######## bolme_is_sirasi ########
==> bolme_is_sirasi/final_clocks.png <==
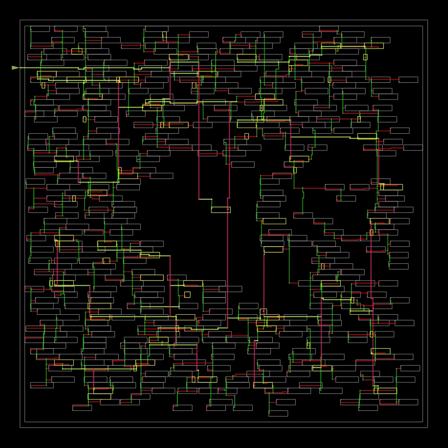

<file path="src/rtl/bolme_pkg.sv">
// Shared definitions for the divide issue queue: opcode encodings,
// FSM state type and the opcode one-hot check.
package bolme_pkg;

    localparam logic [3:0] ISLEV_DIV  = 4'b0001;
    localparam logic [3:0] ISLEV_DIVU = 4'b0010;
    localparam logic [3:0] ISLEV_REM  = 4'b0100;
    localparam logic [3:0] ISLEV_REMU = 4'b1000;

    typedef enum logic [1:0] {
        BOSTA  = 2'd0,
        GONDER = 2'd1,
        BEKLE  = 2'd2,
        SONUC  = 2'd3
    } durum_t;

    // True when exactly one bit of the opcode is set.
    function automatic logic tek_sicak(input logic [3:0] kod);
        return (kod != 4'b0000) && ((kod & (kod - 4'd1)) == 4'b0000);
    endfunction

endpackage

</file>
<file path="src/rtl/bolme_fifo.sv">
// Generic synchronous FIFO with flush.
//   clk_g, rst_g : clock, asynchronous active-low reset
//   itme / giris : push strobe and data (ignored when full or flushing)
//   cekme        : pop strobe (ignored when empty or flushing)
//   temizle      : flush; empties the FIFO at the next edge
//   cikis        : head entry, valid while bos is low
//   dolu / bos   : full / empty flags
module bolme_fifo #(
    parameter int GENISLIK = 8,
    parameter int DERINLIK = 4
) (
    input  logic                clk_g,
    input  logic                rst_g,
    input  logic                itme,
    input  logic                cekme,
    input  logic                temizle,
    input  logic [GENISLIK-1:0] giris,
    output logic [GENISLIK-1:0] cikis,
    output logic                dolu,
    output logic                bos
);
    localparam int AW = $clog2(DERINLIK);
    localparam logic [AW:0] DOLU_SAYI = (AW + 1)'(DERINLIK);

    logic [GENISLIK-1:0] bellek [DERINLIK];
    logic [AW-1:0]       yaz;
    logic [AW-1:0]       oku;
    logic [AW:0]         sayi;
    logic                itme_ok;
    logic                cekme_ok;

    assign itme_ok  = itme  & ~dolu & ~temizle;
    assign cekme_ok = cekme & ~bos  & ~temizle;
    assign dolu     = (sayi == DOLU_SAYI);
    assign bos      = (sayi == '0);
    assign cikis    = bellek[oku];

    // Depth is a power of two, so pointers wrap by natural overflow.
    always_ff @(posedge clk_g or negedge rst_g) begin
        if (!rst_g) begin
            yaz  <= '0;
            oku  <= '0;
            sayi <= '0;
        end else if (temizle) begin
            yaz  <= '0;
            oku  <= '0;
            sayi <= '0;
        end else begin
            if (itme_ok)  yaz <= yaz + 1'b1;
            if (cekme_ok) oku <= oku + 1'b1;
            case ({itme_ok, cekme_ok})
                2'b10:   sayi <= sayi + 1'b1;
                2'b01:   sayi <= sayi - 1'b1;
                default: sayi <= sayi;
            endcase
        end
    end

    always_ff @(posedge clk_g) begin
        if (itme_ok) bellek[yaz] <= giris;
    end

endmodule

</file>
<file path="src/rtl/bolme_is_sirasi.sv">
// Issue/queue stage in front of the integer divide unit.
//   istek_*   : request handshake from execute (opcode one-hot, operands, tag)
//   iptal_g   : flush of queued and in-flight work
//   bolme_*   : start pulse, opcode and operands to the divider; bitti/sonuc back
//   sonuc_*   : result handshake to the consumer, with destination tag
//   bos_c     : queue empty and idle
//   gecersiz_c, zaman_asimi_c : one-cycle pulses for dropped opcode / watchdog
module bolme_is_sirasi
    import bolme_pkg::*;
#(
    parameter int DERINLIK    = 4,
    parameter int ETIKET_W    = 5,
    parameter int ZAMAN_ASIMI = 64
) (
    input  logic                clk_g,
    input  logic                rst_g,
    input  logic                istek_gecerli_g,
    output logic                istek_hazir_c,
    input  logic [3:0]          istek_islev_kodu_g,
    input  logic [31:0]         istek_islec1_g,
    input  logic [31:0]         istek_islec2_g,
    input  logic [ETIKET_W-1:0] istek_etiket_g,
    input  logic                iptal_g,
    output logic                bolme_hazir_c,
    output logic [3:0]          bolme_islev_kodu_c,
    output logic [31:0]         bolme_islec1_c,
    output logic [31:0]         bolme_islec2_c,
    input  logic                bolme_bitti_g,
    input  logic [31:0]         bolme_sonuc_g,
    output logic                sonuc_gecerli_c,
    input  logic                sonuc_hazir_g,
    output logic [31:0]         sonuc_c,
    output logic [ETIKET_W-1:0] sonuc_etiket_c,
    output logic                bos_c,
    output logic                gecersiz_c,
    output logic                zaman_asimi_c
);
    localparam int GENISLIK = 4 + 64 + ETIKET_W;
    localparam int SW       = $clog2(ZAMAN_ASIMI + 1);
    localparam logic [SW-1:0] SAYAC_SON = SW'(ZAMAN_ASIMI - 1);

    durum_t              durum;
    logic                fifo_dolu;
    logic                fifo_bos;
    logic [GENISLIK-1:0] fifo_cikis;
    logic                kabul;
    logic                itme;
    logic                cek;
    logic [3:0]          bas_islev;
    logic [31:0]         bas_islec1;
    logic [31:0]         bas_islec2;
    logic [ETIKET_W-1:0] bas_etiket;
    logic [ETIKET_W-1:0] is_etiket;
    logic                dusur;
    logic [SW-1:0]       sayac;

    assign istek_hazir_c = ~fifo_dolu;
    assign kabul = istek_gecerli_g & istek_hazir_c & ~iptal_g;
    assign itme  = kabul & tek_sicak(istek_islev_kodu_g);
    // Head is popped on the edge that enters GONDER, so the start pulse and
    // the operands appear together in the following cycle.
    assign cek   = ~fifo_bos & ~iptal_g &
                   ((durum == BOSTA) | ((durum == SONUC) & sonuc_hazir_g));
    assign {bas_islev, bas_islec1, bas_islec2, bas_etiket} = fifo_cikis;
    assign bos_c = fifo_bos & (durum == BOSTA);

    bolme_fifo #(
        .GENISLIK (GENISLIK),
        .DERINLIK (DERINLIK)
    ) u_fifo (
        .clk_g   (clk_g),
        .rst_g   (rst_g),
        .itme    (itme),
        .cekme   (cek),
        .temizle (iptal_g),
        .giris   ({istek_islev_kodu_g, istek_islec1_g, istek_islec2_g, istek_etiket_g}),
        .cikis   (fifo_cikis),
        .dolu    (fifo_dolu),
        .bos     (fifo_bos)
    );

    always_ff @(posedge clk_g or negedge rst_g) begin
        if (!rst_g) begin
            durum              <= BOSTA;
            bolme_hazir_c      <= 1'b0;
            bolme_islev_kodu_c <= '0;
            bolme_islec1_c     <= '0;
            bolme_islec2_c     <= '0;
            is_etiket          <= '0;
            dusur              <= 1'b0;
            sayac              <= '0;
            sonuc_gecerli_c    <= 1'b0;
            sonuc_c            <= '0;
            sonuc_etiket_c     <= '0;
            gecersiz_c         <= 1'b0;
            zaman_asimi_c      <= 1'b0;
        end else begin
            bolme_hazir_c <= 1'b0;
            zaman_asimi_c <= 1'b0;
            gecersiz_c    <= kabul & ~tek_sicak(istek_islev_kodu_g);

            if (cek) begin
                bolme_islev_kodu_c <= bas_islev;
                bolme_islec1_c     <= bas_islec1;
                bolme_islec2_c     <= bas_islec2;
                is_etiket          <= bas_etiket;
                bolme_hazir_c      <= 1'b1;
            end

            case (durum)
                BOSTA: begin
                    if (cek) durum <= GONDER;
                end
                GONDER: begin
                    durum <= BEKLE;
                    sayac <= '0;
                    dusur <= iptal_g;
                end
                BEKLE: begin
                    if (bolme_bitti_g) begin
                        // A flushed op still owns the divider until its bitti.
                        if (dusur | iptal_g) begin
                            durum <= BOSTA;
                        end else begin
                            sonuc_c         <= bolme_sonuc_g;
                            sonuc_etiket_c  <= is_etiket;
                            sonuc_gecerli_c <= 1'b1;
                            durum           <= SONUC;
                        end
                        dusur <= 1'b0;
                    end else if (sayac == SAYAC_SON) begin
                        zaman_asimi_c <= 1'b1;
                        dusur         <= 1'b0;
                        durum         <= BOSTA;
                    end else begin
                        sayac <= sayac + 1'b1;
                        if (iptal_g) dusur <= 1'b1;
                    end
                end
                SONUC: begin
                    if (iptal_g) begin
                        sonuc_gecerli_c <= 1'b0;
                        durum           <= BOSTA;
                    end else if (sonuc_hazir_g) begin
                        sonuc_gecerli_c <= 1'b0;
                        durum           <= cek ? GONDER : BOSTA;
                    end
                end
                default: durum <= BOSTA;
            endcase
        end
    end

endmodule

</file>
<file path="config.mk">
export PLATFORM = sky130hd
export DESIGN_NAME = bolme_is_sirasi
export DESIGN_NICKNAME = d
export VERILOG_FILES = /design/src/rtl/bolme_pkg.sv /design/src/rtl/bolme_fifo.sv /design/src/rtl/bolme_is_sirasi.sv
export SDC_FILE = /design/constraint.sdc
export NUM_CORES = 1
export LEC_CHECK = 0
export CORE_MARGIN = 2
export CORE_UTILIZATION = 43
export CTS_CLUSTER_DIAMETER = 150
export DETAILED_ROUTE_END_ITERATION = 12
export GPL_TIMING_DRIVEN = 0
export PLACE_DENSITY = 0.65
export SLEW_MARGIN = 20
export SYNTH_ARGS = -nofsm -noshare
export SYNTH_HDL_FRONTEND = slang
export SYNTH_SLANG_ARGS = --single-unit
</file>
<file path="constraint.sdc">
create_clock -name clk_g -period 3.9 [get_ports clk_g]
set_input_delay 0.39 -clock clk_g [delete_from_list [all_inputs] [get_ports clk_g]]
set_output_delay 0.39 -clock clk_g [all_outputs]
set_load 0.02 [all_outputs]
</file>
######## synthesijer_test_runner_flat ########
==> config.mk <==
export PLATFORM = sky130hd
export DESIGN_NAME = synthesijer_test_runner_flat
export DESIGN_NICKNAME = d
export VERILOG_FILES = /design/src/rtl/synthesijer_test_runner_pkg.sv /design/src/rtl/synthesijer_test_runner_if.sv /design/src/rtl/synthesijer_test_runner_sat_counter.sv /design/src/rtl/synthesijer_test_runner.sv /design/src/flat_wrapper.sv
export SDC_FILE = /design/constraint.sdc
export NUM_CORES = 1
export LEC_CHECK = 0
export CORE_ASPECT_RATIO = 0.5
export CORE_MARGIN = 5
export CORE_UTILIZATION = 50
export DETAILED_ROUTE_END_ITERATION = 10
export PLACE_DENSITY = 0.73
export SETUP_SLACK_MARGIN = 0.15
export SLEW_MARGIN = 20
export SYNTH_ARGS = -nofsm -noshare
export SYNTH_HDL_FRONTEND = slang
export SYNTH_SLANG_ARGS = --single-unit
==> constraint.sdc <==
create_clock -name clk -period 4.45 [get_ports clk]
set_input_delay 0.6675 -clock clk [delete_from_list [all_inputs] [get_ports clk]]
set_output_delay 0.6675 -clock clk [all_outputs]
set_load 0.01 [all_outputs]
==> src/rtl/synthesijer_test_runner_pkg.sv <==
// synthesijer_test_pkg: runner state encoding, index width and mask helper shared by the runner files
package synthesijer_test_pkg;
  typedef enum logic [2:0] {IDLE, DELAY, REQ, WAIT_BUSY, TIMEOUT_ST, NEXT, DONE} state_t;
  localparam int IDX_W = 8;
  localparam int MAX_TESTS = 64;
  function automatic logic all_ones(input logic [MAX_TESTS-1:0] mask, input int n);
    logic [MAX_TESTS-1:0] valid;
    valid = (n >= MAX_TESTS) ? '1 : ((MAX_TESTS'(1) << n) - MAX_TESTS'(1));
    return (mask & valid) == valid;
  endfunction
endpackage

==> src/rtl/synthesijer_test_runner_if.sv <==
// synthesijer_test_runner_if: method handshake bundle between the runner and the test modules
interface synthesijer_test_runner_if #(parameter int NUM_TESTS = 4);
  logic [NUM_TESTS-1:0] test_req;
  logic [NUM_TESTS-1:0] test_busy;
  logic [NUM_TESTS-1:0] test_return;
  modport master(output test_req, input test_busy, test_return);
  modport slave(input test_req, output test_busy, test_return);
endinterface

==> src/rtl/synthesijer_test_runner_sat_counter.sv <==
// sat_counter: up counter with synchronous clear and enable that sticks at all-ones
module sat_counter #(parameter int W = 32) (
  input  logic         clk,
  input  logic         reset,
  input  logic         clr,
  input  logic         en,
  output logic [W-1:0] q
);
  // clear wins over count; counting stops once every bit is set
  always_ff @(posedge clk or posedge reset)
    if (reset) q <= '0;
    else if (clr) q <= '0;
    else if (en && !(&q)) q <= q + W'(1);
endmodule

==> src/rtl/synthesijer_test_runner.sv <==
// synthesijer_test_runner: sequences Synthesijer method handshakes in order with a per-test watchdog
module synthesijer_test_runner
  import synthesijer_test_pkg::*;
#(
  parameter int NUM_TESTS   = 4,
  parameter int START_DELAY = 100,
  parameter int TIMEOUT     = 10000,
  parameter int CNT_W       = 32
) (
  input  logic                      clk,
  input  logic                      reset,
  input  logic                      start,
  synthesijer_test_runner_if.master bus,
  output logic [IDX_W-1:0]          cur_index,
  output logic [NUM_TESTS-1:0]      pass_mask,
  output logic [NUM_TESTS-1:0]      timeout_mask,
  output logic [CNT_W-1:0]          cycle_count,
  output logic                      running,
  output logic                      done,
  output logic                      pass
);
  if (NUM_TESTS < 1 || NUM_TESTS > MAX_TESTS) begin : g_bad_num_tests
    $error("NUM_TESTS must be in 1..64");
  end
  if (TIMEOUT < 1 || (CNT_W < 63 && longint'(TIMEOUT) >= (longint'(1) << CNT_W))) begin : g_bad_timeout
    $error("TIMEOUT must be at least 1 and below 2**CNT_W");
  end
  localparam logic [CNT_W-1:0] DLY_LAST = CNT_W'(START_DELAY > 0 ? START_DELAY - 1 : 0);
  localparam logic [CNT_W-1:0] TO_LAST  = CNT_W'(TIMEOUT - 1);
  localparam logic [IDX_W-1:0] LAST_IDX = IDX_W'(NUM_TESTS - 1);
  state_t state, state_n;
  logic [IDX_W-1:0] idx_n;
  logic [NUM_TESTS-1:0] sel, sel_n;
  logic [CNT_W-1:0] delay_q, wd_q;
  logic go, busy_cur, wd_hit, last;
  assign sel      = NUM_TESTS'(1) << cur_index;
  assign sel_n    = NUM_TESTS'(1) << idx_n;
  assign go       = (state == IDLE || state == DONE) && start;
  assign busy_cur = |(bus.test_busy & sel);
  assign wd_hit   = wd_q >= TO_LAST;
  assign last     = cur_index == LAST_IDX;
  sat_counter #(.W(CNT_W)) u_delay (
    .clk(clk), .reset(reset), .clr(go), .en(state == DELAY), .q(delay_q)
  );
  sat_counter #(.W(CNT_W)) u_watchdog (
    .clk(clk), .reset(reset), .clr(go || state == NEXT),
    .en(state == REQ || state == WAIT_BUSY), .q(wd_q)
  );
  sat_counter #(.W(CNT_W)) u_cycles (
    .clk(clk), .reset(reset), .clr(go),
    .en(state != IDLE && state != DONE), .q(cycle_count)
  );
  // state register
  always_ff @(posedge clk or posedge reset)
    if (reset) state <= IDLE;
    else state <= state_n;
  // next state and next index; an ack beats a watchdog expiry in the same cycle
  always_comb begin
    state_n = state;
    case (state)
      IDLE, DONE: state_n = start ? DELAY : state;
      DELAY:      state_n = delay_q >= DLY_LAST ? REQ : DELAY;
      REQ:        state_n = busy_cur ? WAIT_BUSY : wd_hit ? TIMEOUT_ST : REQ;
      WAIT_BUSY:  state_n = !busy_cur ? NEXT : wd_hit ? TIMEOUT_ST : WAIT_BUSY;
      TIMEOUT_ST: state_n = NEXT;
      NEXT:       state_n = last ? DONE : REQ;
      default:    state_n = IDLE;
    endcase
    idx_n = go ? '0 : (state == NEXT && !last) ? cur_index + IDX_W'(1) : cur_index;
  end
  // registered outputs derived from the upcoming state so they line up with it
  always_ff @(posedge clk or posedge reset)
    if (reset) begin
      cur_index    <= '0;
      bus.test_req <= '0;
      pass_mask    <= '0;
      timeout_mask <= '0;
      running      <= 1'b0;
      done         <= 1'b0;
      pass         <= 1'b0;
    end else begin
      cur_index    <= idx_n;
      bus.test_req <= state_n == REQ ? sel_n : '0;
      pass_mask    <= go ? '0 : (state == WAIT_BUSY && !busy_cur) ? pass_mask | (bus.test_return & sel) : pass_mask;
      timeout_mask <= go ? '0 : state == TIMEOUT_ST ? timeout_mask | sel : timeout_mask;
      running      <= state_n != IDLE && state_n != DONE;
      done         <= state_n == DONE;
      pass         <= state_n == DONE && all_ones(MAX_TESTS'(pass_mask), NUM_TESTS);
    end
endmodule
==> src/flat_wrapper.sv <==
// flat-port wrapper written by rule: the top's interface ports become plain ports
module synthesijer_test_runner_flat import synthesijer_test_pkg::*;
#(
  parameter int NUM_TESTS   = 4,
  parameter int START_DELAY = 100,
  parameter int TIMEOUT     = 10000,
  parameter int CNT_W       = 32
)
  (clk, reset, start, cur_index, pass_mask, timeout_mask, cycle_count, running, done, pass, bus_test_req, bus_test_busy, bus_test_return);
  synthesijer_test_runner_if #(.NUM_TESTS(NUM_TESTS)) bus_i ();
  input  logic clk;
  input  logic reset;
  input  logic start;
  output logic [IDX_W-1:0] cur_index;
  output logic [NUM_TESTS-1:0] pass_mask;
  output logic [NUM_TESTS-1:0] timeout_mask;
  output logic [CNT_W-1:0] cycle_count;
  output logic running;
  output logic done;
  output logic pass;
  output wire logic [$bits(bus_i.test_req)-1:0] bus_test_req;
  input wire logic [$bits(bus_i.test_busy)-1:0] bus_test_busy;
  input wire logic [$bits(bus_i.test_return)-1:0] bus_test_return;
  assign bus_test_req = bus_i.test_req;
  assign bus_i.test_busy = bus_test_busy;
  assign bus_i.test_return = bus_test_return;
  synthesijer_test_runner #(.NUM_TESTS(NUM_TESTS), .START_DELAY(START_DELAY), .TIMEOUT(TIMEOUT), .CNT_W(CNT_W)) u_core (.clk(clk), .reset(reset), .start(start), .bus(bus_i), .cur_index(cur_index), .pass_mask(pass_mask), .timeout_mask(timeout_mask), .cycle_count(cycle_count), .running(running), .done(done), .pass(pass));
endmodule
######## frame_sync_ctrl ########
## src/rtl/frame_sync_pkg.sv

```systemverilog
// Shared definitions for the frame synchroniser: state encoding and counter sizing.
package frame_sync_pkg;

   localparam int STATE_W = 2;

   localparam logic [STATE_W-1:0] HUNT   = 2'd0;
   localparam logic [STATE_W-1:0] VERIFY = 2'd1;
   localparam logic [STATE_W-1:0] LOCKED = 2'd2;

   // Bits needed to count 0..n-1, never less than one.
   function automatic int cnt_width(input int n);
      return (n <= 2) ? 1 : $clog2(n);
   endfunction

endpackage

```

## src/rtl/frame_sync_ctrl_sync_pat_match.sv

```systemverilog
// Sync-pattern detector: bit history, fill tracking and a Mealy match that includes the current bit.
module sync_pat_match #(
   parameter int               PAT_W   = 4,
   parameter logic [PAT_W-1:0] PATTERN = 4'b1011
) (
   input  logic clk,
   input  logic reset,
   input  logic en,
   input  logic x,
   output logic match
);

   localparam int FILL_W = $clog2(PAT_W + 1);

   logic [PAT_W-2:0]  sr_r;
   logic [FILL_W-1:0] fill_r;
   logic [PAT_W-1:0]  window_s;

   assign window_s = {sr_r, x};

   // Shift in accepted bits and count how many are valid, saturating at PAT_W.
   always_ff @(posedge clk) begin
      if (reset) begin
         sr_r   <= '0;
         fill_r <= '0;
      end else if (en) begin
         sr_r <= window_s[PAT_W-2:0];
         if (fill_r != FILL_W'(PAT_W)) begin
            fill_r <= fill_r + FILL_W'(1);
         end
      end
   end

   assign match = en && (fill_r >= FILL_W'(PAT_W - 1)) && (window_s == PATTERN);

endmodule

```

## src/rtl/frame_sync_ctrl.sv

```systemverilog
// Frame-sync controller: hunt, verify and flywheel lock on a periodic sync pattern.
// Optional statistics counters (frame_cnt, slip_cnt) are built when FRAME_SYNC_STATS_EN is defined.
module frame_sync_ctrl
   import frame_sync_pkg::*;
#(
   parameter int               PAT_W     = 4,
   parameter logic [PAT_W-1:0] PATTERN   = 4'b1011,
   parameter int               FRAME_LEN = 16,
   parameter int               LOCK_CNT  = 3,
   parameter int               LOSS_CNT  = 2
) (
   input  logic                               clk,
   input  logic                               reset,
   input  logic                               en,
   input  logic                               x,
   output logic                               locked,
   output logic                               frame_start,
   output logic                               sync_err,
   output logic [cnt_width(FRAME_LEN)-1:0]    bit_cnt,
   output logic [STATE_W-1:0]                 state_o
`ifdef FRAME_SYNC_STATS_EN
   ,
   output logic [15:0]                        frame_cnt,
   output logic [7:0]                         slip_cnt
`endif
);

   localparam int CNT_W  = cnt_width(FRAME_LEN);
   localparam int HIT_W  = cnt_width(LOCK_CNT + 1);
   localparam int MISS_W = cnt_width(LOSS_CNT + 1);

   logic [STATE_W-1:0] state_r, state_nx_s;
   logic [CNT_W-1:0]   bit_cnt_r, bit_nx_s, bit_step_s;
   logic [HIT_W-1:0]   hit_cnt_r, hit_nx_s, hit_inc_s;
   logic [MISS_W-1:0]  miss_cnt_r, miss_nx_s, miss_inc_s;
   logic               match_s, chk_s;
   logic               locked_s, frame_start_s, sync_err_s;
   logic               locked_r, frame_start_r, sync_err_r;

   sync_pat_match #(
      .PAT_W   (PAT_W),
      .PATTERN (PATTERN)
   ) u_match (
      .clk   (clk),
      .reset (reset),
      .en    (en),
      .x     (x),
      .match (match_s)
   );

   assign chk_s      = en && (bit_cnt_r == CNT_W'(FRAME_LEN - 1));
   assign bit_step_s = chk_s ? '0 : bit_cnt_r + CNT_W'(1);
   assign hit_inc_s  = hit_cnt_r + HIT_W'(1);
   assign miss_inc_s = miss_cnt_r + MISS_W'(1);

   // State, counters and registered output pulses.
   always_ff @(posedge clk) begin
      if (reset) begin
         state_r       <= HUNT;
         bit_cnt_r     <= '0;
         hit_cnt_r     <= '0;
         miss_cnt_r    <= '0;
         locked_r      <= 1'b0;
         frame_start_r <= 1'b0;
         sync_err_r    <= 1'b0;
      end else begin
         state_r       <= state_nx_s;
         bit_cnt_r     <= bit_nx_s;
         hit_cnt_r     <= hit_nx_s;
         miss_cnt_r    <= miss_nx_s;
         locked_r      <= locked_s;
         frame_start_r <= frame_start_s;
         sync_err_r    <= sync_err_s;
      end
   end

   // Next state and counter updates; off-checkpoint matches are ignored outside HUNT.
   always_comb begin
      state_nx_s = state_r;
      bit_nx_s   = bit_cnt_r;
      hit_nx_s   = hit_cnt_r;
      miss_nx_s  = miss_cnt_r;
      case (state_r)
         HUNT: begin
            bit_nx_s = '0;
            if (match_s) begin
               hit_nx_s   = HIT_W'(1);
               miss_nx_s  = '0;
               state_nx_s = (LOCK_CNT == 1) ? LOCKED : VERIFY;
            end else begin
               hit_nx_s   = '0;
               state_nx_s = HUNT;
            end
         end
         VERIFY: begin
            if (en) begin
               bit_nx_s = bit_step_s;
            end else begin
               bit_nx_s = bit_cnt_r;
            end
            if (chk_s && match_s) begin
               hit_nx_s = hit_inc_s;
               if (hit_inc_s == HIT_W'(LOCK_CNT)) begin
                  state_nx_s = LOCKED;
                  miss_nx_s  = '0;
               end else begin
                  state_nx_s = VERIFY;
               end
            end else if (chk_s) begin
               state_nx_s = HUNT;
               hit_nx_s   = '0;
            end else begin
               state_nx_s = VERIFY;
            end
         end
         LOCKED: begin
            if (en) begin
               bit_nx_s = bit_step_s;
            end else begin
               bit_nx_s = bit_cnt_r;
            end
            if (chk_s && match_s) begin
               miss_nx_s = '0;
            end else if (chk_s) begin
               if (miss_inc_s == MISS_W'(LOSS_CNT)) begin
                  state_nx_s = HUNT;
                  miss_nx_s  = '0;
                  hit_nx_s   = '0;
               end else begin
                  miss_nx_s = miss_inc_s;
               end
            end else begin
               state_nx_s = LOCKED;
            end
         end
         default: begin
            state_nx_s = HUNT;
            bit_nx_s   = '0;
            hit_nx_s   = '0;
            miss_nx_s  = '0;
         end
      endcase
   end

   // Output decode; a losing checkpoint reports sync_err but not frame_start.
   always_comb begin
      locked_s = (state_nx_s == LOCKED);
      if ((state_r == LOCKED) && chk_s) begin
         sync_err_s    = !match_s;
         frame_start_s = (state_nx_s == LOCKED);
      end else begin
         sync_err_s    = 1'b0;
         frame_start_s = 1'b0;
      end
   end

   assign locked      = locked_r;
   assign frame_start = frame_start_r;
   assign sync_err    = sync_err_r;
   assign bit_cnt     = bit_cnt_r;
   assign state_o     = state_r;

`ifdef FRAME_SYNC_STATS_EN
   logic [15:0] frame_cnt_r;
   logic [7:0]  slip_cnt_r;

   // Frame count wraps; slip count saturates.
   always_ff @(posedge clk) begin
      if (reset) begin
         frame_cnt_r <= 16'd0;
         slip_cnt_r  <= 8'd0;
      end else begin
         if (frame_start_s) begin
            frame_cnt_r <= frame_cnt_r + 16'd1;
         end
         if ((state_r == LOCKED) && (state_nx_s == HUNT) && (slip_cnt_r != 8'hFF)) begin
            slip_cnt_r <= slip_cnt_r + 8'd1;
         end
      end
   end

   assign frame_cnt = frame_cnt_r;
   assign slip_cnt  = slip_cnt_r;
`endif

endmodule

```

## config.mk

```make
export PLATFORM = sky130hd
export DESIGN_NAME = frame_sync_ctrl
export DESIGN_NICKNAME = d
export VERILOG_FILES = /design/src/rtl/frame_sync_pkg.sv /design/src/rtl/frame_sync_ctrl_sync_pat_match.sv /design/src/rtl/frame_sync_ctrl.sv
export SDC_FILE = /design/constraint.sdc
export NUM_CORES = 1
export LEC_CHECK = 0
export CAP_MARGIN = 0
export CORE_MARGIN = 2
export CORE_UTILIZATION = 40
export CTS_BUF_LIST = sky130_fd_sc_hd__clkbuf_8
export DETAILED_ROUTE_END_ITERATION = 16
export DONT_BUFFER_PORTS = 1
export PLACE_DENSITY = 0.66
export SLEW_MARGIN = 20
export SYNTH_ARGS = -nofsm -noshare
export SYNTH_HDL_FRONTEND = slang
export SYNTH_SLANG_ARGS = --single-unit
```

## constraint.sdc

```tcl
create_clock -name clk -period 2.2 [get_ports clk]
set_input_delay 0.44 -clock clk [delete_from_list [all_inputs] [get_ports clk]]
set_output_delay 0.44 -clock clk [all_outputs]
set_load 0.01 [all_outputs]
```

######## fifo_bank4 ########
## src/rtl/fifo_bank4_pkg.sv

```systemverilog
// Shared sizing for the per-class FIFO bank.
// Widths and thresholds used by fifo_sync and fifo_bank4.
package fifo_bank4_pkg;

    localparam int unsigned DATA_W    = 12;
    localparam int unsigned DEPTH     = 8;
    localparam int unsigned AF_THRESH = 6;
    localparam int unsigned AE_THRESH = 2;
    localparam int unsigned PTR_W     = $clog2(DEPTH);
    localparam int unsigned CNT_W     = PTR_W + 1;

endpackage

```

## src/rtl/fifo_sync.sv

```systemverilog
// Single synchronous FIFO with registered read data, occupancy flags
// and a sticky overflow/underflow error flag.
module fifo_sync
    import fifo_bank4_pkg::*;
(
    input  logic              clk_i,
    input  logic              reset_i,
    input  logic              push_i,
    input  logic [DATA_W-1:0] data_i,
    input  logic              pop_i,
    output logic [DATA_W-1:0] data_o,
    output logic              valid_o,
    output logic              empty_o,
    output logic              full_o,
    output logic              almost_empty_o,
    output logic              almost_full_o,
    output logic              err_o
);

    logic [DATA_W-1:0] mem_q [DEPTH];
    logic [PTR_W-1:0]  wr_q, wr_d;
    logic [PTR_W-1:0]  rd_q, rd_d;
    logic [CNT_W-1:0]  cnt_q, cnt_d;
    logic [DATA_W-1:0] data_q, data_d;
    logic              valid_q;
    logic              err_q, err_d;
    logic              push_ok;
    logic              pop_ok;

    assign empty_o        = (cnt_q == '0);
    assign full_o         = (cnt_q == CNT_W'(DEPTH));
    assign almost_empty_o = (cnt_q <= CNT_W'(AE_THRESH));
    assign almost_full_o  = (cnt_q >= CNT_W'(AF_THRESH));

    // A pop frees the slot a full-FIFO push lands in during the same edge.
    assign pop_ok  = pop_i && !empty_o;
    assign push_ok = push_i && (!full_o || pop_i);

    always_comb begin
        wr_d   = wr_q;
        rd_d   = rd_q;
        cnt_d  = cnt_q;
        data_d = data_q;
        err_d  = err_q;
        if (push_ok) begin
            wr_d = wr_q + PTR_W'(1);
        end
        if (pop_ok) begin
            rd_d   = rd_q + PTR_W'(1);
            data_d = mem_q[rd_q];
        end
        if (push_ok && !pop_ok) begin
            cnt_d = cnt_q + CNT_W'(1);
        end else if (pop_ok && !push_ok) begin
            cnt_d = cnt_q - CNT_W'(1);
        end
        if ((pop_i && empty_o) || (push_i && full_o && !pop_i)) begin
            err_d = 1'b1;
        end
    end

    always_ff @(posedge clk_i) begin
        if (reset_i) begin
            wr_q    <= '0;
            rd_q    <= '0;
            cnt_q   <= '0;
            data_q  <= '0;
            valid_q <= 1'b0;
            err_q   <= 1'b0;
        end else begin
            wr_q    <= wr_d;
            rd_q    <= rd_d;
            cnt_q   <= cnt_d;
            data_q  <= data_d;
            valid_q <= pop_ok;
            err_q   <= err_d;
        end
    end

    // Storage is deliberately left uncleared by reset.
    always_ff @(posedge clk_i) begin
        if (!reset_i && push_ok) begin
            mem_q[wr_q] <= data_i;
        end
    end

    assign data_o  = data_q;
    assign valid_o = valid_q;
    assign err_o   = err_q;

endmodule

```

## src/rtl/fifo_bank4.sv

```systemverilog
// Four independent per-class FIFOs fed by the class demultiplexer.
// Pure structural wrapper around four fifo_sync instances.
module fifo_bank4
    import fifo_bank4_pkg::*;
(
    input  logic              clk,
    input  logic              reset,
    input  logic              push_0,
    input  logic              push_1,
    input  logic              push_2,
    input  logic              push_3,
    input  logic [DATA_W-1:0] data_in0,
    input  logic [DATA_W-1:0] data_in1,
    input  logic [DATA_W-1:0] data_in2,
    input  logic [DATA_W-1:0] data_in3,
    input  logic              pop_0,
    input  logic              pop_1,
    input  logic              pop_2,
    input  logic              pop_3,
    output logic [DATA_W-1:0] data_out0,
    output logic [DATA_W-1:0] data_out1,
    output logic [DATA_W-1:0] data_out2,
    output logic [DATA_W-1:0] data_out3,
    output logic              valid_0,
    output logic              valid_1,
    output logic              valid_2,
    output logic              valid_3,
    output logic              empty_0,
    output logic              empty_1,
    output logic              empty_2,
    output logic              empty_3,
    output logic              full_0,
    output logic              full_1,
    output logic              full_2,
    output logic              full_3,
    output logic              almost_empty_0,
    output logic              almost_empty_1,
    output logic              almost_empty_2,
    output logic              almost_empty_3,
    output logic              almost_full_0,
    output logic              almost_full_1,
    output logic              almost_full_2,
    output logic              almost_full_3,
    output logic              err_0,
    output logic              err_1,
    output logic              err_2,
    output logic              err_3
);

    fifo_sync u_fifo0 (
        .clk_i          (clk),
        .reset_i        (reset),
        .push_i         (push_0),
        .data_i         (data_in0),
        .pop_i          (pop_0),
        .data_o         (data_out0),
        .valid_o        (valid_0),
        .empty_o        (empty_0),
        .full_o         (full_0),
        .almost_empty_o (almost_empty_0),
        .almost_full_o  (almost_full_0),
        .err_o          (err_0)
    );

    fifo_sync u_fifo1 (
        .clk_i          (clk),
        .reset_i        (reset),
        .push_i         (push_1),
        .data_i         (data_in1),
        .pop_i          (pop_1),
        .data_o         (data_out1),
        .valid_o        (valid_1),
        .empty_o        (empty_1),
        .full_o         (full_1),
        .almost_empty_o (almost_empty_1),
        .almost_full_o  (almost_full_1),
        .err_o          (err_1)
    );

    fifo_sync u_fifo2 (
        .clk_i          (clk),
        .reset_i        (reset),
        .push_i         (push_2),
        .data_i         (data_in2),
        .pop_i          (pop_2),
        .data_o         (data_out2),
        .valid_o        (valid_2),
        .empty_o        (empty_2),
        .full_o         (full_2),
        .almost_empty_o (almost_empty_2),
        .almost_full_o  (almost_full_2),
        .err_o          (err_2)
    );

    fifo_sync u_fifo3 (
        .clk_i          (clk),
        .reset_i        (reset),
        .push_i         (push_3),
        .data_i         (data_in3),
        .pop_i          (pop_3),
        .data_o         (data_out3),
        .valid_o        (valid_3),
        .empty_o        (empty_3),
        .full_o         (full_3),
        .almost_empty_o (almost_empty_3),
        .almost_full_o  (almost_full_3),
        .err_o          (err_3)
    );

endmodule

```

## config.mk

```make
export PLATFORM = sky130hd
export DESIGN_NAME = fifo_bank4
export DESIGN_NICKNAME = d
export VERILOG_FILES = /design/src/rtl/fifo_bank4_pkg.sv /design/src/rtl/fifo_sync.sv /design/src/rtl/fifo_bank4.sv
export SDC_FILE = /design/constraint.sdc
export NUM_CORES = 1
export LEC_CHECK = 0
export CELL_PAD_IN_SITES_DETAIL_PLACEMENT = 1
export CELL_PAD_IN_SITES_GLOBAL_PLACEMENT = 1
export CORE_MARGIN = 1
export CORE_UTILIZATION = 48
export CTS_CLUSTER_DIAMETER = 200
export DETAILED_ROUTE_END_ITERATION = 10
export PLACE_DENSITY_LB_ADDON = 0.1
export RECOVER_POWER = 25
export SYNTH_ARGS = -nofsm -noshare
export SYNTH_HDL_FRONTEND = slang
export SYNTH_HIERARCHICAL = 1
export SYNTH_SLANG_ARGS = --single-unit
```

## constraint.sdc

```tcl
create_clock -name clk -period 4.9 [get_ports clk]
set_clock_uncertainty 0.05 [all_clocks]
set_input_delay 0.735 -clock clk [delete_from_list [all_inputs] [get_ports clk]]
set_output_delay 0.735 -clock clk [all_outputs]
set_load 0.1 [all_outputs]
```


==> layout pictures side by side <==
Local utilization.
(a)
Scale bar: 20 microns. The die is cut into 11 by 11 equal tiles; dark purple is low, yellow is high, 0 to 100% covered.
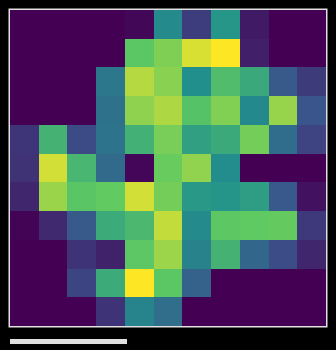
(b)
Scale bar: 50 microns. The die is cut into 20 by 20 equal tiles; dark purple is low, yellow is high, 0 to 100% covered.
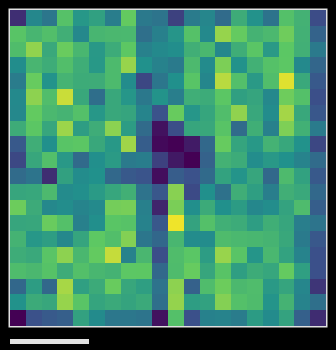
(c)
Scale bar: 50 microns. The die is cut into 20 by 20 equal tiles; dark purple is low, yellow is high, 0 to 100% covered.
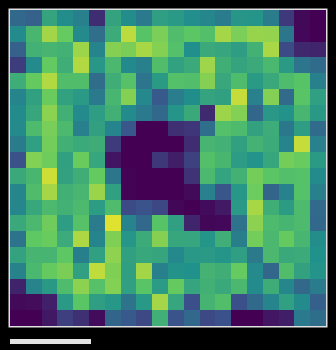
(d)
Scale bar: 50 microns. The die is cut into 17 by 9 equal tiles; dark purple is low, yellow is high, 0 to 100% covered.
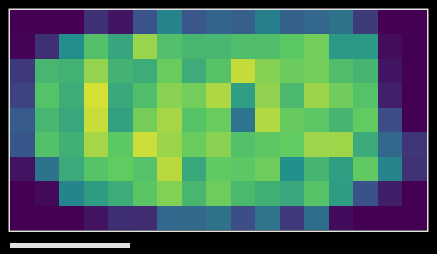
- (a) = frame_sync_ctrl
- (d) = synthesijer_test_runner_flat
- (c) = bolme_is_sirasi
- (b) = fifo_bank4

Key to (a):
- tiles over 75% full: 19%
- emptiest ninth of the die: top left
- mean over tiles: 36%
- nearly empty tiles: 33%
- fullest tile: 100%

==> fifo_bank4/final_clocks.png <==
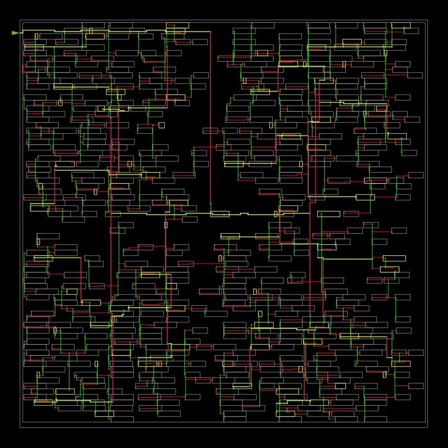
flip-flops: 480
insertion delay of the later-clocked pin in the worst-skew pair: 0.58 ns
clock group power: 3.77 mW
clock sink count: 480

==> reports/qor.yml, fifo_bank4 <==
die:
  chip_area_sq_mm: 0.03993
  floorplan.io_pins: 130
  core_area_sq_mm: 0.03865
  die_x_microns: 199.8
power_and_ir_drop:
  comb_power_mw: 4.33
  leakage_nw: 7.407
  comb_power_share_pct: 32.5
  clock_power_share_pct: 28.3
  power.internal_mw: 8.449
  sequentialPowerShare_pct: 39.1
  vdd_ir_drop_max_mv: 0.3818
  power.group.top: "sequential cells"
logic_synthesis:
  yosys_cells: 1068
  prevailing_logic_family_in_the_synthesized_netlist: "multiplexers"
  area_share_of_fa_ha_maj_cells_after_synthesis_pct: 1.758
  simple_gate_share_pct: 7.699
  synth_flop_count: 480
  synthesis.instances: 1068
  synthAoiAreaFrac_pct: 3.437
  syn_area_sq_mm: 0.01879
  ys.warnings.count: 6
  ys.flop_type: "edfxtp_1"
final_timing:
  final_max_slew_viol_count: 0
  final_min_period_over_clock_period_pct: 72.33
  final.min_clock_period_ns: 3.544
placed_design:
  finalWeightedCongestion: 0.7508
  dp_slack_ns: 1.322
  placed_cell_area_sq_mm: 0.02077
global_routing:
  grt_pass1_wl_microns: 62040
  antenna_found_initial: 4
  grt_pass1_vias: 10400
  grt_remaining_overflow: 0
layout:
  largestClassByArea: "sequential cells"
  finalNonFillerCells: 1790
  sequential_cell_area_sq_mm: 0.01346
  area.share.sequential_pct: 60.06
  multiInputCombCellCount: 512
  stdcell_area_sq_mm: 0.02240
  num-nonclk-inverters: 16
  area_share_clock_buf_inv_pct: 7.299
worst_setup_path:
  crit_path_end_kind: "primary output"
  crit_path_cell_trace: "or3_1 > nor2_1 > clkdlybuf4s50_1"
  cpLargestDelayFamily: "buffers and inverters"
drt:
  avgRoutedWirePerCell_microns: 22.62
  routed-wl-met2_microns: 19840
job:
  maxCapViolCount: 0
cts:
  cts_repair_resize_count: 0
min_path:
  whs_path_depth: 2
run_status:
  status: "complete, no violations"
==> fifo_bank4: cell usage in the layout, fill, tap and decap left out, types with 5 or more instances in the layout <==
master           count
buf_4               44
edfxtp_1           384
clkinv_2             7
xor2_1              12
nor3_1               8
ha_1                20
o22ai_1             48
dfxtp_1             93
xnor2_1             12
clkbuf_8             6
nand2_1             32
clkbuf_16           51
a211oi_1             8
clkinv_1             8
inv_1               16
clkbuf_1            12
nor2_1             120
nor3_2              56
a21oi_1             20
clkdlybuf4s50_1     97
bufinv_16            5
mux4_2              96
dlygate4sd3_1       31
nand2b_1             8
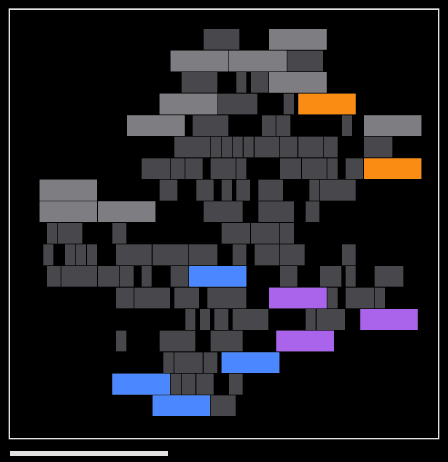
(frame_sync_ctrl/registers.png)
Scale bar: 20 microns. Other sequential cells in the stronger grey, the rest of the logic in the fainter grey.
- `bit_cnt`: blue (flops 4; where bottom middle)
- `u_match.sr_r`: purple (flops 3)
- `hit_cnt_r`: orange (flops 2)
- not coloured: 10

==> reports/qor.yml, frame_sync_ctrl <==
run_status:
  status: "complete, no violations"
power_and_ir_drop:
  clock_power_share_pct: 38.1
  comb_power_share_pct: 5.1
  seq_cell_power_uw: 358
layout:
  comb_area_share_pct: 53.96
  stdcell_area_sq_mm: 0.001074
  drive_gt1_share_pct: 9.091
  numSequentialCells: 19
logic_synthesis:
  prevailing_logic_family_in_the_synthesized_netlist: "simple AND/OR/NAND/NOR gates"
  enable_flop_cells: 0
  synth.mux.area_fraction_pct: 6.000
  synthesis.nets: 121
  yosys-stat-area_sq_mm: 0.001001
  synth_flop_count: 19
  simple_gate_share_pct: 22.75
  common_cells: "dfxtp_1 (19), nor2_1 (11), ha_1 (9), inv_1 (8), nand2_1 (7)"
  synth.distinct_cells: 35
  yosys_cells: 108
worst_setup_path:
  r2r-start: "u_match.fill_r[0]"
  required_ns: 2.35
  crit_path_cell_trace: "ha_1 > ha_1 > a211oi_2 > nor3_1 > a221o_1 > and2_1"
  cpLargestDelayFamily: "AND-OR/OR-AND gates"
  setup.worst_path.class: "flip-flop to flip-flop"
  r2r_cells: 6
global_routing:
  antenna_found_initial: 0
  grt_pass1_vias: 728
drt:
  drcViolationCount: 0
  ant_nets: 0
  initialDrtViolationCount: 7
  number_of_optimization_iterations_in_the_first_detailed_route_pass: 2
die:
  die_x_microns: 54.03
  rows: 18
  core_area_sq_mm: 0.002432
  floorplan.io_pins: 13
final_timing:
  slew-limit-headroom_pct: 68.92
  maxClockFrequency_mhz: 492.9
  final.min_clock_period_ns: 2.029
  finalClockSkew_ns: 0.001748
cts:
  cts_repair_resize_count: 0
  cts_htree_levels: 1
job:
  maxCapViolCount: 0
min_path:
  min_path_type: "primary input to flip-flop"
-- frame_sync_ctrl: stage by stage --
step           hold slack (ns)  util [%]  std cells  worst slack, ns
2_1_floorplan           0.4273         -        108           0.3757
3_3_place_gp            0.4341     42.23        136           0.1987
3_5_place_dp            0.4535     42.23        136           0.2013
4_1_cts                 0.2426     44.14        140           0.1747
5_1_grt                 0.2331     44.14        140          0.02592
6_report                0.2440     44.14        140           0.1710
-- frame_sync_ctrl: per-layer routing --
metal,global-route usage [%],part of all wire (%),vias up
met4,9.167,1.9,0
met1,18.07,47,364
met2,22.97,49,7
met5,0,0,-
li1,-,-,392
met3,4.444,2.3,5
==> synthesijer_test_runner_flat/wire_density.png <==
The die is cut into 35 by 18 equal tiles; dark purple is low, yellow is high, scaled to the fullest tile. Values are wire area over tile area, all layers added.
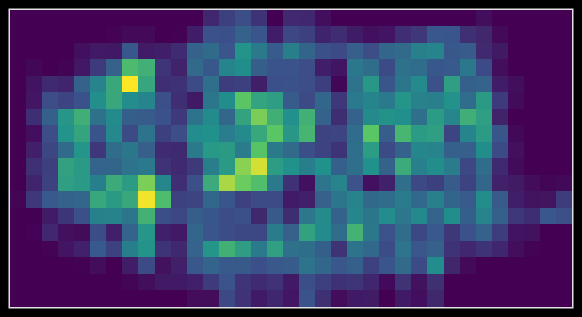
- tiles over half the peak: 11%
- densest ninth of the die: middle
- mean over tiles: 0.16
- nearly empty tiles: 23%
- fullest tile: 0.70

==> reports/qor.yml, synthesijer_test_runner_flat <==
run_status:
  status: "complete, no violations"
logic_synthesis:
  prevailing_logic_family_in_the_synthesized_netlist: "simple AND/OR/NAND/NOR gates"
  synth_flop_count: 122
  synth.distinct_cells: 66
  area_share_of_fa_ha_maj_cells_after_synthesis_pct: 0.7416
  ys.flop_type: "dfrtp_1"
  synth-async-reset-ratio_pct: 100.0
drt:
  vias: 5980
  initialDrtViolationCount: 562
power_and_ir_drop:
  comb_power_share_pct: 28.1
  fin_total_pwr_mw: 4.249
  leakage_nw: 3.357
cts:
  cts_hold_buffers: 0
  cts_post_setup_buffers_inserted: 0
  cts.sinks: 122
job:
  openroad.warnings: 28
  maxCapViolCount: 0
min_path:
  hp-start: "u_core.u_cycles.q[6]"
layout:
  multiInputCombCellCount: 570
  layout.nets: 823
  ant_cells: 0
  final.fill_count: 1084
final_timing:
  slew-limit-headroom_pct: 35.14
  maxClockFrequency_mhz: 347.2
  final.min_clock_period_ns: 2.880
worst_setup_path:
  crit_path_cell_trace: "xor2_1 > nor3b_2 > a21oi_1 > a221o_1 > or4_4 > nor4_1"
  start_kind: "flip-flop"
  cp.arrival_ns: 3.18
  crit-reg2reg-capture: "u_core.bus.test_req[3]"
global_routing:
  maximum_number_of_pins_on_one_net_before_global_route_repair: 103
  grt_pass1_vias: 5727
==> synthesijer_test_runner_flat: power by group through the flow <==
stage               Clock (mW)  Sequential (mW)  Combinational (mW)
floorplan                    0             1.41               0.831
global placement             0             1.47                1.17
detailed placement           0             1.47                1.18
CTS                       1.61             1.45                1.19
global route              1.67             1.48                1.33
finish                    1.60             1.46                1.19
==> synthesijer_test_runner_flat: per-layer routing <==
| layer | wire, microns | GRT usage (%) |
|---|---|---|
| met1 | 7550 | 29.50 |
| met2 | 7851 | 34.41 |
| met3 | 826 | 4.077 |
| met4 | 217 | 6.057 |
| met5 | 0 | 0 |
==> bolme_is_sirasi/metal_stack.png <==
Two of the layers only.
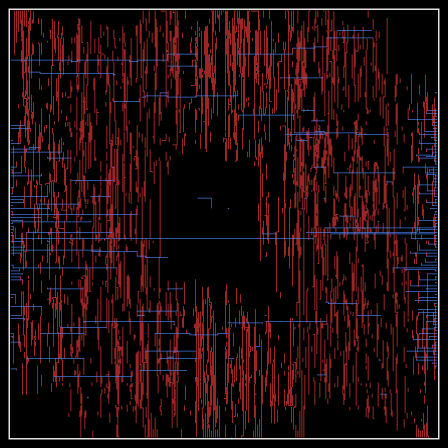
- met2: red (wire length 15900 microns)
- met3: blue (wire length 2110 microns)

==> bolme_is_sirasi/wire_density.png <==
The die is cut into 39 by 39 equal tiles; dark purple is low, yellow is high, scaled to the fullest tile. Values are wire area over tile area, all layers added.
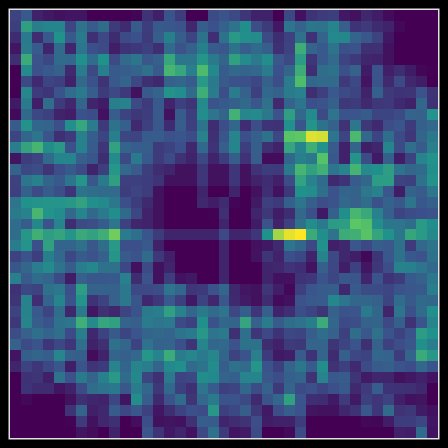
- emptiest ninth of the die: middle
- nearly empty tiles: 8.4%
- fullest tile: 0.54

About bolme_is_sirasi/final_clocks.png:
insertion delay of the later-clocked pin in the worst-skew pair: 0.55 ns
Layout Skew: 0.02382 ns
number of clock buffers in the layout: 58

==> reports/qor.yml, bolme_is_sirasi <==
logic_synthesis:
  seq_area_frac_synth_pct: 75.98
  yosys-top-cells-area: "edfxtp_1 (55%), dfrtp_1 (21%), mux4_2 (10%)"
  area_share_of_fa_ha_maj_cells_after_synthesis_pct: 0.8366
  synth_xor_xnor_area_share_pct: 0.3630
  yosys-stat-area_sq_mm: 0.01585
  syn_area_sq_mm: 0.01585
  common_cells: "edfxtp_1 (292), nand2_1 (234), dfrtp_1 (131), mux4_2 (73), mux2_2 (37)"
  synth_dominant_cell_count: "edfxtp_1"
  synth_flop_count: 423
  synthesis.nets: 1028
  postSynthAreaPerCell_sq_um: 17.48
drt:
  drt-vias-per-instance: 5.026
  ant_nets: 0
  avgRoutedWirePerCell_microns: 19.42
  drcViolationCount: 0
  initialDrtViolationCount: 455
die:
  die_x_microns: 196.0
layout:
  final-nonclk-buf-share_pct: 12.50
  area_share_clock_buf_inv_pct: 6.997
  final_util_pct: 55.56
  stdcell_area_sq_mm: 0.02024
  buffers: 268
  ant_cells: 1
final_timing:
  slew-limit-headroom_pct: 40.58
  holdWs_ns: 0.3995
  hold_violations: 0
worst_setup_path:
  critical_path_depth: 10
  cp.arrival_ns: 3.51
  critical_path.max_fanout: 10
  startpoint: "durum[1]"
  crit_slowest_cell: "buf_1"
  setup.worst_path.class: "flip-flop to flip-flop"
  r2r_cells: 10
power_and_ir_drop:
  clock_power_share_pct: 30.4
  clock_power_mw: 4.09
  power.internal_mw: 9.605
cts:
  tritoncts_clock_tree: "yes"
  cts_root_buffer: "clkbuf_16"
  numCtsBuffers: 44
job:
  openroad.warnings: 32
run_status:
  status: "complete, no violations"
## bolme_is_sirasi: flip-flops by register name, indices dropped and copies added (netlist names), 2 cells and up
name	cells
u_fifo.oku	2
is_etiket	5
sonuc_c	32
bolme_islec2_c	32
sonuc_etiket_c	5
bolme_islev_kodu_c	4
u_fifo.yaz	2
u_fifo.bellek	292
u_fifo.sayi	3
bolme_islec1_c	32
sayac	7
durum	2
## bolme_is_sirasi: per-layer routing
metal	up-vias	part of all wire [%]	global-route usage, %
met5	-	0.040	0
met4	2	2.0	4.686
met3	52	6.5	4.229
met2	251	49	28.67
met1	4226	43	23.63
li1	3938	-	-

######## pipelined_mux_tree ########
===== src/rtl/pipelined_mux_tree_pkg.sv =====
// ---------------------------------------------------------------------------
// pipelined_mux_pkg
// Shared definitions for the pipelined N:1 channel selector.
//   chan_count(levels) : number of channels served by a tree of the given depth
//   SEL_W              : select index width for the default two-level tree
//   sel_idx_t          : select index type for the default two-level tree
// ---------------------------------------------------------------------------
package pipelined_mux_pkg;

    localparam int DEF_LEVELS = 2;
    localparam int SEL_W      = 2 * DEF_LEVELS;

    typedef logic [SEL_W-1:0] sel_idx_t;

    // Channel count of a 4-ary tree: 4**levels.
    function automatic int chan_count(input int levels);
        return 32'sd1 << (32'sd2 * levels);
    endfunction

endpackage


===== src/rtl/pipelined_mux_tree_mux4_reg_stage.sv =====
// ---------------------------------------------------------------------------
// mux4_reg_stage
// One 4:1 multiplexer followed by an output register.
//   i_clk    : clock, rising edge
//   i_rst_n  : synchronous active-low reset, clears the output register
//   i_din    : four packed inputs, input j = i_din[j*WIDTH +: WIDTH]
//   i_sel    : 2-bit select
//   o_dout   : registered selected input
// ---------------------------------------------------------------------------
module mux4_reg_stage #(
    parameter int WIDTH = 1
) (
    input  logic               i_clk,
    input  logic               i_rst_n,
    input  logic [4*WIDTH-1:0] i_din,
    input  logic [1:0]         i_sel,
    output logic [WIDTH-1:0]   o_dout
);

    logic [WIDTH-1:0] w_mux;
    logic [WIDTH-1:0] r_dout;

    // Combinational 4:1 select.
    always_comb begin
        w_mux = '0;
        case (i_sel)
            2'd0:    w_mux = i_din[0*WIDTH +: WIDTH];
            2'd1:    w_mux = i_din[1*WIDTH +: WIDTH];
            2'd2:    w_mux = i_din[2*WIDTH +: WIDTH];
            2'd3:    w_mux = i_din[3*WIDTH +: WIDTH];
            default: w_mux = '0;
        endcase
    end

    // Output register with synchronous reset.
    always_ff @(posedge i_clk) begin
        if (!i_rst_n) begin
            r_dout <= '0;
        end else begin
            r_dout <= w_mux;
        end
    end

    assign o_dout = r_dout;

endmodule


===== src/rtl/pipelined_mux_tree.sv =====
// ---------------------------------------------------------------------------
// pipelined_mux_tree
// Pipelined N:1 channel selector (N = 4**LEVELS), one register stage per
// tree level, with a valid flag and channel index travelling alongside the
// data. In scan mode an internal counter picks the channel, advancing once
// per accepted beat.
//   i_clk       : clock, rising edge
//   i_rst_n     : synchronous active-low reset
//   i_din       : N packed channels, channel i = i_din[i*WIDTH +: WIDTH]
//   i_sel       : channel index used when i_scan_en = 0
//   i_in_valid  : input beat present this cycle
//   i_scan_en   : 1 = use the internal scan counter instead of i_sel
//   o_dout      : selected channel data (LEVELS cycles after the beat)
//   o_out_valid : o_dout / o_out_ch valid
//   o_out_ch    : index of the channel in o_dout
// ---------------------------------------------------------------------------
module pipelined_mux_tree
    import pipelined_mux_pkg::*;
#(
    parameter  int WIDTH  = 1,
    parameter  int LEVELS = 2,
    localparam int N      = chan_count(LEVELS),
    localparam int SELW   = 2 * LEVELS
) (
    input  logic               i_clk,
    input  logic               i_rst_n,
    input  logic [N*WIDTH-1:0] i_din,
    input  logic [SELW-1:0]    i_sel,
    input  logic               i_in_valid,
    input  logic               i_scan_en,
    output logic [WIDTH-1:0]   o_dout,
    output logic               o_out_valid,
    output logic [SELW-1:0]    o_out_ch
);

    logic [SELW-1:0] r_scan_cnt;
    logic [SELW-1:0] w_eff_sel;
    logic [SELW-1:0] r_sel_d [LEVELS];
    logic [LEVELS-1:0] r_vld_d;

    // The counter is held at 0 outside scan mode, so the first scan beat
    // always uses channel 0 even when scan_en rises together with in_valid.
    assign w_eff_sel = i_scan_en ? r_scan_cnt : i_sel;

    // Scan counter: advances on each accepted beat, wraps naturally at N.
    always_ff @(posedge i_clk) begin
        if (!i_rst_n) begin
            r_scan_cnt <= '0;
        end else if (!i_scan_en) begin
            r_scan_cnt <= '0;
        end else if (i_in_valid) begin
            r_scan_cnt <= r_scan_cnt + SELW'(1);
        end else begin
            r_scan_cnt <= r_scan_cnt;
        end
    end

    // Select/valid delay line, stage j aligned with tree level j's registers.
    always_ff @(posedge i_clk) begin
        if (!i_rst_n) begin
            for (int j = 0; j < LEVELS; j++) begin
                r_sel_d[j] <= '0;
                r_vld_d[j] <= 1'b0;
            end
        end else begin
            r_sel_d[0] <= w_eff_sel;
            r_vld_d[0] <= i_in_valid;
            for (int j = 1; j < LEVELS; j++) begin
                r_sel_d[j] <= r_sel_d[j-1];
                r_vld_d[j] <= r_vld_d[j-1];
            end
        end
    end

    // Tree: level k has N/4**(k+1) registered 4:1 muxes. Level 0 uses the
    // live select; deeper levels use the copy delayed alongside their data.
    for (genvar k = 0; k < LEVELS; k++) begin : g_lvl
        localparam int M = N >> (2 * (k + 1));

        logic [4*M*WIDTH-1:0] w_in;
        logic [M*WIDTH-1:0]   w_out;
        logic [1:0]           w_sel;

        if (k == 0) begin : g_src
            assign w_in  = i_din;
            assign w_sel = w_eff_sel[1:0];
        end else begin : g_src
            assign w_in  = g_lvl[k-1].w_out;
            assign w_sel = r_sel_d[k-1][2*k +: 2];
        end

        for (genvar m = 0; m < M; m++) begin : g_mux
            mux4_reg_stage #(
                .WIDTH (WIDTH)
            ) u_mux (
                .i_clk   (i_clk),
                .i_rst_n (i_rst_n),
                .i_din   (w_in[m*4*WIDTH +: 4*WIDTH]),
                .i_sel   (w_sel),
                .o_dout  (w_out[m*WIDTH +: WIDTH])
            );
        end
    end

    assign o_dout      = g_lvl[LEVELS-1].w_out;
    assign o_out_valid = r_vld_d[LEVELS-1];
    assign o_out_ch    = r_sel_d[LEVELS-1];

endmodule


===== config.mk =====
export PLATFORM = sky130hd
export DESIGN_NAME = pipelined_mux_tree
export DESIGN_NICKNAME = d
export VERILOG_FILES = /design/src/rtl/pipelined_mux_tree_pkg.sv /design/src/rtl/pipelined_mux_tree_mux4_reg_stage.sv /design/src/rtl/pipelined_mux_tree.sv
export SDC_FILE = /design/constraint.sdc
export NUM_CORES = 1
export LEC_CHECK = 0
export CAP_MARGIN = 15
export CORE_UTILIZATION = 60
export CTS_BUF_LIST = sky130_fd_sc_hd__clkbuf_8 sky130_fd_sc_hd__clkbuf_16
export DETAILED_ROUTE_END_ITERATION = 10
export DONT_BUFFER_PORTS = 1
export GPL_ROUTABILITY_DRIVEN = 0
export PLACE_DENSITY = 0.81
export SLEW_MARGIN = 20
export SYNTH_ARGS = -nofsm -noshare
export SYNTH_HDL_FRONTEND = slang
export SYNTH_SLANG_ARGS = --single-unit

===== constraint.sdc =====
create_clock -name i_clk -period 2.3 [get_ports i_clk]
set_clock_uncertainty 0.15 [all_clocks]
set_input_delay 0.345 -clock i_clk [delete_from_list [all_inputs] [get_ports i_clk]]
set_output_delay 0.345 -clock i_clk [all_outputs]
set_load 0.005 [all_outputs]

######## mem_wb_elastic ########
[src/rtl/mem_wb_pkg.sv]
// Shared definitions for the MEM->WB elastic pipeline register.
package mem_wb_pkg;

    // Bit positions inside the WB control field.
    localparam int WB_REGWRITE_BIT = 0;
    localparam int WB_MEMTOREG_BIT = 1;

    // Default widths of the datapath carried through the slots.
    localparam int DEF_DATA_W     = 32;
    localparam int DEF_REG_ADDR_W = 5;
    localparam int DEF_WB_CTRL_W  = 2;

    // One in-flight MEM->WB entry at the default widths.
    typedef struct packed {
        logic [DEF_DATA_W-1:0]     read_data;
        logic [DEF_DATA_W-1:0]     alu_result;
        logic [DEF_REG_ADDR_W-1:0] write_dest;
        logic [DEF_WB_CTRL_W-1:0]  wb_ctrl;
    } wb_payload_t;

    // Write-back mux: loads return memory data, everything else the ALU result.
    function automatic logic [DEF_DATA_W-1:0] wb_select(input wb_payload_t p);
        return p.wb_ctrl[WB_MEMTOREG_BIT] ? p.read_data : p.alu_result;
    endfunction

endpackage

[src/rtl/mem_wb_slot.sv]
// One elastic slot: a valid bit plus a payload register.
// clear drops the entry but leaves the payload untouched; load copies the
// upstream valid and, only when that entry is real, its payload, so the
// payload of an emptied slot stays bit-stable.
module mem_wb_slot #(
    parameter type payload_t = logic [31:0]
) (
    input  logic     clk,
    input  logic     reset,
    input  logic     clear,
    input  logic     load,
    input  logic     valid_in,
    input  payload_t payload_in,
    output logic     valid,
    output payload_t payload
);

    // Valid/payload register with reset > clear > load priority.
    always_ff @(posedge clk) begin
        if (reset) begin
            valid   <= 1'b0;
            payload <= '0;
        end else if (clear) begin
            valid   <= 1'b0;
        end else if (load) begin
            valid <= valid_in;
            if (valid_in) begin
                payload <= payload_in;
            end
        end
    end

endmodule

[src/rtl/mem_wb_elastic.sv]
// MEM->WB pipeline register built from STAGES elastic slots.
// Handshake: an entry moves across a boundary on a clock edge in which the
// sender's valid and the receiver's ready are both 1; ready never depends on
// the sender's valid, and a sender holds its entry stable until it moves.
// Slot 0 is the youngest (fed by the input), slot STAGES-1 drives the outputs.
module mem_wb_elastic
    import mem_wb_pkg::*;
#(
    parameter int DATA_W     = DEF_DATA_W,
    parameter int REG_ADDR_W = DEF_REG_ADDR_W,
    parameter int WB_CTRL_W  = DEF_WB_CTRL_W,
    parameter int STAGES     = 1,
    parameter int CNT_W      = 16,
    localparam int OCC_W     = $clog2(STAGES + 1)
) (
    input  logic                  clk,
    input  logic                  reset,
    input  logic                  in_valid,
    output logic                  in_ready,
    input  logic [DATA_W-1:0]     read_data_in,
    input  logic [DATA_W-1:0]     alu_result_in,
    input  logic [REG_ADDR_W-1:0] write_dest_in,
    input  logic [WB_CTRL_W-1:0]  wb_ctrl_in,
    input  logic                  flush,
    output logic                  out_valid,
    input  logic                  out_ready,
    output logic [DATA_W-1:0]     wb_data,
    output logic [REG_ADDR_W-1:0] write_dest,
    output logic                  reg_write,
    input  logic [REG_ADDR_W-1:0] fwd_addr,
    output logic                  fwd_hit,
    output logic [DATA_W-1:0]     fwd_data,
    output logic [OCC_W-1:0]      occupancy,
    output logic [CNT_W-1:0]      retired_count
);

    // Payload at this instance's widths; same layout as wb_payload_t.
    typedef struct packed {
        logic [DATA_W-1:0]     read_data;
        logic [DATA_W-1:0]     alu_result;
        logic [REG_ADDR_W-1:0] write_dest;
        logic [WB_CTRL_W-1:0]  wb_ctrl;
    } slot_payload_t;

    function automatic logic [DATA_W-1:0] select_wb(input slot_payload_t p);
        return p.wb_ctrl[WB_MEMTOREG_BIT] ? p.read_data : p.alu_result;
    endfunction

    logic          slot_valid [STAGES];
    slot_payload_t slot_pl    [STAGES];
    logic          src_valid  [STAGES];
    slot_payload_t src_pl     [STAGES];
    logic          adv        [STAGES];
    logic          next_valid [STAGES];
    logic [OCC_W-1:0] occ_next;
    slot_payload_t in_pl;
    slot_payload_t last_pl;

    assign in_pl   = '{read_data:  read_data_in,
                       alu_result: alu_result_in,
                       write_dest: write_dest_in,
                       wb_ctrl:    wb_ctrl_in};
    assign last_pl = slot_pl[STAGES-1];

    // Advance chain: slot i may move when out_ready=1 or any slot from i to
    // the output is empty, which collapses any bubble in a single cycle.
    always_comb begin
        logic all_full;
        all_full = 1'b1;
        for (int i = STAGES - 1; i >= 0; i--) begin
            all_full = all_full & slot_valid[i];
            adv[i]   = out_ready | ~all_full;
        end
    end

    // No skid buffer: ready is combinational from out_ready.
    assign in_ready = adv[0];

    genvar g;
    generate
        for (g = 0; g < STAGES; g++) begin : g_slot
            if (g == 0) begin : g_src_in
                assign src_valid[g] = in_valid;
                assign src_pl[g]    = in_pl;
            end else begin : g_src_prev
                assign src_valid[g] = slot_valid[g-1];
                assign src_pl[g]    = slot_pl[g-1];
            end

            mem_wb_slot #(
                .payload_t (slot_payload_t)
            ) u_slot (
                .clk        (clk),
                .reset      (reset),
                .clear      (flush),
                .load       (adv[g]),
                .valid_in   (src_valid[g]),
                .payload_in (src_pl[g]),
                .valid      (slot_valid[g]),
                .payload    (slot_pl[g])
            );
        end
    endgenerate

    // Next-state valid image of the slots, used only to register occupancy.
    always_comb begin
        occ_next = '0;
        for (int i = 0; i < STAGES; i++) begin
            next_valid[i] = flush ? 1'b0 : (adv[i] ? src_valid[i] : slot_valid[i]);
            occ_next      = occ_next + OCC_W'(next_valid[i]);
        end
    end

    // Occupancy register: popcount of the valid bits after each edge.
    always_ff @(posedge clk) begin
        if (reset) begin
            occupancy <= '0;
        end else begin
            occupancy <= occ_next;
        end
    end

    // Write-back outputs from the oldest slot; flush suppresses the write.
    assign out_valid  = slot_valid[STAGES-1];
    assign wb_data    = select_wb(last_pl);
    assign write_dest = last_pl.write_dest;
    assign reg_write  = out_valid & out_ready & ~flush & last_pl.wb_ctrl[WB_REGWRITE_BIT];

    // Retired-write counter, wraps naturally.
    always_ff @(posedge clk) begin
        if (reset) begin
            retired_count <= '0;
        end else if (reg_write) begin
            retired_count <= retired_count + 1'b1;
        end
    end

    // Forwarding lookup: scan oldest to youngest so the youngest match wins.
    always_comb begin
        fwd_hit  = 1'b0;
        fwd_data = '0;
        for (int i = STAGES - 1; i >= 0; i--) begin
            if (slot_valid[i] && slot_pl[i].wb_ctrl[WB_REGWRITE_BIT] &&
                (slot_pl[i].write_dest == fwd_addr) && (fwd_addr != '0)) begin
                fwd_hit  = 1'b1;
                fwd_data = select_wb(slot_pl[i]);
            end
        end
    end

endmodule
[config.mk]
export PLATFORM = sky130hd
export DESIGN_NAME = mem_wb_elastic
export DESIGN_NICKNAME = d
export VERILOG_FILES = /design/src/rtl/mem_wb_pkg.sv /design/src/rtl/mem_wb_slot.sv /design/src/rtl/mem_wb_elastic.sv
export SDC_FILE = /design/constraint.sdc
export NUM_CORES = 1
export LEC_CHECK = 0
export CAP_MARGIN = 20
export CELL_PAD_IN_SITES_DETAIL_PLACEMENT = 0
export CELL_PAD_IN_SITES_GLOBAL_PLACEMENT = 2
export CORE_MARGIN = 2
export CORE_UTILIZATION = 23
export CTS_BUF_LIST = sky130_fd_sc_hd__clkbuf_8 sky130_fd_sc_hd__clkbuf_16
export DETAILED_ROUTE_END_ITERATION = 16
export GPL_TIMING_DRIVEN = 0
export PLACE_DENSITY = 0.76
export REMOVE_ABC_BUFFERS = 1
export SLEW_MARGIN = 5
export SYNTH_ARGS = -nofsm -noshare
export SYNTH_HDL_FRONTEND = slang
export SYNTH_SLANG_ARGS = --single-unit
[constraint.sdc]
create_clock -name clk -period 1.9 [get_ports clk]
set_clock_uncertainty 0.05 [all_clocks]
set_input_delay 0.38 -clock clk [delete_from_list [all_inputs] [get_ports clk]]
set_output_delay 0.38 -clock clk [all_outputs]
set_load 0.05 [all_outputs]
######## wb_burst_slave ########
## src/rtl/wb_slave_pkg.sv

```systemverilog
// Shared types for the Wishbone burst slave: cycle-type and burst-type encodings,
// the slave state enum and the wrap-size helper used by the address generator.
package wb_slave_pkg;

   typedef enum logic [2:0] {
      CtiClassic = 3'b000,
      CtiIncr    = 3'b010,
      CtiEob     = 3'b111
   } cti_e;

   typedef enum logic [1:0] {
      BteLinear = 2'b00,
      BteWrap4  = 2'b01,
      BteWrap8  = 2'b10,
      BteWrap16 = 2'b11
   } bte_e;

   typedef enum logic [1:0] {
      StIdle,
      StReq,
      StResp,
      StErr
   } state_e;

   // Number of low address bits that increment for a burst type; a wrap larger than
   // the address space (and linear bursts) wrap over the full width.
   function automatic int unsigned wrap_bits(input bte_e bte, input int unsigned adr_w);
      int unsigned bits;
      case (bte)
         BteWrap4:  bits = 2;
         BteWrap8:  bits = 3;
         BteWrap16: bits = 4;
         default:   bits = adr_w;
      endcase
      if (bits > adr_w) bits = adr_w;
      return bits;
   endfunction

endpackage

```

## src/rtl/wb_burst_addr_gen.sv

```systemverilog
// Combinational burst next-address generator: linear (modulo 2^ADR_W) or wrap-4/8/16,
// where only the low wrap bits increment and the upper bits are held.
module wb_burst_addr_gen
   import wb_slave_pkg::*;
#(
   parameter int unsigned ADR_W = 4
) (
   input  logic [ADR_W-1:0] adr_i,
   input  logic [1:0]       bte_i,
   output logic [ADR_W-1:0] nxt_adr_o
);

   logic [ADR_W-1:0] inc;
   logic [ADR_W-1:0] mask;
   int unsigned      bits;

   // Increment the whole address, then keep only the bits inside the wrap window.
   always_comb begin
      bits = wrap_bits(bte_e'(bte_i), ADR_W);
      inc  = adr_i + 1'b1;
      mask = '0;
      for (int unsigned i = 0; i < ADR_W; i++) begin
         mask[i] = (i < bits);
      end
      nxt_adr_o = (adr_i & ~mask) | (inc & mask);
   end

endmodule

```

## src/rtl/wb_burst_slave.sv

```systemverilog
// Wishbone B3 slave endpoint with registered-feedback read-burst prefetch (CTI/BTE),
// address-range checking and a level req/ack backend port.
// Optional macro WB_SLAVE_TIMEOUT_EN: abort a backend request with ERR_O after WAIT_MAX
// cycles without be_ack_i.
module wb_burst_slave #(
   parameter int unsigned DATA_W    = 32,
   parameter int unsigned GRAN      = 8,
   parameter int unsigned ADR_W     = 4,
   parameter int unsigned NUM_WORDS = 16,
   parameter int unsigned WAIT_MAX  = 15
) (
   input  logic                     CLK_I,
   input  logic                     RST_I,
   input  logic                     CYC_I,
   input  logic                     STB_I,
   input  logic                     WE_I,
   input  logic [ADR_W-1:0]         ADR_I,
   input  logic [DATA_W-1:0]        DAT_I,
   input  logic [DATA_W/GRAN-1:0]   SEL_I,
   input  logic [2:0]               CTI_I,
   input  logic [1:0]               BTE_I,
   output logic [DATA_W-1:0]        DAT_O,
   output logic                     ACK_O,
   output logic                     ERR_O,
   output logic                     be_req_o,
   output logic                     be_we_o,
   output logic [ADR_W-1:0]         be_adr_o,
   output logic [DATA_W-1:0]        be_dat_o,
   output logic [DATA_W/GRAN-1:0]   be_sel_o,
   input  logic                     be_ack_i,
   input  logic [DATA_W-1:0]        be_dat_i
);
   import wb_slave_pkg::*;

   localparam int unsigned   SEL_W     = DATA_W / GRAN;
   localparam logic [ADR_W:0] NumWordsW = (ADR_W + 1)'(NUM_WORDS);

   state_e              state_q, state_d;
   logic [ADR_W-1:0]    adr_q, adr_d;
   logic                we_q, we_d;
   logic [DATA_W-1:0]   wdat_q, wdat_d;
   logic [SEL_W-1:0]    sel_q, sel_d;
   logic [DATA_W-1:0]   rdat_q, rdat_d;
   logic [ADR_W-1:0]    nxt_adr;
   logic                bus_stb, adr_hit, adr_oob, nxt_ok, prefetch, timeout;

   wb_burst_addr_gen #(
      .ADR_W (ADR_W)
   ) u_addr_gen (
      .adr_i     (adr_q),
      .bte_i     (BTE_I),
      .nxt_adr_o (nxt_adr)
   );

   assign bus_stb  = CYC_I & STB_I;
   assign adr_hit  = (ADR_I == adr_q);
   assign adr_oob  = ({1'b0, ADR_I} >= NumWordsW);
   assign nxt_ok   = ({1'b0, nxt_adr} < NumWordsW);
   // Only incrementing read bursts whose next beat is in range fetch ahead.
   assign prefetch = !we_q && (CTI_I == CtiIncr) && nxt_ok;

   assign DAT_O    = rdat_q;
   assign be_dat_o = wdat_q;
   assign be_sel_o = sel_q;

`ifdef WB_SLAVE_TIMEOUT_EN
   localparam int unsigned CntW = (WAIT_MAX > 1) ? $clog2(WAIT_MAX) : 1;
   logic [CntW-1:0] cnt_q, cnt_d;

   assign timeout = (state_q == StReq) && CYC_I && !be_ack_i &&
                    (cnt_q == CntW'(WAIT_MAX - 1));

   // Count unacknowledged REQ cycles; cleared whenever REQ is left or times out.
   always_comb begin
      cnt_d = '0;
      if ((state_q == StReq) && CYC_I && !be_ack_i && !timeout) cnt_d = cnt_q + 1'b1;
   end

   // Timeout counter register.
   always_ff @(posedge CLK_I or negedge RST_I) begin
      if (!RST_I) cnt_q <= '0;
      else        cnt_q <= cnt_d;
   end
`else
   logic unused_wait_max;
   assign unused_wait_max = (WAIT_MAX != 0);
   assign timeout         = 1'b0;
`endif

   // Next-state, latch updates and bus/backend outputs.
   always_comb begin
      state_d  = state_q;
      adr_d    = adr_q;
      we_d     = we_q;
      wdat_d   = wdat_q;
      sel_d    = sel_q;
      rdat_d   = rdat_q;
      ACK_O    = 1'b0;
      ERR_O    = 1'b0;
      be_req_o = 1'b0;
      be_we_o  = 1'b0;
      be_adr_o = adr_q;
      case (state_q)
         StIdle: begin
            if (bus_stb) begin
               if (adr_oob) begin
                  state_d = StErr;
               end else begin
                  adr_d   = ADR_I;
                  we_d    = WE_I;
                  wdat_d  = DAT_I;
                  sel_d   = SEL_I;
                  state_d = StReq;
               end
            end
         end
         StReq: begin
            be_req_o = 1'b1;
            be_we_o  = we_q;
            if (be_ack_i) begin
               if (!we_q) rdat_d = be_dat_i;
               state_d = StResp;
            end else if (timeout) begin
               state_d = StErr;
            end
         end
         StResp: begin
            if (bus_stb && adr_hit) begin
               ACK_O = 1'b1;
               if (prefetch) begin
                  be_req_o = 1'b1;
                  be_adr_o = nxt_adr;
                  adr_d    = nxt_adr;
                  if (be_ack_i) rdat_d = be_dat_i;
                  else          state_d = StReq;
               end else begin
                  state_d = StIdle;
               end
            end else if (bus_stb) begin
               // Master moved to another address: drop any prefetched data.
               state_d = StIdle;
            end
         end
         StErr: begin
            ERR_O   = bus_stb;
            state_d = StIdle;
         end
         default: state_d = StIdle;
      endcase
      // An abandoned bus cycle withdraws the backend request at once.
      if (!CYC_I) begin
         state_d  = StIdle;
         be_req_o = 1'b0;
      end
   end

   // State and latched transaction registers.
   always_ff @(posedge CLK_I or negedge RST_I) begin
      if (!RST_I) begin
         state_q <= StIdle;
         adr_q   <= '0;
         we_q    <= 1'b0;
         wdat_q  <= '0;
         sel_q   <= '0;
         rdat_q  <= '0;
      end else begin
         state_q <= state_d;
         adr_q   <= adr_d;
         we_q    <= we_d;
         wdat_q  <= wdat_d;
         sel_q   <= sel_d;
         rdat_q  <= rdat_d;
      end
   end

endmodule

```

## config.mk

```make
export PLATFORM = sky130hd
export DESIGN_NAME = wb_burst_slave
export DESIGN_NICKNAME = d
export VERILOG_FILES = /design/src/rtl/wb_slave_pkg.sv /design/src/rtl/wb_burst_addr_gen.sv /design/src/rtl/wb_burst_slave.sv
export SDC_FILE = /design/constraint.sdc
export NUM_CORES = 1
export LEC_CHECK = 0
export ABC_AREA = 1
export CORE_ASPECT_RATIO = 0.9
export CORE_MARGIN = 1.5
export CORE_UTILIZATION = 40
export CTS_CLUSTER_SIZE = 12
export DETAILED_ROUTE_END_ITERATION = 8
export PLACE_DENSITY = 0.84
export SKIP_CTS_REPAIR_TIMING = 1
export SYNTH_ARGS = -nofsm -noshare
export SYNTH_HDL_FRONTEND = slang
export SYNTH_SLANG_ARGS = --single-unit
```

## constraint.sdc

```tcl
create_clock -name CLK_I -period 5.4 [get_ports CLK_I]
set_input_delay 0.81 -clock CLK_I [delete_from_list [all_inputs] [get_ports CLK_I]]
set_output_delay 0.81 -clock CLK_I [all_outputs]
set_load 0.01 [all_outputs]
```

######## gray_bin ########
<file path="src/rtl/gray_bin_pkg.sv">
// rtl/gray_bin_pkg.sv - shared types, step codes and Gray decode helper for gray_bin
package gray_bin_pkg;

    localparam logic [1:0] STEP_HOLD = 2'd0;
    localparam logic [1:0] STEP_UP   = 2'd1;
    localparam logic [1:0] STEP_DN   = 2'd2;
    localparam logic [1:0] STEP_ERR  = 2'd3;

    typedef enum logic [1:0] {
        S_HOLD = STEP_HOLD,
        S_UP   = STEP_UP,
        S_DN   = STEP_DN,
        S_ERR  = STEP_ERR
    } step_t;

    // Decodes the low w bits of g; the running XOR walks from the MSB down.
    function automatic logic [15:0] gray2bin(input logic [15:0] g, input int w);
        logic [15:0] b;
        logic        acc;
        b   = '0;
        acc = 1'b0;
        for (int i = 15; i >= 0; i--) begin
            if (i < w) begin
                acc  = acc ^ g[i];
                b[i] = acc;
            end
        end
        return b;
    endfunction

endpackage

</file>
<file path="src/rtl/gray_bin_step.sv">
// rtl/gray_bin_step.sv - combinational step classifier (hold / up / down / error)
module gray_bin_step
    import gray_bin_pkg::*;
#(
    parameter int WIDTH = 4
) (
    input  logic [WIDTH-1:0] bin,
    input  logic [WIDTH-1:0] prev_bin,
    input  logic             first_flag,
    output logic             dir,
    output logic             hold,
    output logic             err
);

    logic [WIDTH-1:0] d;
    step_t            step;

    always_comb begin
        d = bin - prev_bin;
        // Modular difference makes max<->0 wrap a legal single step.
        if (d == '0)
            step = S_HOLD;
        else if (d == WIDTH'(1))
            step = S_UP;
        else if (d == '1)
            step = S_DN;
        else
            step = S_ERR;

        dir  = 1'b0;
        hold = 1'b0;
        err  = 1'b0;
        if (!first_flag) begin
            case (step)
                S_HOLD: hold = 1'b1;
                S_UP:   dir  = 1'b1;
                S_DN:   ;
                S_ERR:  err  = 1'b1;
            endcase
        end
    end

endmodule

</file>
<file path="src/rtl/gray_bin.sv">
// rtl/gray_bin.sv - 2-stage Gray-to-binary decoder with step check; GRAY_BIN_ONEHOT_EN adds out_onehot
module gray_bin
    import gray_bin_pkg::*;
#(
    parameter int WIDTH = 4
) (
    input  logic             clk,
    input  logic             rst,
    input  logic             in_valid,
    output logic             in_ready,
    input  logic [WIDTH-1:0] in_gray,
    output logic             out_valid,
    input  logic             out_ready,
    output logic [WIDTH-1:0] out_bin,
    output logic             out_dir,
    output logic             out_hold,
    output logic             step_err
`ifdef GRAY_BIN_ONEHOT_EN
    ,
    output logic [2**WIDTH-1:0] out_onehot
`endif
);

    logic             a_valid;
    logic [WIDTH-1:0] a_gray;
    logic [WIDTH-1:0] a_bin;
    logic [WIDTH-1:0] prev_bin;
    logic             first_flag;
    logic             in_xfer;
    logic             b_load;
    logic             s_dir;
    logic             s_hold;
    logic             s_err;

    assign in_ready = !a_valid || !out_valid || out_ready;
    assign in_xfer  = in_valid && in_ready;
    assign b_load   = a_valid && (!out_valid || out_ready);
    assign a_bin    = WIDTH'(gray2bin(16'(a_gray), WIDTH));

    gray_bin_step #(
        .WIDTH(WIDTH)
    ) u_step (
        .bin       (a_bin),
        .prev_bin  (prev_bin),
        .first_flag(first_flag),
        .dir       (s_dir),
        .hold      (s_hold),
        .err       (s_err)
    );

    always_ff @(posedge clk) begin
        if (rst) begin
            a_valid    <= 1'b0;
            a_gray     <= '0;
            out_valid  <= 1'b0;
            out_bin    <= '0;
            out_dir    <= 1'b0;
            out_hold   <= 1'b0;
            step_err   <= 1'b0;
            prev_bin   <= '0;
            first_flag <= 1'b1;
        end else begin
            if (in_xfer) begin
                a_valid <= 1'b1;
                a_gray  <= in_gray;
            end else if (b_load) begin
                a_valid <= 1'b0;
            end

            // prev_bin follows every stage-B load, erroneous samples included.
            if (b_load) begin
                out_valid  <= 1'b1;
                out_bin    <= a_bin;
                out_dir    <= s_dir;
                out_hold   <= s_hold;
                step_err   <= s_err;
                prev_bin   <= a_bin;
                first_flag <= 1'b0;
            end else if (out_ready) begin
                out_valid <= 1'b0;
            end
        end
    end

`ifdef GRAY_BIN_ONEHOT_EN
    logic [2**WIDTH-1:0] onehot_next;

    always_comb begin
        onehot_next        = '0;
        onehot_next[a_bin] = 1'b1;
    end

    always_ff @(posedge clk) begin
        if (rst)
            out_onehot <= '0;
        else if (b_load)
            out_onehot <= onehot_next;
    end
`endif

endmodule

</file>
<file path="config.mk">
export PLATFORM = sky130hd
export DESIGN_NAME = gray_bin
export DESIGN_NICKNAME = d
export VERILOG_FILES = /design/src/rtl/gray_bin_pkg.sv /design/src/rtl/gray_bin_step.sv /design/src/rtl/gray_bin.sv
export SDC_FILE = /design/constraint.sdc
export NUM_CORES = 1
export LEC_CHECK = 0
export CELL_PAD_IN_SITES_DETAIL_PLACEMENT = 1
export CELL_PAD_IN_SITES_GLOBAL_PLACEMENT = 2
export CORE_AREA = 2 2 56 58
export DETAILED_ROUTE_END_ITERATION = 10
export DIE_AREA = 0 0 58 60
export GPL_TIMING_DRIVEN = 0
export MAX_ROUTING_LAYER = met4
export PLACE_DENSITY = 0.79
export SYNTH_ARGS = -nofsm -noshare
export SYNTH_HDL_FRONTEND = slang
export SYNTH_SLANG_ARGS = --single-unit
</file>
<file path="constraint.sdc">
create_clock -name clk -period 2.45 [get_ports clk]
set_input_delay 0.245 -clock clk [delete_from_list [all_inputs] [get_ports clk]]
set_output_delay 0.245 -clock clk [all_outputs]
set_load 0.1 [all_outputs]
</file>
==> gray_bin/cell_classes.png <==
Scale bar: 20 microns.
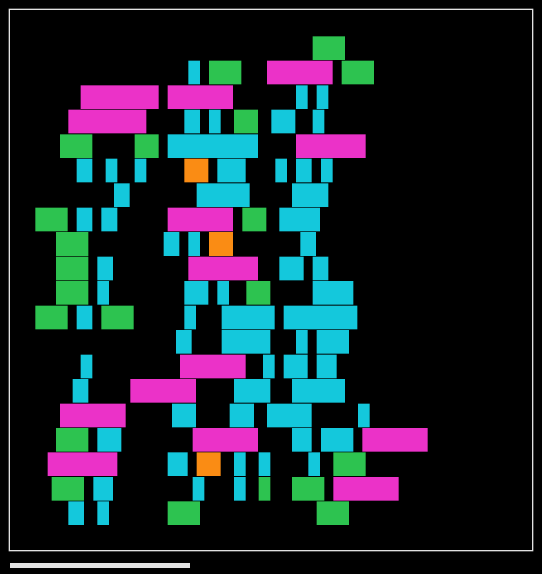
- flip-flops: magenta (cells 14; share of their area 31%)
- all other logic: cyan (cells 62; share of their area 46%)
- cells driving clock nets: orange (cells 3; share of their area 2.4%)
- other buffers and delay cells: green (cells 21; share of their area 21%)

==> gray_bin/final_clocks.png <==
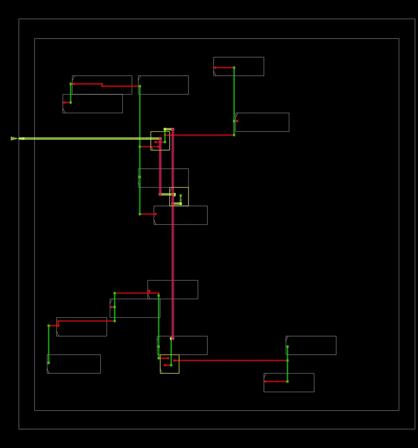
clock group power: 131 uW
insertion delay of the later-clocked pin in the worst-skew pair: 0.28 ns

==> reports/qor.yml, gray_bin <==
cts:
  cts_post_setup_buffers_inserted: 4
  clk_transition_reported_paths_ns: 0.08
  cts_hold_buffers: 0
  tritoncts_clock_tree: "yes"
placed_design:
  placed_cell_area_sq_um: 893.4
  dp_slack_ns: -0.4592
  finalWeightedCongestion: 0.7576
final_timing:
  final.min_clock_period_ns: 2.520
  setup_violations: 1
  final_max_slew_viol_count: 0
  final.setup.tns_ns: -0.06999
  maxClockFrequency_mhz: 396.8
  finalClockSkew_ns: 0.001045
  worst_slack_ns: -0.06999
die:
  floorplan.initialDensity_pct: 23.66
  die_x_microns: 58
  die-height_microns: 60
power_and_ir_drop:
  power_density_mw_per_mm2: 595.7
  seq_cell_power_uw: 250
  clock_power_share_pct: 22.4
  power.group.top: "sequential cells"
  leakage_nw: 0.3746
  sequentialPowerShare_pct: 42.4
  net-switching-power_uw: 203.3
  switching_share_pct: 34.57
worst_setup_path:
  crit_slowest_cell: "or4b_4"
  start_kind: "flip-flop"
  critical_path.max_fanout: 2
  r2r-start: "a_gray[2]"
  endpoint: "step_err"
  cpLargestDelayFamily: "XOR/XNOR gates"
  crit_path_end_kind: "flip-flop"
  r2r_cells: 9
  slowest_delay_ns: 0.51
  setup.worst_path.class: "flip-flop to flip-flop"
run_status:
  failed_checks: "negative setup slack"
  status: "finished, violations left"
drt:
  totalWireLength_microns: 1620
  number_of_optimization_iterations_in_the_first_detailed_route_pass: 2
  drt-vias-per-instance: 4.692
  ant_nets: 0
  initialDrtViolationCount: 9
  highest_layer: "met4"
  avgRoutedWirePerCell_microns: 12.18
global_routing:
  grtUsageMet1_pct: 10.30
  use_met2_pct: 19.97
  grt_pass1_vias: 650
  antenna_found_initial: 0
job:
  maxCapViolCount: 0
  openroad.warnings: 29
logic_synthesis:
  synth-async-reset-ratio_pct: 0
  synth_xor_xnor_area_share_pct: 8.561
  syn_area_sq_um: 686.9
  prevailing_logic_family_in_the_synthesized_netlist: "simple AND/OR/NAND/NOR gates"
  yosys-stat-area_sq_um: 686.9
  synthesis.nets: 89
  enable_flop_cells: 0
  area_share_of_fa_ha_maj_cells_after_synthesis_pct: 8.379
  post-synth-top-area-cell: "dfxtp_1"
layout:
  finalNonFillerCells: 133
  final_util_pct: 34.01
min_path:
  timing.hold.worst_endpoint: "first_flag"
  min_path_type: "flip-flop to flip-flop"
-- gray_bin: final cells by class --
| class | count | area [sq um] | area share, % |
|---|---|---|---|
| flip-flops and latches | 14 | 291.5 | 29.53 |
| plain buffers | 1 | 3.754 | 0.3802 |
| repair buffers | 20 | 190.2 | 19.26 |
| clock buffers | 3 | 22.52 | 2.281 |
| multi-input cells | 55 | 411.6 | 41.70 |
| well taps | 33 | 41.29 | 4.183 |
| inverters | 7 | 26.28 | 2.662 |
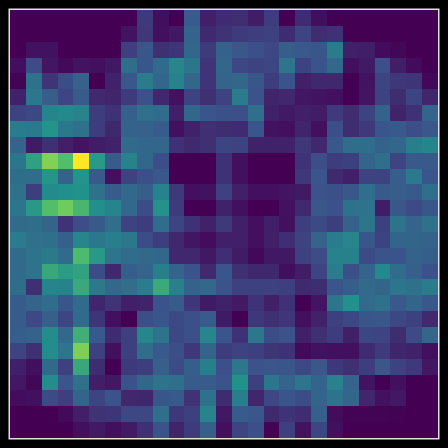
(mem_wb_elastic/wire_density.png)
The die is cut into 27 by 27 equal tiles; dark purple is low, yellow is high, scaled to the fullest tile. Values are wire area over tile area, all layers added.
- tiles over half the peak: 3.3%
- nearly empty tiles: 12%
- densest ninth of the die: left middle
- mean over tiles: 0.12
- fullest tile: 0.59

==> reports/qor.yml, mem_wb_elastic <==
final_timing:
  setup_violations: 39
  worst_slack_ns: -0.3887
  hold_violations: 0
  worst_pin_slew_ns: 0.5149
  final.min_clock_period_ns: 2.289
power_and_ir_drop:
  power.group.top: "sequential cells"
  power.internal_mw: 3.438
  sequentialPowerShare_pct: 42.3
  leakage_nw: 2.782
  clock_power_share_pct: 38.8
  power_density_mw_per_mm2: 646.8
layout:
  largestClassByArea: "combinational gates"
  buffers: 202
  layout_top_cell: "nand2_1"
  final_layout_top_logic_cells: "nand2_1 (147), dfxtp_1 (82), a21oi_1 (75)"
  final_util_pct: 43.01
  logic_area_sq_mm: 0.002471
  area.share.sequential_pct: 24.86
  sequential_cell_area_sq_mm: 0.001779
  numSequentialCells: 88
  final.fill_count: 1614
drt:
  number_of_optimization_iterations_in_the_first_detailed_route_pass: 4
  drcViolationCount: 0
  avgRoutedWirePerCell_microns: 16.13
  met3WireLength_microns: 984
cts:
  cts_root_buffer: "clkbuf_16"
  insertion_delay_ns: 0.34
  cts_htree_levels: 3
  cts.sinks: 88
worst_setup_path:
  r2r_setup_slack_ns: 0.25
  dominant_cell_type_by_count_on_the_critical_path: "buf_12"
  start_kind: "flip-flop"
  crit-reg2reg-capture: "retired_count[14]"
logic_synthesis:
  top_cell_area_share_pct: 44.78
  seq_area_frac_synth_pct: 44.78
  postSynthAreaPerCell_sq_um: 8.144
  ys.flop_type: "dfxtp_1"
  synthAoiAreaFrac_pct: 10.18
  yosys_cells: 483
  common_cells: "nand2_1 (147), dfxtp_1 (88), a21oi_1 (75), nor2b_1 (33), mux2_2 (32)"
placed_design:
  placed_cell_area_sq_mm: 0.005826
  dp_slack_ns: -1.765
global_routing:
  antenna_found_initial: 0
  grtUsageMet1_pct: 20.45
  use_met2_pct: 24.99
  grt-busiest-layer: "met2"
  grt_pass1_vias: 3955
  grt_remaining_overflow: 0
run_status:
  failed_checks: "negative setup slack"
  status: "finished, violations left"
die:
  floorplan.initialDensity_pct: 23.64
==> mem_wb_elastic: flip-flops by register name, indices dropped and copies added (netlist names) <==
| register | flops |
|---|---|
| retired_count | 16 |
| occupancy | 1 |
| g_slot.u_slot.payload | 71 |
==> mem_wb_elastic: timing repair <==
item                                    CTS  global route
endpoints found under the setup margin  157            70
pin swaps                                 7             3
hold buffers                              0             0
gates resized                           618            57
buffers inserted                         19             4
gates cloned                              5             0
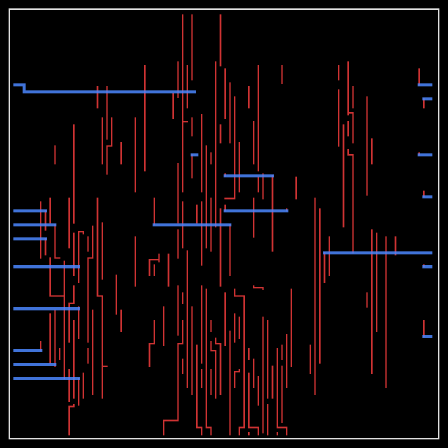
(pipelined_mux_tree/metal_stack.png)
Two of the layers only.
- met3: blue (wire length 86.7 microns)
- met2: red (wire length 725 microns)

==> reports/qor.yml, pipelined_mux_tree <==
run_status:
  status: "complete, no violations"
final_timing:
  slew-limit-headroom_pct: 72.88
  final.setup.tns_ns: 0
  worst_pin_slew_ns: 0.4062
  holdWs_ns: 0.05922
  hold_violations: 0
  rsz0062_at_grt: "false"
drt:
  vias: 661
  wl_met1_microns: 745
  avgRoutedWirePerCell_microns: 14.47
  ant_nets: 0
power_and_ir_drop:
  vdd_ir_drop_max_mv: 0.3631
  fin_total_pwr_uw: 627.6
  power_density_mw_per_mm2: 671.5
layout:
  layout.nets: 119
  final_util_pct: 67.60
  stdcell_area_sq_um: 934.6
  max_reg_flops: 8
  top_register: "r_sel_d"
  syn_to_final_growth_pct: -0.7969
  final.fill_count: 119
  ant_cells: 0
  final_layout_top_logic_cells: "dfxtp_1 (19), nor2_1 (10), and2_1 (7), mux2i_1 (7), o21ai_0 (6)"
worst_setup_path:
  start_kind: "flip-flop"
  cpLargestDelayFamily: "flip-flops"
  startpoint: "r_scan_cnt[0]"
  r2r-start: "r_scan_cnt[0]"
global_routing:
  grt_remaining_overflow: 0
  grt-busiest-layer: "met2"
  grtUsageMet1_pct: 25.76
cts:
  numCtsBuffers: 3
  cts.sinks: 19
logic_synthesis:
  syn_area_sq_um: 942.2
  ys.flop_type: "dfxtp_1"
  simple_gate_share_pct: 22.58
  synthesis.instances: 98
  area_share_of_fa_ha_maj_cells_after_synthesis_pct: 1.328
  ys.warnings.count: 0
job:
  openroad.warnings: 26
  maxCapViolCount: 0
min_path:
  min_path_type: "primary input to flip-flop"
die:
  rows: 13
placed_design:
  place.detailed.instances: 104
  placed_cell_area_sq_um: 888.4
[pipelined_mux_tree: cell type report]
| cell class | instances | area, sq um | share of cell area [%] |
|---|---|---|---|
| Sequential cell | 19 | 380.4 | 40.70 |
| Multi-Input combinational cell | 68 | 481.7 | 51.54 |
| Tap cell | 15 | 18.77 | 2.008 |
| Clock inverter | 1 | 5.005 | 0.5355 |
| Clock buffer | 3 | 41.29 | 4.418 |
| Inverter | 2 | 7.507 | 0.8032 |
[pipelined_mux_tree: where the power goes]
group	switching, mW	internal, mW	total (mW)
sequential	0.00826	0.344	0.353
combinational	0.0216	0.0302	0.0517
clock	0.103	0.120	0.223
==> wb_burst_slave/metal_stack.png <==
Two of the layers only.
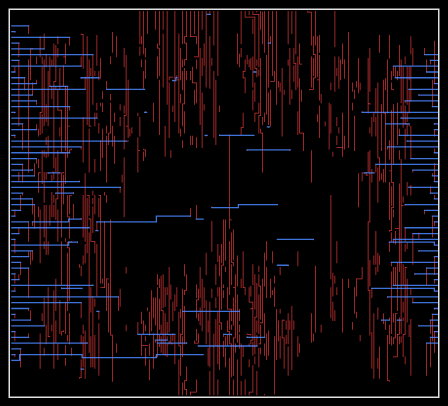
- met3: blue (wire length 933 microns)
- met2: red (wire length 4080 microns)

==> wb_burst_slave/density.png <==
Scale bar: 20 microns. The die is cut into 10 by 9 equal tiles; dark purple is low, yellow is high, 0 to 100% covered.
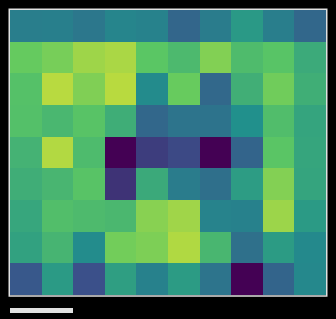
- mean over tiles: 56%
- nearly empty tiles: 3.3%
- tiles over 75% full: 20%
- emptiest ninth of the die: middle

==> reports/qor.yml, wb_burst_slave <==
run_status:
  status: "complete, no violations"
worst_setup_path:
  required_ns: 4.59
  r2r_cells: 10
  slowest_delay_ns: 0.59
  endpoint: "be_adr_o[0]"
  buffer_and_inverter_count_on_the_worst_path: 2
power_and_ir_drop:
  vdd_ir_drop_max_mv: 0.2748
  power.group.top: "combinational logic"
final_timing:
  hold_violations: 0
  slew-limit-headroom_pct: 19.89
die:
  floorplan.initialDensity_pct: 41.97
layout:
  final.fill_count: 684
  sequential_cell_area_sq_mm: 0.001877
min_path:
  whs_path_depth: 2
  timing.hold.worst_endpoint: "be_dat_o[19]"
drt:
  avgRoutedWirePerCell_microns: 13.09
  totalWireLength_microns: 9204
## wb_burst_slave: layout make-up
| type | instances | share of cell area, % |
|---|---|---|
| Clock buffer | 10 | 2.405 |
| Clock inverter | 6 | 1.697 |
| Inverter | 27 | 1.909 |
| Multi-Input combinational cell | 310 | 25.88 |
| Sequential cell | 75 | 35.36 |
| Tap cell | 115 | 2.711 |
| Timing Repair Buffer | 160 | 30.03 |
## wb_burst_slave: state kept, by name (all words and copies together), names as in the netlist
register / flops
DAT_O: 32
state_q: 2
adr_q: 4
be_sel_o: 4
we_q: 1
be_dat_o: 32

######## adc_power_sequencer_flat ########
==> adc_power_sequencer_flat/metal_stack.png <==
Two of the layers only.
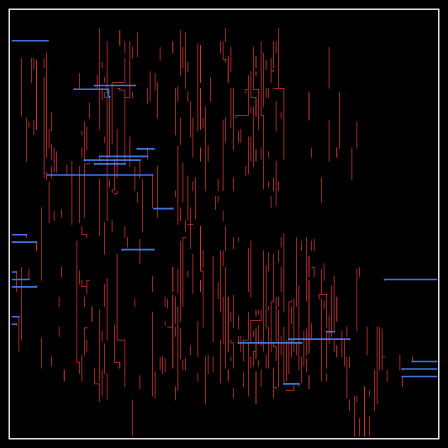

## src/rtl/adc_seq_pkg.sv

```systemverilog
// rtl/adc_seq_pkg.sv - shared state encoding, command bytes and settle helper for the ADC power sequencer
package adc_seq_pkg;

  typedef enum logic [2:0] {
    ST_OFF,
    ST_ANA_UP,
    ST_ADC_UP,
    ST_ON_IDLE,
    ST_ON_OUT,
    ST_DRAIN,
    ST_ADC_DN
  } adc_seq_state_e;

  localparam logic [7:0] CMD_PWR_UP  = 8'h50;  // 'P'
  localparam logic [7:0] CMD_PWR_DN  = 8'h70;  // 'p'
  localparam logic [7:0] CMD_OUT_ON  = 8'h4F;  // 'O'
  localparam logic [7:0] CMD_OUT_OFF = 8'h6F;  // 'o'

  // Terminal count for an N-cycle interval; a zero interval still lasts one cycle.
  function automatic int unsigned settle_term(input int unsigned cycles);
    return (cycles == 0) ? 0 : cycles - 1;
  endfunction

endpackage

```

## src/rtl/adc_seq_if.sv

```systemverilog
// rtl/adc_seq_if.sv - command channel between the UART decoder and the power sequencer
interface adc_seq_if;
  logic [7:0] Cmd;
  logic       CmdValid;
  logic       CmdError;

  modport master (output Cmd, output CmdValid, input CmdError);
  modport slave  (input Cmd, input CmdValid, output CmdError);
endinterface

```

## src/rtl/adc_seq_timer.sv

```systemverilog
// rtl/adc_seq_timer.sv - settle/timeout counter shared by every timed sequencer state
module adc_seq_timer #(
  parameter int CNT_W = 16
) (
  input  logic             clk_i,
  input  logic             rst_i,
  input  logic             load_i,
  input  logic             en_i,
  input  logic [CNT_W-1:0] term_i,
  output logic             done_o
);

  logic [CNT_W-1:0] cnt_q, cnt_d;

  assign done_o = en_i && (cnt_q == term_i);

  // Holds at the terminal value so a late state change never sees a wrapped count.
  always_comb begin
    cnt_d = cnt_q;
    if (load_i) begin
      cnt_d = '0;
    end else if (en_i && !done_o) begin
      cnt_d = cnt_q + CNT_W'(1);
    end
  end

  always_ff @(posedge clk_i) begin
    if (rst_i) begin
      cnt_q <= '0;
    end else begin
      cnt_q <= cnt_d;
    end
  end

endmodule

```

## src/rtl/adc_power_sequencer.sv

```systemverilog
// rtl/adc_power_sequencer.sv - ordered ADC rail sequencer driven by ASCII commands; ADC_SEQ_WATCHDOG_EN adds an ON_IDLE timeout
module adc_power_sequencer
  import adc_seq_pkg::*;
#(
  parameter int CNT_W        = 16,
  parameter int ANA_SETTLE   = 16,
  parameter int ADC_SETTLE   = 8,
  parameter int OUT_DRAIN    = 4,
  parameter int ADC_DOWN     = 8,
  parameter int IDLE_TIMEOUT = 1000
) (
  input  logic            Clock,
  input  logic            Reset,
  adc_seq_if.slave        cmd_if,
  output logic            AnalogPower,
  output logic            ADCPower,
  output logic            OutToADCEnable,
  output logic            Ready,
  output logic            Busy
);

  localparam longint CNT_LIM = longint'(1) << CNT_W;

  if (ANA_SETTLE >= CNT_LIM || ADC_SETTLE >= CNT_LIM || OUT_DRAIN >= CNT_LIM ||
      ADC_DOWN >= CNT_LIM || IDLE_TIMEOUT >= CNT_LIM) begin : g_cnt_w_check
    $error("adc_power_sequencer: interval parameter does not fit in CNT_W bits");
  end

  localparam logic [CNT_W-1:0] T_ANA   = CNT_W'(settle_term(ANA_SETTLE));
  localparam logic [CNT_W-1:0] T_ADC   = CNT_W'(settle_term(ADC_SETTLE));
  localparam logic [CNT_W-1:0] T_DRAIN = CNT_W'(settle_term(OUT_DRAIN));
  localparam logic [CNT_W-1:0] T_DN    = CNT_W'(settle_term(ADC_DOWN));
`ifdef ADC_SEQ_WATCHDOG_EN
  localparam logic [CNT_W-1:0] T_WDT   = CNT_W'(settle_term(IDLE_TIMEOUT));
`endif

  adc_seq_state_e   state_q, state_d;
  logic             err_q, err_d;
  logic             ana_q, adc_q, out_q, rdy_q, busy_q;
  logic             tmr_load, tmr_en, tmr_done;
  logic [CNT_W-1:0] tmr_term;

  adc_seq_timer #(.CNT_W(CNT_W)) u_timer (
    .clk_i  (Clock),
    .rst_i  (Reset),
    .load_i (tmr_load),
    .en_i   (tmr_en),
    .term_i (tmr_term),
    .done_o (tmr_done)
  );

  always_comb begin
    tmr_term = '0;
    case (state_q)
      ST_ANA_UP:  tmr_term = T_ANA;
      ST_ADC_UP:  tmr_term = T_ADC;
      ST_DRAIN:   tmr_term = T_DRAIN;
      ST_ADC_DN:  tmr_term = T_DN;
`ifdef ADC_SEQ_WATCHDOG_EN
      ST_ON_IDLE: tmr_term = T_WDT;
`endif
      default:    tmr_term = '0;
    endcase
  end

  // Commands win over a same-cycle terminal count, so an abort is never lost.
  always_comb begin
    state_d = state_q;
    err_d   = 1'b0;
    if (cmd_if.CmdValid) begin
      case (cmd_if.Cmd)
        CMD_PWR_UP: begin
          if (state_q == ST_OFF) state_d = ST_ANA_UP;
          else                   err_d   = 1'b1;
        end
        CMD_PWR_DN: begin
          case (state_q)
            ST_ANA_UP:              state_d = ST_OFF;
            ST_ADC_UP, ST_ON_IDLE:  state_d = ST_ADC_DN;
            ST_ON_OUT:              state_d = ST_DRAIN;
            default:                err_d   = 1'b1;
          endcase
        end
        CMD_OUT_ON: begin
          if (state_q == ST_ON_IDLE || state_q == ST_ON_OUT) state_d = ST_ON_OUT;
          else                                               err_d   = 1'b1;
        end
        CMD_OUT_OFF: begin
          if (state_q == ST_ON_IDLE || state_q == ST_ON_OUT) state_d = ST_ON_IDLE;
          else                                               err_d   = 1'b1;
        end
        default: err_d = 1'b1;
      endcase
    end

    if (state_d == state_q && tmr_done) begin
      case (state_q)
        ST_ANA_UP: state_d = ST_ADC_UP;
        ST_ADC_UP: state_d = ST_ON_IDLE;
        ST_DRAIN:  state_d = ST_ADC_DN;
        ST_ADC_DN: state_d = ST_OFF;
`ifdef ADC_SEQ_WATCHDOG_EN
        ST_ON_IDLE: begin
          if (!cmd_if.CmdValid) begin
            state_d = ST_ADC_DN;
            err_d   = 1'b1;
          end
        end
`endif
        default: state_d = state_q;
      endcase
    end
  end

  always_comb begin
    tmr_en   = (state_q == ST_ANA_UP) || (state_q == ST_ADC_UP) ||
               (state_q == ST_DRAIN)  || (state_q == ST_ADC_DN);
    tmr_load = (state_d != state_q);
`ifdef ADC_SEQ_WATCHDOG_EN
    tmr_en   = tmr_en || (state_q == ST_ON_IDLE);
    tmr_load = tmr_load || ((state_q == ST_ON_IDLE) && cmd_if.CmdValid);
`endif
  end

  // Rails are decoded from the next state so they move on the same edge as the state.
  always_ff @(posedge Clock) begin
    if (Reset) begin
      state_q <= ST_OFF;
      err_q   <= 1'b0;
      ana_q   <= 1'b0;
      adc_q   <= 1'b0;
      out_q   <= 1'b0;
      rdy_q   <= 1'b0;
      busy_q  <= 1'b0;
    end else begin
      state_q <= state_d;
      err_q   <= err_d;
      ana_q   <= (state_d != ST_OFF);
      adc_q   <= (state_d == ST_ADC_UP) || (state_d == ST_ON_IDLE) ||
                 (state_d == ST_ON_OUT) || (state_d == ST_DRAIN);
      out_q   <= (state_d == ST_ON_OUT);
      rdy_q   <= (state_d == ST_ON_IDLE) || (state_d == ST_ON_OUT);
      busy_q  <= (state_d == ST_ANA_UP) || (state_d == ST_ADC_UP) ||
                 (state_d == ST_DRAIN)  || (state_d == ST_ADC_DN);
    end
  end

  assign AnalogPower     = ana_q;
  assign ADCPower        = adc_q;
  assign OutToADCEnable  = out_q;
  assign Ready           = rdy_q;
  assign Busy            = busy_q;
  assign cmd_if.CmdError = err_q;

  a_rail_order: assert property (@(posedge Clock) (!out_q || adc_q) && (!adc_q || ana_q));

endmodule

```

## src/flat_wrapper.sv

```systemverilog
// flat-port wrapper written by rule: the top's interface ports become plain ports
module adc_power_sequencer_flat import adc_seq_pkg::*;
#(
  parameter int CNT_W        = 16,
  parameter int ANA_SETTLE   = 16,
  parameter int ADC_SETTLE   = 8,
  parameter int OUT_DRAIN    = 4,
  parameter int ADC_DOWN     = 8,
  parameter int IDLE_TIMEOUT = 1000
)
  (Clock, Reset, AnalogPower, ADCPower, OutToADCEnable, Ready, Busy, cmd_if_Cmd, cmd_if_CmdValid, cmd_if_CmdError);
  adc_seq_if cmd_if_i ();
  input  logic Clock;
  input  logic Reset;
  output logic AnalogPower;
  output logic ADCPower;
  output logic OutToADCEnable;
  output logic Ready;
  output logic Busy;
  input wire logic [$bits(cmd_if_i.Cmd)-1:0] cmd_if_Cmd;
  input wire logic [$bits(cmd_if_i.CmdValid)-1:0] cmd_if_CmdValid;
  output wire logic [$bits(cmd_if_i.CmdError)-1:0] cmd_if_CmdError;
  assign cmd_if_i.Cmd = cmd_if_Cmd;
  assign cmd_if_i.CmdValid = cmd_if_CmdValid;
  assign cmd_if_CmdError = cmd_if_i.CmdError;
  adc_power_sequencer #(.CNT_W(CNT_W), .ANA_SETTLE(ANA_SETTLE), .ADC_SETTLE(ADC_SETTLE), .OUT_DRAIN(OUT_DRAIN), .ADC_DOWN(ADC_DOWN), .IDLE_TIMEOUT(IDLE_TIMEOUT)) u_core (.Clock(Clock), .Reset(Reset), .cmd_if(cmd_if_i), .AnalogPower(AnalogPower), .ADCPower(ADCPower), .OutToADCEnable(OutToADCEnable), .Ready(Ready), .Busy(Busy));
endmodule
```

## config.mk

```make
export PLATFORM = sky130hd
export DESIGN_NAME = adc_power_sequencer_flat
export DESIGN_NICKNAME = d
export VERILOG_FILES = /design/src/rtl/adc_seq_pkg.sv /design/src/rtl/adc_seq_if.sv /design/src/rtl/adc_seq_timer.sv /design/src/rtl/adc_power_sequencer.sv /design/src/flat_wrapper.sv
export SDC_FILE = /design/constraint.sdc
export NUM_CORES = 1
export LEC_CHECK = 0
export CORE_UTILIZATION = 35
export DETAILED_ROUTE_END_ITERATION = 8
export PLACE_DENSITY_LB_ADDON = 0.15
export RECOVER_POWER = 25
export SLEW_MARGIN = 30
export SYNTH_ARGS = -nofsm -noshare
export SYNTH_HDL_FRONTEND = slang
export SYNTH_HIERARCHICAL = 1
export SYNTH_SLANG_ARGS = --single-unit
export TNS_END_PERCENT = 30
```

## constraint.sdc

```tcl
create_clock -name Clock -period 8.9 [get_ports Clock]
set_clock_uncertainty 0.1 [all_clocks]
set_input_delay 1.78 -clock Clock [delete_from_list [all_inputs] [get_ports Clock]]
set_output_delay 1.78 -clock Clock [all_outputs]
set_load 0.05 [all_outputs]
```

######## restoring_divider ########
### src/rtl/div_pkg.sv
// Shared types and constants for the sequential restoring divider.
package div_pkg;

    typedef logic [1:0] state_t;

    localparam state_t IDLE   = 2'd0;
    localparam state_t CALC   = 2'd1;
    localparam state_t FINISH = 2'd2;
    localparam state_t DONE   = 2'd3;

    localparam int DIV_WIDTH = 8;

    // Iteration counter must hold the value WIDTH itself.
    function automatic int cnt_width(input int width);
        return $clog2(width + 1);
    endfunction

endpackage

### src/rtl/full_adder.sv
// One-bit full adder cell used by the ripple subtractor.
module full_adder (
    input  logic i_a,
    input  logic i_b,
    input  logic i_c,
    output logic o_s,
    output logic o_c
);

    assign o_s = i_a ^ i_b ^ i_c;
    assign o_c = (i_a & i_b) | (i_c & (i_a ^ i_b));

endmodule

### src/rtl/ripple_subtractor.sv
// N-bit ripple subtractor: a - b computed as a + ~b + 1 through full_adder cells.
module ripple_subtractor #(
    parameter int N = 9
) (
    input  logic [N-1:0] i_a,
    input  logic [N-1:0] i_b,
    output logic [N-1:0] o_diff
);

    logic [N:0] w_c;
    logic       w_unused_carry;

    assign w_c[0]         = 1'b1;
    assign w_unused_carry = w_c[N];

    for (genvar i = 0; i < N; i++) begin : g_cell
        full_adder u_fa (
            .i_a (i_a[i]),
            .i_b (~i_b[i]),
            .i_c (w_c[i]),
            .o_s (o_diff[i]),
            .o_c (w_c[i+1])
        );
    end

endmodule

### src/rtl/restoring_divider.sv
// Sequential unsigned radix-2 restoring divider, one trial subtraction per clock,
// with a start/ready/done handshake and registered quotient/remainder/div-by-zero.
//
// state  | meaning
// IDLE   | ready=1, waiting for start; operands captured on the accepting edge
// CALC   | one shift/trial-subtract iteration per edge, WIDTH edges total
// FINISH | write quotient/remainder/flag, raise done
// DONE   | done high for this single cycle, then back to IDLE
module restoring_divider
    import div_pkg::*;
#(
    parameter int WIDTH = DIV_WIDTH
) (
    input  logic             i_clk,
    input  logic             i_rst_n,
    input  logic             i_start,
    input  logic [WIDTH-1:0] i_dividend,
    input  logic [WIDTH-1:0] i_divisor,
    output logic             o_ready,
    output logic             o_done,
    output logic [WIDTH-1:0] o_quotient,
    output logic [WIDTH-1:0] o_remainder,
    output logic             o_div_by_zero
);

    localparam int CW = cnt_width(WIDTH);

    state_t           r_state;
    logic [CW-1:0]    r_cnt;
    logic [WIDTH:0]   r_r;
    logic [WIDTH-1:0] r_q;
    logic [WIDTH-1:0] r_divisor;
    logic [WIDTH-1:0] r_quotient;
    logic [WIDTH-1:0] r_remainder;
    logic             r_div_by_zero;
    logic             r_done;

    logic [WIDTH:0]   w_rs;
    logic [WIDTH:0]   w_t;
    logic             w_unused_r_msb;

    assign w_rs           = {r_r[WIDTH-1:0], r_q[WIDTH-1]};
    assign w_unused_r_msb = r_r[WIDTH];

    ripple_subtractor #(
        .N (WIDTH + 1)
    ) u_sub (
        .i_a    (w_rs),
        .i_b    ({1'b0, r_divisor}),
        .o_diff (w_t)
    );

    always_ff @(posedge i_clk or negedge i_rst_n) begin
        if (!i_rst_n) begin
            r_state       <= IDLE;
            r_cnt         <= '0;
            r_r           <= '0;
            r_q           <= '0;
            r_divisor     <= '0;
            r_quotient    <= '0;
            r_remainder   <= '0;
            r_div_by_zero <= 1'b0;
            r_done        <= 1'b0;
        end else begin
            case (r_state)
                IDLE: begin
                    if (i_start) begin
                        r_divisor <= i_divisor;
                        r_r       <= '0;
                        r_q       <= i_dividend;
                        r_cnt     <= CW'(WIDTH);
                        r_state   <= (i_divisor == '0) ? FINISH : CALC;
                    end
                end
                CALC: begin
                    if (w_t[WIDTH]) begin
                        r_r <= w_rs;
                        r_q <= {r_q[WIDTH-2:0], 1'b0};
                    end else begin
                        r_r <= w_t;
                        r_q <= {r_q[WIDTH-2:0], 1'b1};
                    end
                    r_cnt <= r_cnt - CW'(1);
                    if (r_cnt == CW'(1)) begin
                        r_state <= FINISH;
                    end
                end
                FINISH: begin
                    // With a zero divisor no iterations ran, so Q still holds the dividend.
                    if (r_divisor == '0) begin
                        r_quotient    <= '1;
                        r_remainder   <= r_q;
                        r_div_by_zero <= 1'b1;
                    end else begin
                        r_quotient    <= r_q;
                        r_remainder   <= r_r[WIDTH-1:0];
                        r_div_by_zero <= 1'b0;
                    end
                    r_done  <= 1'b1;
                    r_state <= DONE;
                end
                DONE: begin
                    r_done  <= 1'b0;
                    r_state <= IDLE;
                end
                default: r_state <= IDLE;
            endcase
        end
    end

    assign o_ready       = (r_state == IDLE);
    assign o_done        = r_done;
    assign o_quotient    = r_quotient;
    assign o_remainder   = r_remainder;
    assign o_div_by_zero = r_div_by_zero;

endmodule

### config.mk
export PLATFORM = sky130hd
export DESIGN_NAME = restoring_divider
export DESIGN_NICKNAME = d
export VERILOG_FILES = /design/src/rtl/div_pkg.sv /design/src/rtl/full_adder.sv /design/src/rtl/ripple_subtractor.sv /design/src/rtl/restoring_divider.sv
export SDC_FILE = /design/constraint.sdc
export NUM_CORES = 1
export LEC_CHECK = 0
export ABC_AREA = 1
export ABC_CLOCK_PERIOD_IN_PS = 8800
export CORE_UTILIZATION = 45
export CTS_CLUSTER_DIAMETER = 200
export DETAILED_ROUTE_END_ITERATION = 10
export GPL_ROUTABILITY_DRIVEN = 0
export PLACE_DENSITY = 0.65
export SYNTH_ARGS = -nofsm -noshare
export SYNTH_HDL_FRONTEND = slang
export SYNTH_HIERARCHICAL = 1
export SYNTH_SLANG_ARGS = --single-unit
### constraint.sdc
create_clock -name i_clk -period 8.8 [get_ports i_clk]
set_input_delay 1.32 -clock i_clk [delete_from_list [all_inputs] [get_ports i_clk]]
set_output_delay 1.32 -clock i_clk [all_outputs]
set_load 0.005 [all_outputs]
==> adc_power_sequencer_flat/registers.png <==
Scale bar: 20 microns. Other sequential cells in the stronger grey, the rest of the logic in the fainter grey.
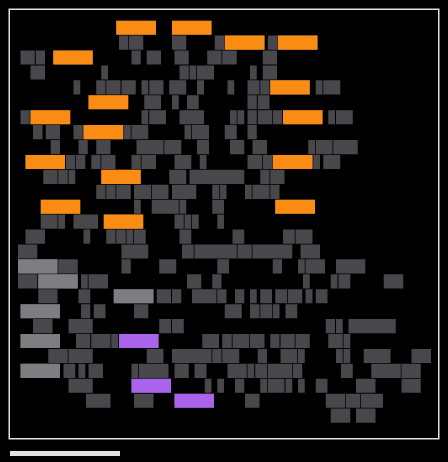
- `u_core/u_timer/cnt_q`: orange (flops 16)
- `u_core/state_q`: purple (flops 3)
- not coloured: 6

Notes on adc_power_sequencer_flat/metal_stack.png above:
- met3: blue (wire length 147 microns)
- met2: red (wire length 1860 microns)

==> reports/qor.yml, adc_power_sequencer_flat <==
run_status:
  status: "complete, no violations"
die:
  floorplan.initialDensity_pct: 36.52
cts:
  cts_repair_resize_count: 0
  numCtsBuffers: 3
  cts_root_buffer: "clkbuf_8"
  tritoncts_clock_tree: "yes"
  clk_transition_reported_paths_ns: 0.09
power_and_ir_drop:
  comb_power_uw: 19.9
  power.group.top: "sequential cells"
  power.internal_uw: 152.4
  net-switching-power_uw: 46.33
  leakage_nw: 0.7846
logic_synthesis:
  synthesis.instances: 240
  synthAoiAreaFrac_pct: 26.10
  post-synth-top-area-cell: "dfxtp_1"
  yosys-top-cells-area: "dfxtp_1 (25%), xnor2_1 (6.9%), a21oi_1 (5.2%)"
  postSynthAreaPerCell_sq_um: 8.430
  simple_gate_share_pct: 30.18
  syn_area_sq_mm: 0.002023
  synth.mux.area_fraction_pct: 1.484
  ys.warnings.count: 6
  enable_flop_cells: 0
layout:
  sequential_cell_area_sq_um: 500.5
  final-nonclk-buf-share_pct: 7.457
  drive_gt1_share_pct: 13.67
  n_clock_buffer: 3
  largestClassByArea: "combinational gates"
  num-nonclk-inverters: 5
  comb_area_share_pct: 63.38
worst_setup_path:
  slowest_delay_ns: 0.66
  endpoint: "u_core/ADCPower"
job:
  maxCapViolCount: 0
min_path:
  min_path_type: "flip-flop to flip-flop"
placed_design:
  dp_slack_ns: 4.051
  dpl.hpwl_microns: 3211
  port_buffers: 16
global_routing:
  globalRouteTotalUtil_pct: 15.86
  grt-busiest-layer: "met2"
final_timing:
  final.min_clock_period_ns: 4.563
  worst_slack_ns: 4.337
  final.setup.tns_ns: 0
drt:
  initialDrtViolationCount: 159
  drt-vias-per-instance: 5.323
  wl_met1_microns: 2293
  number_of_optimization_iterations_in_the_first_detailed_route_pass: 4
==> adc_power_sequencer_flat: cell usage in the layout, fill, tap and decap left out, drive strengths merged, types with 8 or more instances in the layout <==
master,n
a21oi,21
and3,8
clkdlybuf4s50,10
conb,12
dfxtp,25
nand2,16
nand3,8
nor2,18
o21ai,16
or3,9
xnor2,16
==> adc_power_sequencer_flat: flip-flops by register name (all words and copies together), names as in the netlist <==
register,cells
u_core/AnalogPower,1
u_core/ADCPower,1
u_core/Busy,1
u_core/cmd_if.CmdError,1
u_core/state_q,3
u_core/Ready,1
u_core/OutToADCEnable,1
u_core/u_timer/cnt_q,16
==> restoring_divider/registers.png <==
Scale bar: 20 microns. Other sequential cells in the stronger grey, the rest of the logic in the fainter grey.
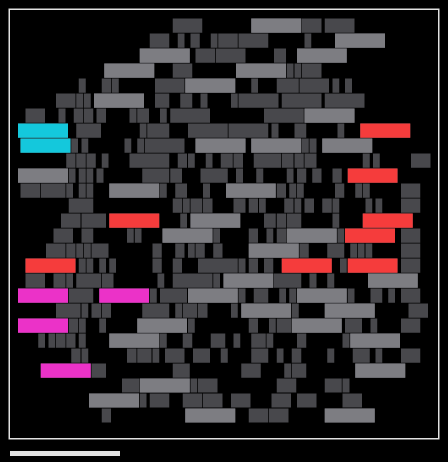
- `r_state`: cyan (flops 2)
- `o_remainder`: red (flops 8)
- `r_cnt`: magenta (flops 4)
- not coloured: 34

==> reports/qor.yml, restoring_divider <==
run_status:
  status: "complete, no violations"
logic_synthesis:
  ys.warnings.count: 6
cts:
  cts_root_buffer: "clkbuf_8"
  insertion_delay_ns: 0.30
  cts_hold_buffers: 0
global_routing:
  grt_pass1_vias: 1909
  grtUsageMet1_pct: 24.42
  grt_remaining_overflow: 0
layout:
  layout_top_cell: "nand2_1"
  layout.nets: 342
  stdcell_area_sq_mm: 0.003058
  comb_area_share_pct: 38.46
drt:
  number_of_optimization_iterations_in_the_first_detailed_route_pass: 4
  routed-wl-met2_microns: 2638
placed_design:
  place.detailed.instances: 372
  port_buffers: 37
worst_setup_path:
  dominant_cell_type_by_count_on_the_critical_path: "fa_1"
  crit_slowest_cell: "fa_1"
  required_ns: 8.95
  critical_path.max_fanout: 17
die:
  core_area_sq_mm: 0.005507
power_and_ir_drop:
  power.group.top: "combinational logic"
restoring_divider: logic make-up after synthesis:
| logic type | synth area share (%) |
|---|---|
| other cells | 0.2917 |
| mux | 3.499 |
| simple gates | 18.08 |
| buf+inv | 7.677 |
| flops | 46.65 |
| compound gates | 13.41 |
| fa+ha+maj | 10.40 |

######## change_dispenser ########
==> change_dispenser/registers.png <==
Scale bar: 20 microns. Other sequential cells in the stronger grey, the rest of the logic in the fainter grey.
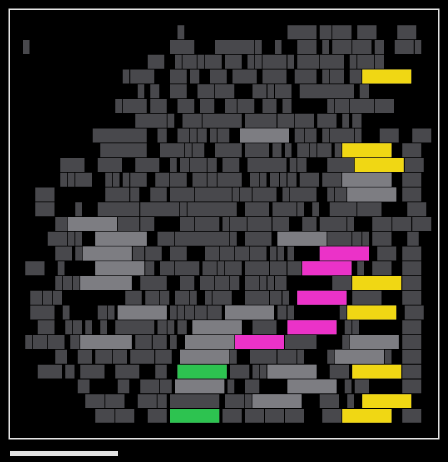
==> change_dispenser/final_clocks.png <==
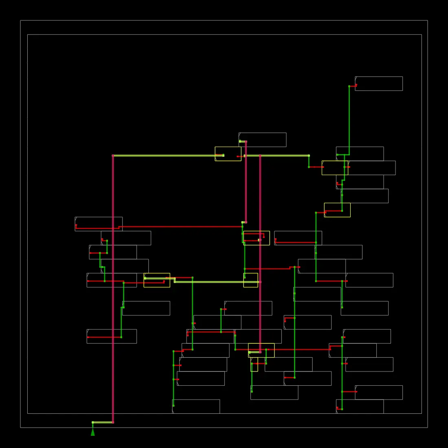
===== config.mk =====
export PLATFORM = sky130hd
export DESIGN_NAME = change_dispenser
export DESIGN_NICKNAME = d
export VERILOG_FILES = /design/src/rtl/change_dispenser.sv
export SDC_FILE = /design/constraint.sdc
export NUM_CORES = 1
export LEC_CHECK = 0
export ABC_CLOCK_PERIOD_IN_PS = 7580
export CORE_UTILIZATION = 45
export DETAILED_ROUTE_END_ITERATION = 10
export PLACE_DENSITY = 0.77
export SLEW_MARGIN = 10
export SYNTH_ARGS = -nofsm -noshare
export SYNTH_HDL_FRONTEND = slang
export SYNTH_SLANG_ARGS = --single-unit

===== constraint.sdc =====
create_clock -name clock -period 7.58 [get_ports clock]
set_input_delay 0.758 -clock clock [delete_from_list [all_inputs] [get_ports clock]]
set_output_delay 0.758 -clock clock [all_outputs]
set_load 0.02 [all_outputs]

===== src/rtl/change_dispenser.sv =====
// rtl/change_dispenser.sv - coin-accepting vend controller with dime/nickel change payout
// Optional feature macro: EXACT_CHANGE_EN (adds exactChange flag and overpay rejection)
module change_dispenser #(
   parameter logic [7:0] PRICE = 8'd65
) (
   input  logic       clock,
   input  logic       reset,
   input  logic [1:0] coin_in,
   input  logic       coin_valid,
   input  logic [7:0] nickelCount,
   input  logic [7:0] dimeCount,
   output logic       countEnable,
   output logic [1:0] coin_out,
   output logic       coinReject,
   output logic [7:0] credit,
   output logic [5:0] dispenseReady,
   output logic [7:0] subNickel,
   output logic [7:0] subDime,
   output logic       changeShort
`ifdef EXACT_CHANGE_EN
   ,
   output logic       exactChange
`endif
);

   localparam logic [1:0] ST_IDLE   = 2'd0;
   localparam logic [1:0] ST_VEND   = 2'd1;
   localparam logic [1:0] ST_CHANGE = 2'd2;

   logic [1:0] r_state;
   logic [7:0] r_credit;
   logic       r_count_en;
   logic [1:0] r_coin_out;
   logic       r_reject;
   logic [5:0] r_dispense;
   logic [7:0] r_sub_nickel;
   logic [7:0] r_sub_dime;
   logic       r_short;
`ifdef EXACT_CHANGE_EN
   logic       r_exact;
   logic       w_exact_next;
   logic       w_overpay;
`endif

   logic       w_coin_present;
   logic [7:0] w_coin_value;
   logic [8:0] w_sum;
   logic       w_paid;
   logic       w_accept;
   logic       w_reject;
   logic [7:0] w_change;
   logic [7:0] w_dime_need;
   logic [7:0] w_sub_dime;
   logic [7:0] w_rem;
   logic [7:0] w_nickel_need;
   logic [7:0] w_sub_nickel;
   logic       w_short;
   logic [5:0] w_vend_code;

   assign w_coin_present = coin_valid && (coin_in != 2'b00);
   assign w_sum          = {1'b0, r_credit} + {1'b0, w_coin_value};
   assign w_paid         = (r_credit >= PRICE);
   assign w_change       = r_credit - PRICE;

   // Coin type to cents
   always_comb begin
      w_coin_value = 8'd0;
      case (coin_in)
         2'b01:   w_coin_value = 8'd5;
         2'b10:   w_coin_value = 8'd10;
         2'b11:   w_coin_value = 8'd25;
         default: w_coin_value = 8'd0;
      endcase
   end

`ifdef EXACT_CHANGE_EN
   // Inventory cannot guarantee every change amount 5..20, so overpaying is refused
   assign w_exact_next = !((nickelCount >= 8'd1) &&
                           ((dimeCount >= 8'd1) || (nickelCount >= 8'd3)) &&
                           ((dimeCount >= 8'd2) ||
                            ((dimeCount >= 8'd1) && (nickelCount >= 8'd2)) ||
                            (nickelCount >= 8'd4)));
   assign w_overpay    = r_exact && (w_sum > {1'b0, PRICE});
   assign w_accept     = (r_state == ST_IDLE) && w_coin_present && !w_paid && !w_overpay;
`else
   assign w_accept     = (r_state == ST_IDLE) && w_coin_present && !w_paid;
`endif
   assign w_reject = w_coin_present && !w_accept;

   // Change payout: dimes first, then nickels; change never exceeds 20 cents
   always_comb begin
      w_dime_need = 8'd0;
      if (w_change >= 8'd20)
         w_dime_need = 8'd2;
      else if (w_change >= 8'd10)
         w_dime_need = 8'd1;
      w_sub_dime = (w_dime_need > dimeCount) ? dimeCount : w_dime_need;
      w_rem = w_change - (w_sub_dime * 8'd10);
      w_nickel_need = 8'd0;
      if (w_rem >= 8'd20)
         w_nickel_need = 8'd4;
      else if (w_rem >= 8'd15)
         w_nickel_need = 8'd3;
      else if (w_rem >= 8'd10)
         w_nickel_need = 8'd2;
      else if (w_rem >= 8'd5)
         w_nickel_need = 8'd1;
      w_sub_nickel = (w_nickel_need > nickelCount) ? nickelCount : w_nickel_need;
      w_short = (w_rem != (w_sub_nickel * 8'd5));
   end

   // One-hot vend code indexed by change/5
   always_comb begin
      w_vend_code = 6'b000000;
      case (w_change)
         8'd0:    w_vend_code = 6'b000001;
         8'd5:    w_vend_code = 6'b000010;
         8'd10:   w_vend_code = 6'b000100;
         8'd15:   w_vend_code = 6'b001000;
         8'd20:   w_vend_code = 6'b010000;
         default: w_vend_code = 6'b000000;
      endcase
   end

   // FSM and registered outputs; pulses default low every cycle
   always_ff @(posedge clock or posedge reset) begin
      if (reset) begin
         r_state      <= ST_IDLE;
         r_credit     <= 8'd0;
         r_count_en   <= 1'b0;
         r_coin_out   <= 2'b00;
         r_reject     <= 1'b0;
         r_dispense   <= 6'b000000;
         r_sub_nickel <= 8'd0;
         r_sub_dime   <= 8'd0;
         r_short      <= 1'b0;
`ifdef EXACT_CHANGE_EN
         r_exact      <= 1'b0;
`endif
      end else begin
         r_count_en   <= w_accept;
         r_coin_out   <= w_accept ? coin_in : 2'b00;
         r_reject     <= w_reject;
         r_dispense   <= 6'b000000;
         r_sub_nickel <= 8'd0;
         r_sub_dime   <= 8'd0;
         r_short      <= 1'b0;
`ifdef EXACT_CHANGE_EN
         r_exact      <= w_exact_next;
`endif
         case (r_state)
            ST_IDLE: begin
               if (w_paid) begin
                  r_state    <= ST_VEND;
                  r_dispense <= w_vend_code;
               end else if (w_accept) begin
                  r_credit <= w_sum[7:0];
               end
            end
            ST_VEND: begin
               r_state      <= ST_CHANGE;
               r_sub_dime   <= w_sub_dime;
               r_sub_nickel <= w_sub_nickel;
               r_short      <= w_short;
            end
            ST_CHANGE: begin
               r_state  <= ST_IDLE;
               r_credit <= 8'd0;
            end
            default: begin
               r_state  <= ST_IDLE;
               r_credit <= 8'd0;
            end
         endcase
      end
   end

   assign countEnable   = r_count_en;
   assign coin_out      = r_coin_out;
   assign coinReject    = r_reject;
   assign credit        = r_credit;
   assign dispenseReady = r_dispense;
   assign subNickel     = r_sub_nickel;
   assign subDime       = r_sub_dime;
   assign changeShort   = r_short;
`ifdef EXACT_CHANGE_EN
   assign exactChange   = r_exact;
`endif

endmodule


==> reports/qor.yml <==
run_status:
  status: "complete, no violations"
worst_setup_path:
  crit_slowest_cell: "dfrtp_2"
  setup.worst_path.class: "flip-flop to flip-flop"
  cpLargestDelayFamily: "adder cells"
  critical_path_depth: 33
cts:
  cts_root_buffer: "clkbuf_8"
  clk_transition_reported_paths_ns: 0.08
  cts_htree_levels: 2
  ctsLongestPathBuffers: 2
  numCtsBuffers: 5
final_timing:
  final.setup.tns_ns: 0
  hold_violations: 0
global_routing:
  globalRouteTotalUtil_pct: 18.49
  maximum_number_of_pins_on_one_net_before_global_route_repair: 37
  antenna_found_initial: 0
job:
  openroad.warnings: 30
  maxCapViolCount: 0
placed_design:
  place.detailed.instances: 423
logic_synthesis:
  ys.flop_type: "dfrtp_1"
  area_share_of_fa_ha_maj_cells_after_synthesis_pct: 19.46
  synth-async-reset-ratio_pct: 100.0
  postSynthAreaPerCell_sq_um: 9.893
  synthAoiAreaFrac_pct: 13.73
  simple_gate_share_pct: 15.56
  yosys-stat-area_sq_mm: 0.002661
drt:
  drt-vias-per-instance: 4.948
layout:
  final-nonclk-buf-share_pct: 18.39
  comb_area_share_pct: 49.68
  final_layout_top_logic_cells: "clkdlybuf4s50_1 (54), ha_1 (33), dfrtp_1 (33)"
## Picture notes: change_dispenser/registers.png
- `dispenseReady`: magenta (flops 5)
- `coin_out`: green (flops 2)
- `subNickel`: yellow (flops 8)

## Picture notes: change_dispenser/final_clocks.png
clock sink count: 36
insertion delay of the later-clocked pin in the worst-skew pair: 0.29 ns

[routing by layer]
metal / global-route usage (%) / routed length [microns]
met5: 0 / 0
met4: 7.273 / 142
met3: 3.448 / 262
met2: 33.04 / 2956
met1: 21.82 / 2432
[flip-flops by register name, summed over array words and instances, names as in the netlist]
register and count:
credit 8, subDime 8, subNickel 8, dispenseReady 5, coin_out 2, r_state 2
changeShort 1, coinReject 1, countEnable 1


## Gallery

Wiring heat map.
shot_01.png
The die is cut into 12 by 12 equal tiles; dark purple is low, yellow is high, scaled to the fullest tile. Values are wire area over tile area, all layers added.
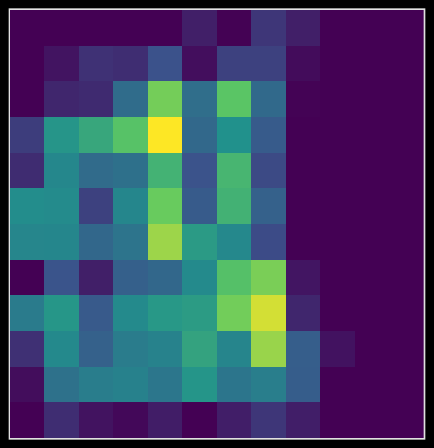
shot_02.png
The die is cut into 11 by 11 equal tiles; dark purple is low, yellow is high, scaled to the fullest tile. Values are wire area over tile area, all layers added.
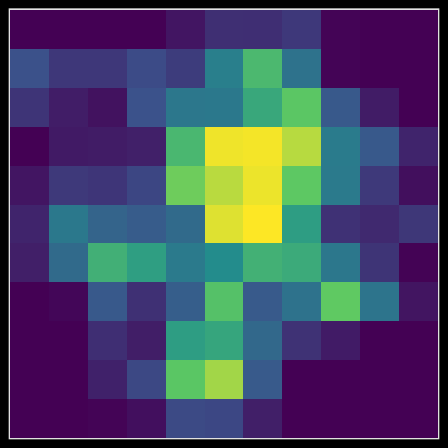
shot_03.png
The die is cut into 16 by 16 equal tiles; dark purple is low, yellow is high, scaled to the fullest tile. Values are wire area over tile area, all layers added.
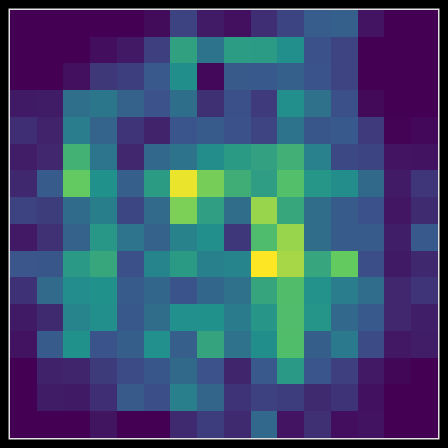
shot_04.png
The die is cut into 40 by 40 equal tiles; dark purple is low, yellow is high, scaled to the fullest tile. Values are wire area over tile area, all layers added.
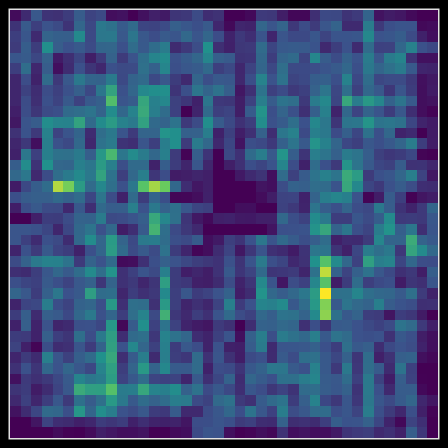
shot_05.png
The die is cut into 16 by 16 equal tiles; dark purple is low, yellow is high, scaled to the fullest tile. Values are wire area over tile area, all layers added.
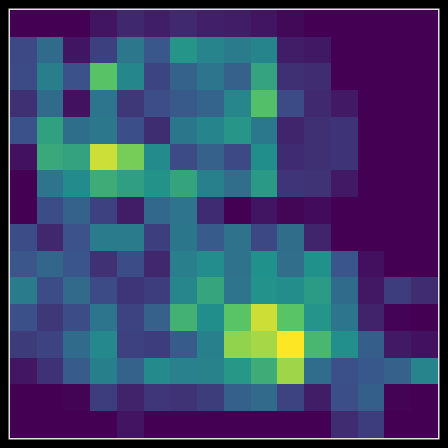
shot_06.png
The die is cut into 20 by 18 equal tiles; dark purple is low, yellow is high, scaled to the fullest tile. Values are wire area over tile area, all layers added.
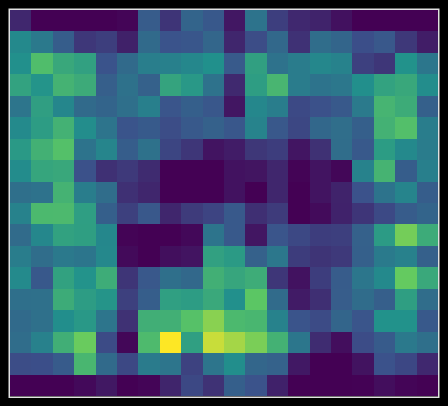
shot_02.png: frame_sync_ctrl
shot_05.png: adc_power_sequencer_flat
shot_01.png: gray_bin
shot_04.png: fifo_bank4
shot_03.png: restoring_divider
shot_06.png: wb_burst_slave

Key to shot_01.png:
- fullest tile: 0.31
- densest ninth of the die: middle
- nearly empty tiles: 35%
- emptiest ninth of the die: right middle
- mean over tiles: 0.073
- tiles over half the peak: 16%


==> gallery <==
Clock nets.
Plate I
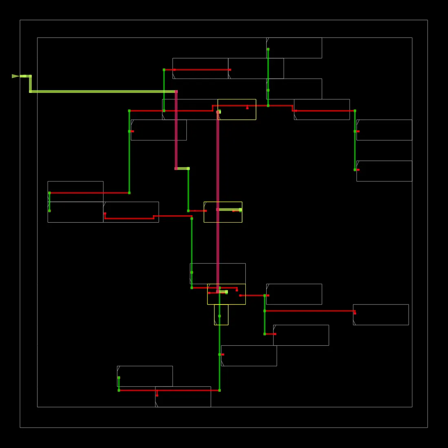
Plate II
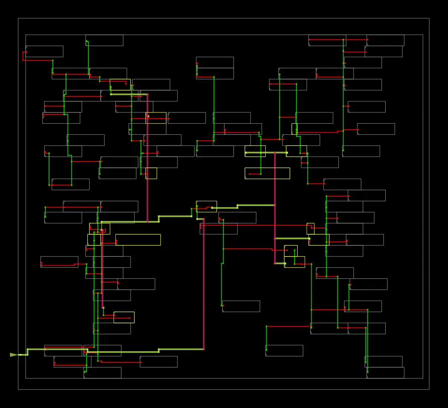
Plate III
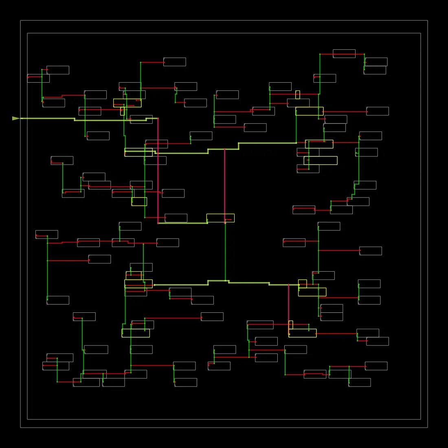
Plate IV
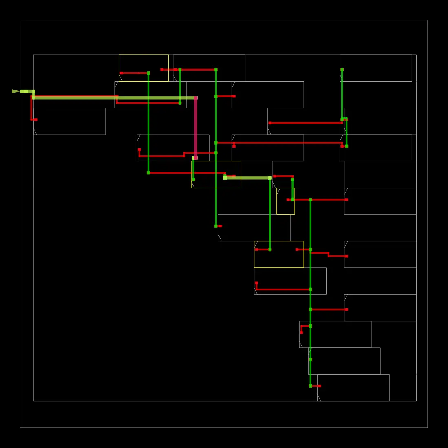
Plate V
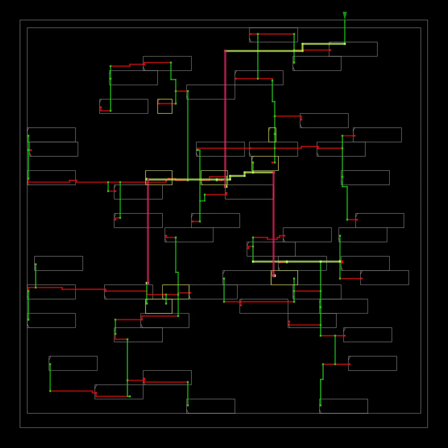
Plate VI
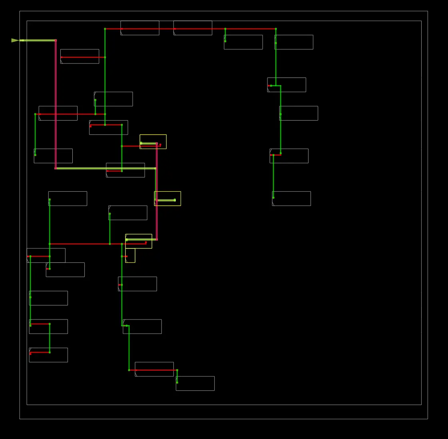
- pipelined_mux_tree = Plate IV
- wb_burst_slave = Plate II
- mem_wb_elastic = Plate III
- restoring_divider = Plate V
- frame_sync_ctrl = Plate I
- adc_power_sequencer_flat = Plate VI

Power and IR drop assume default switching activity.
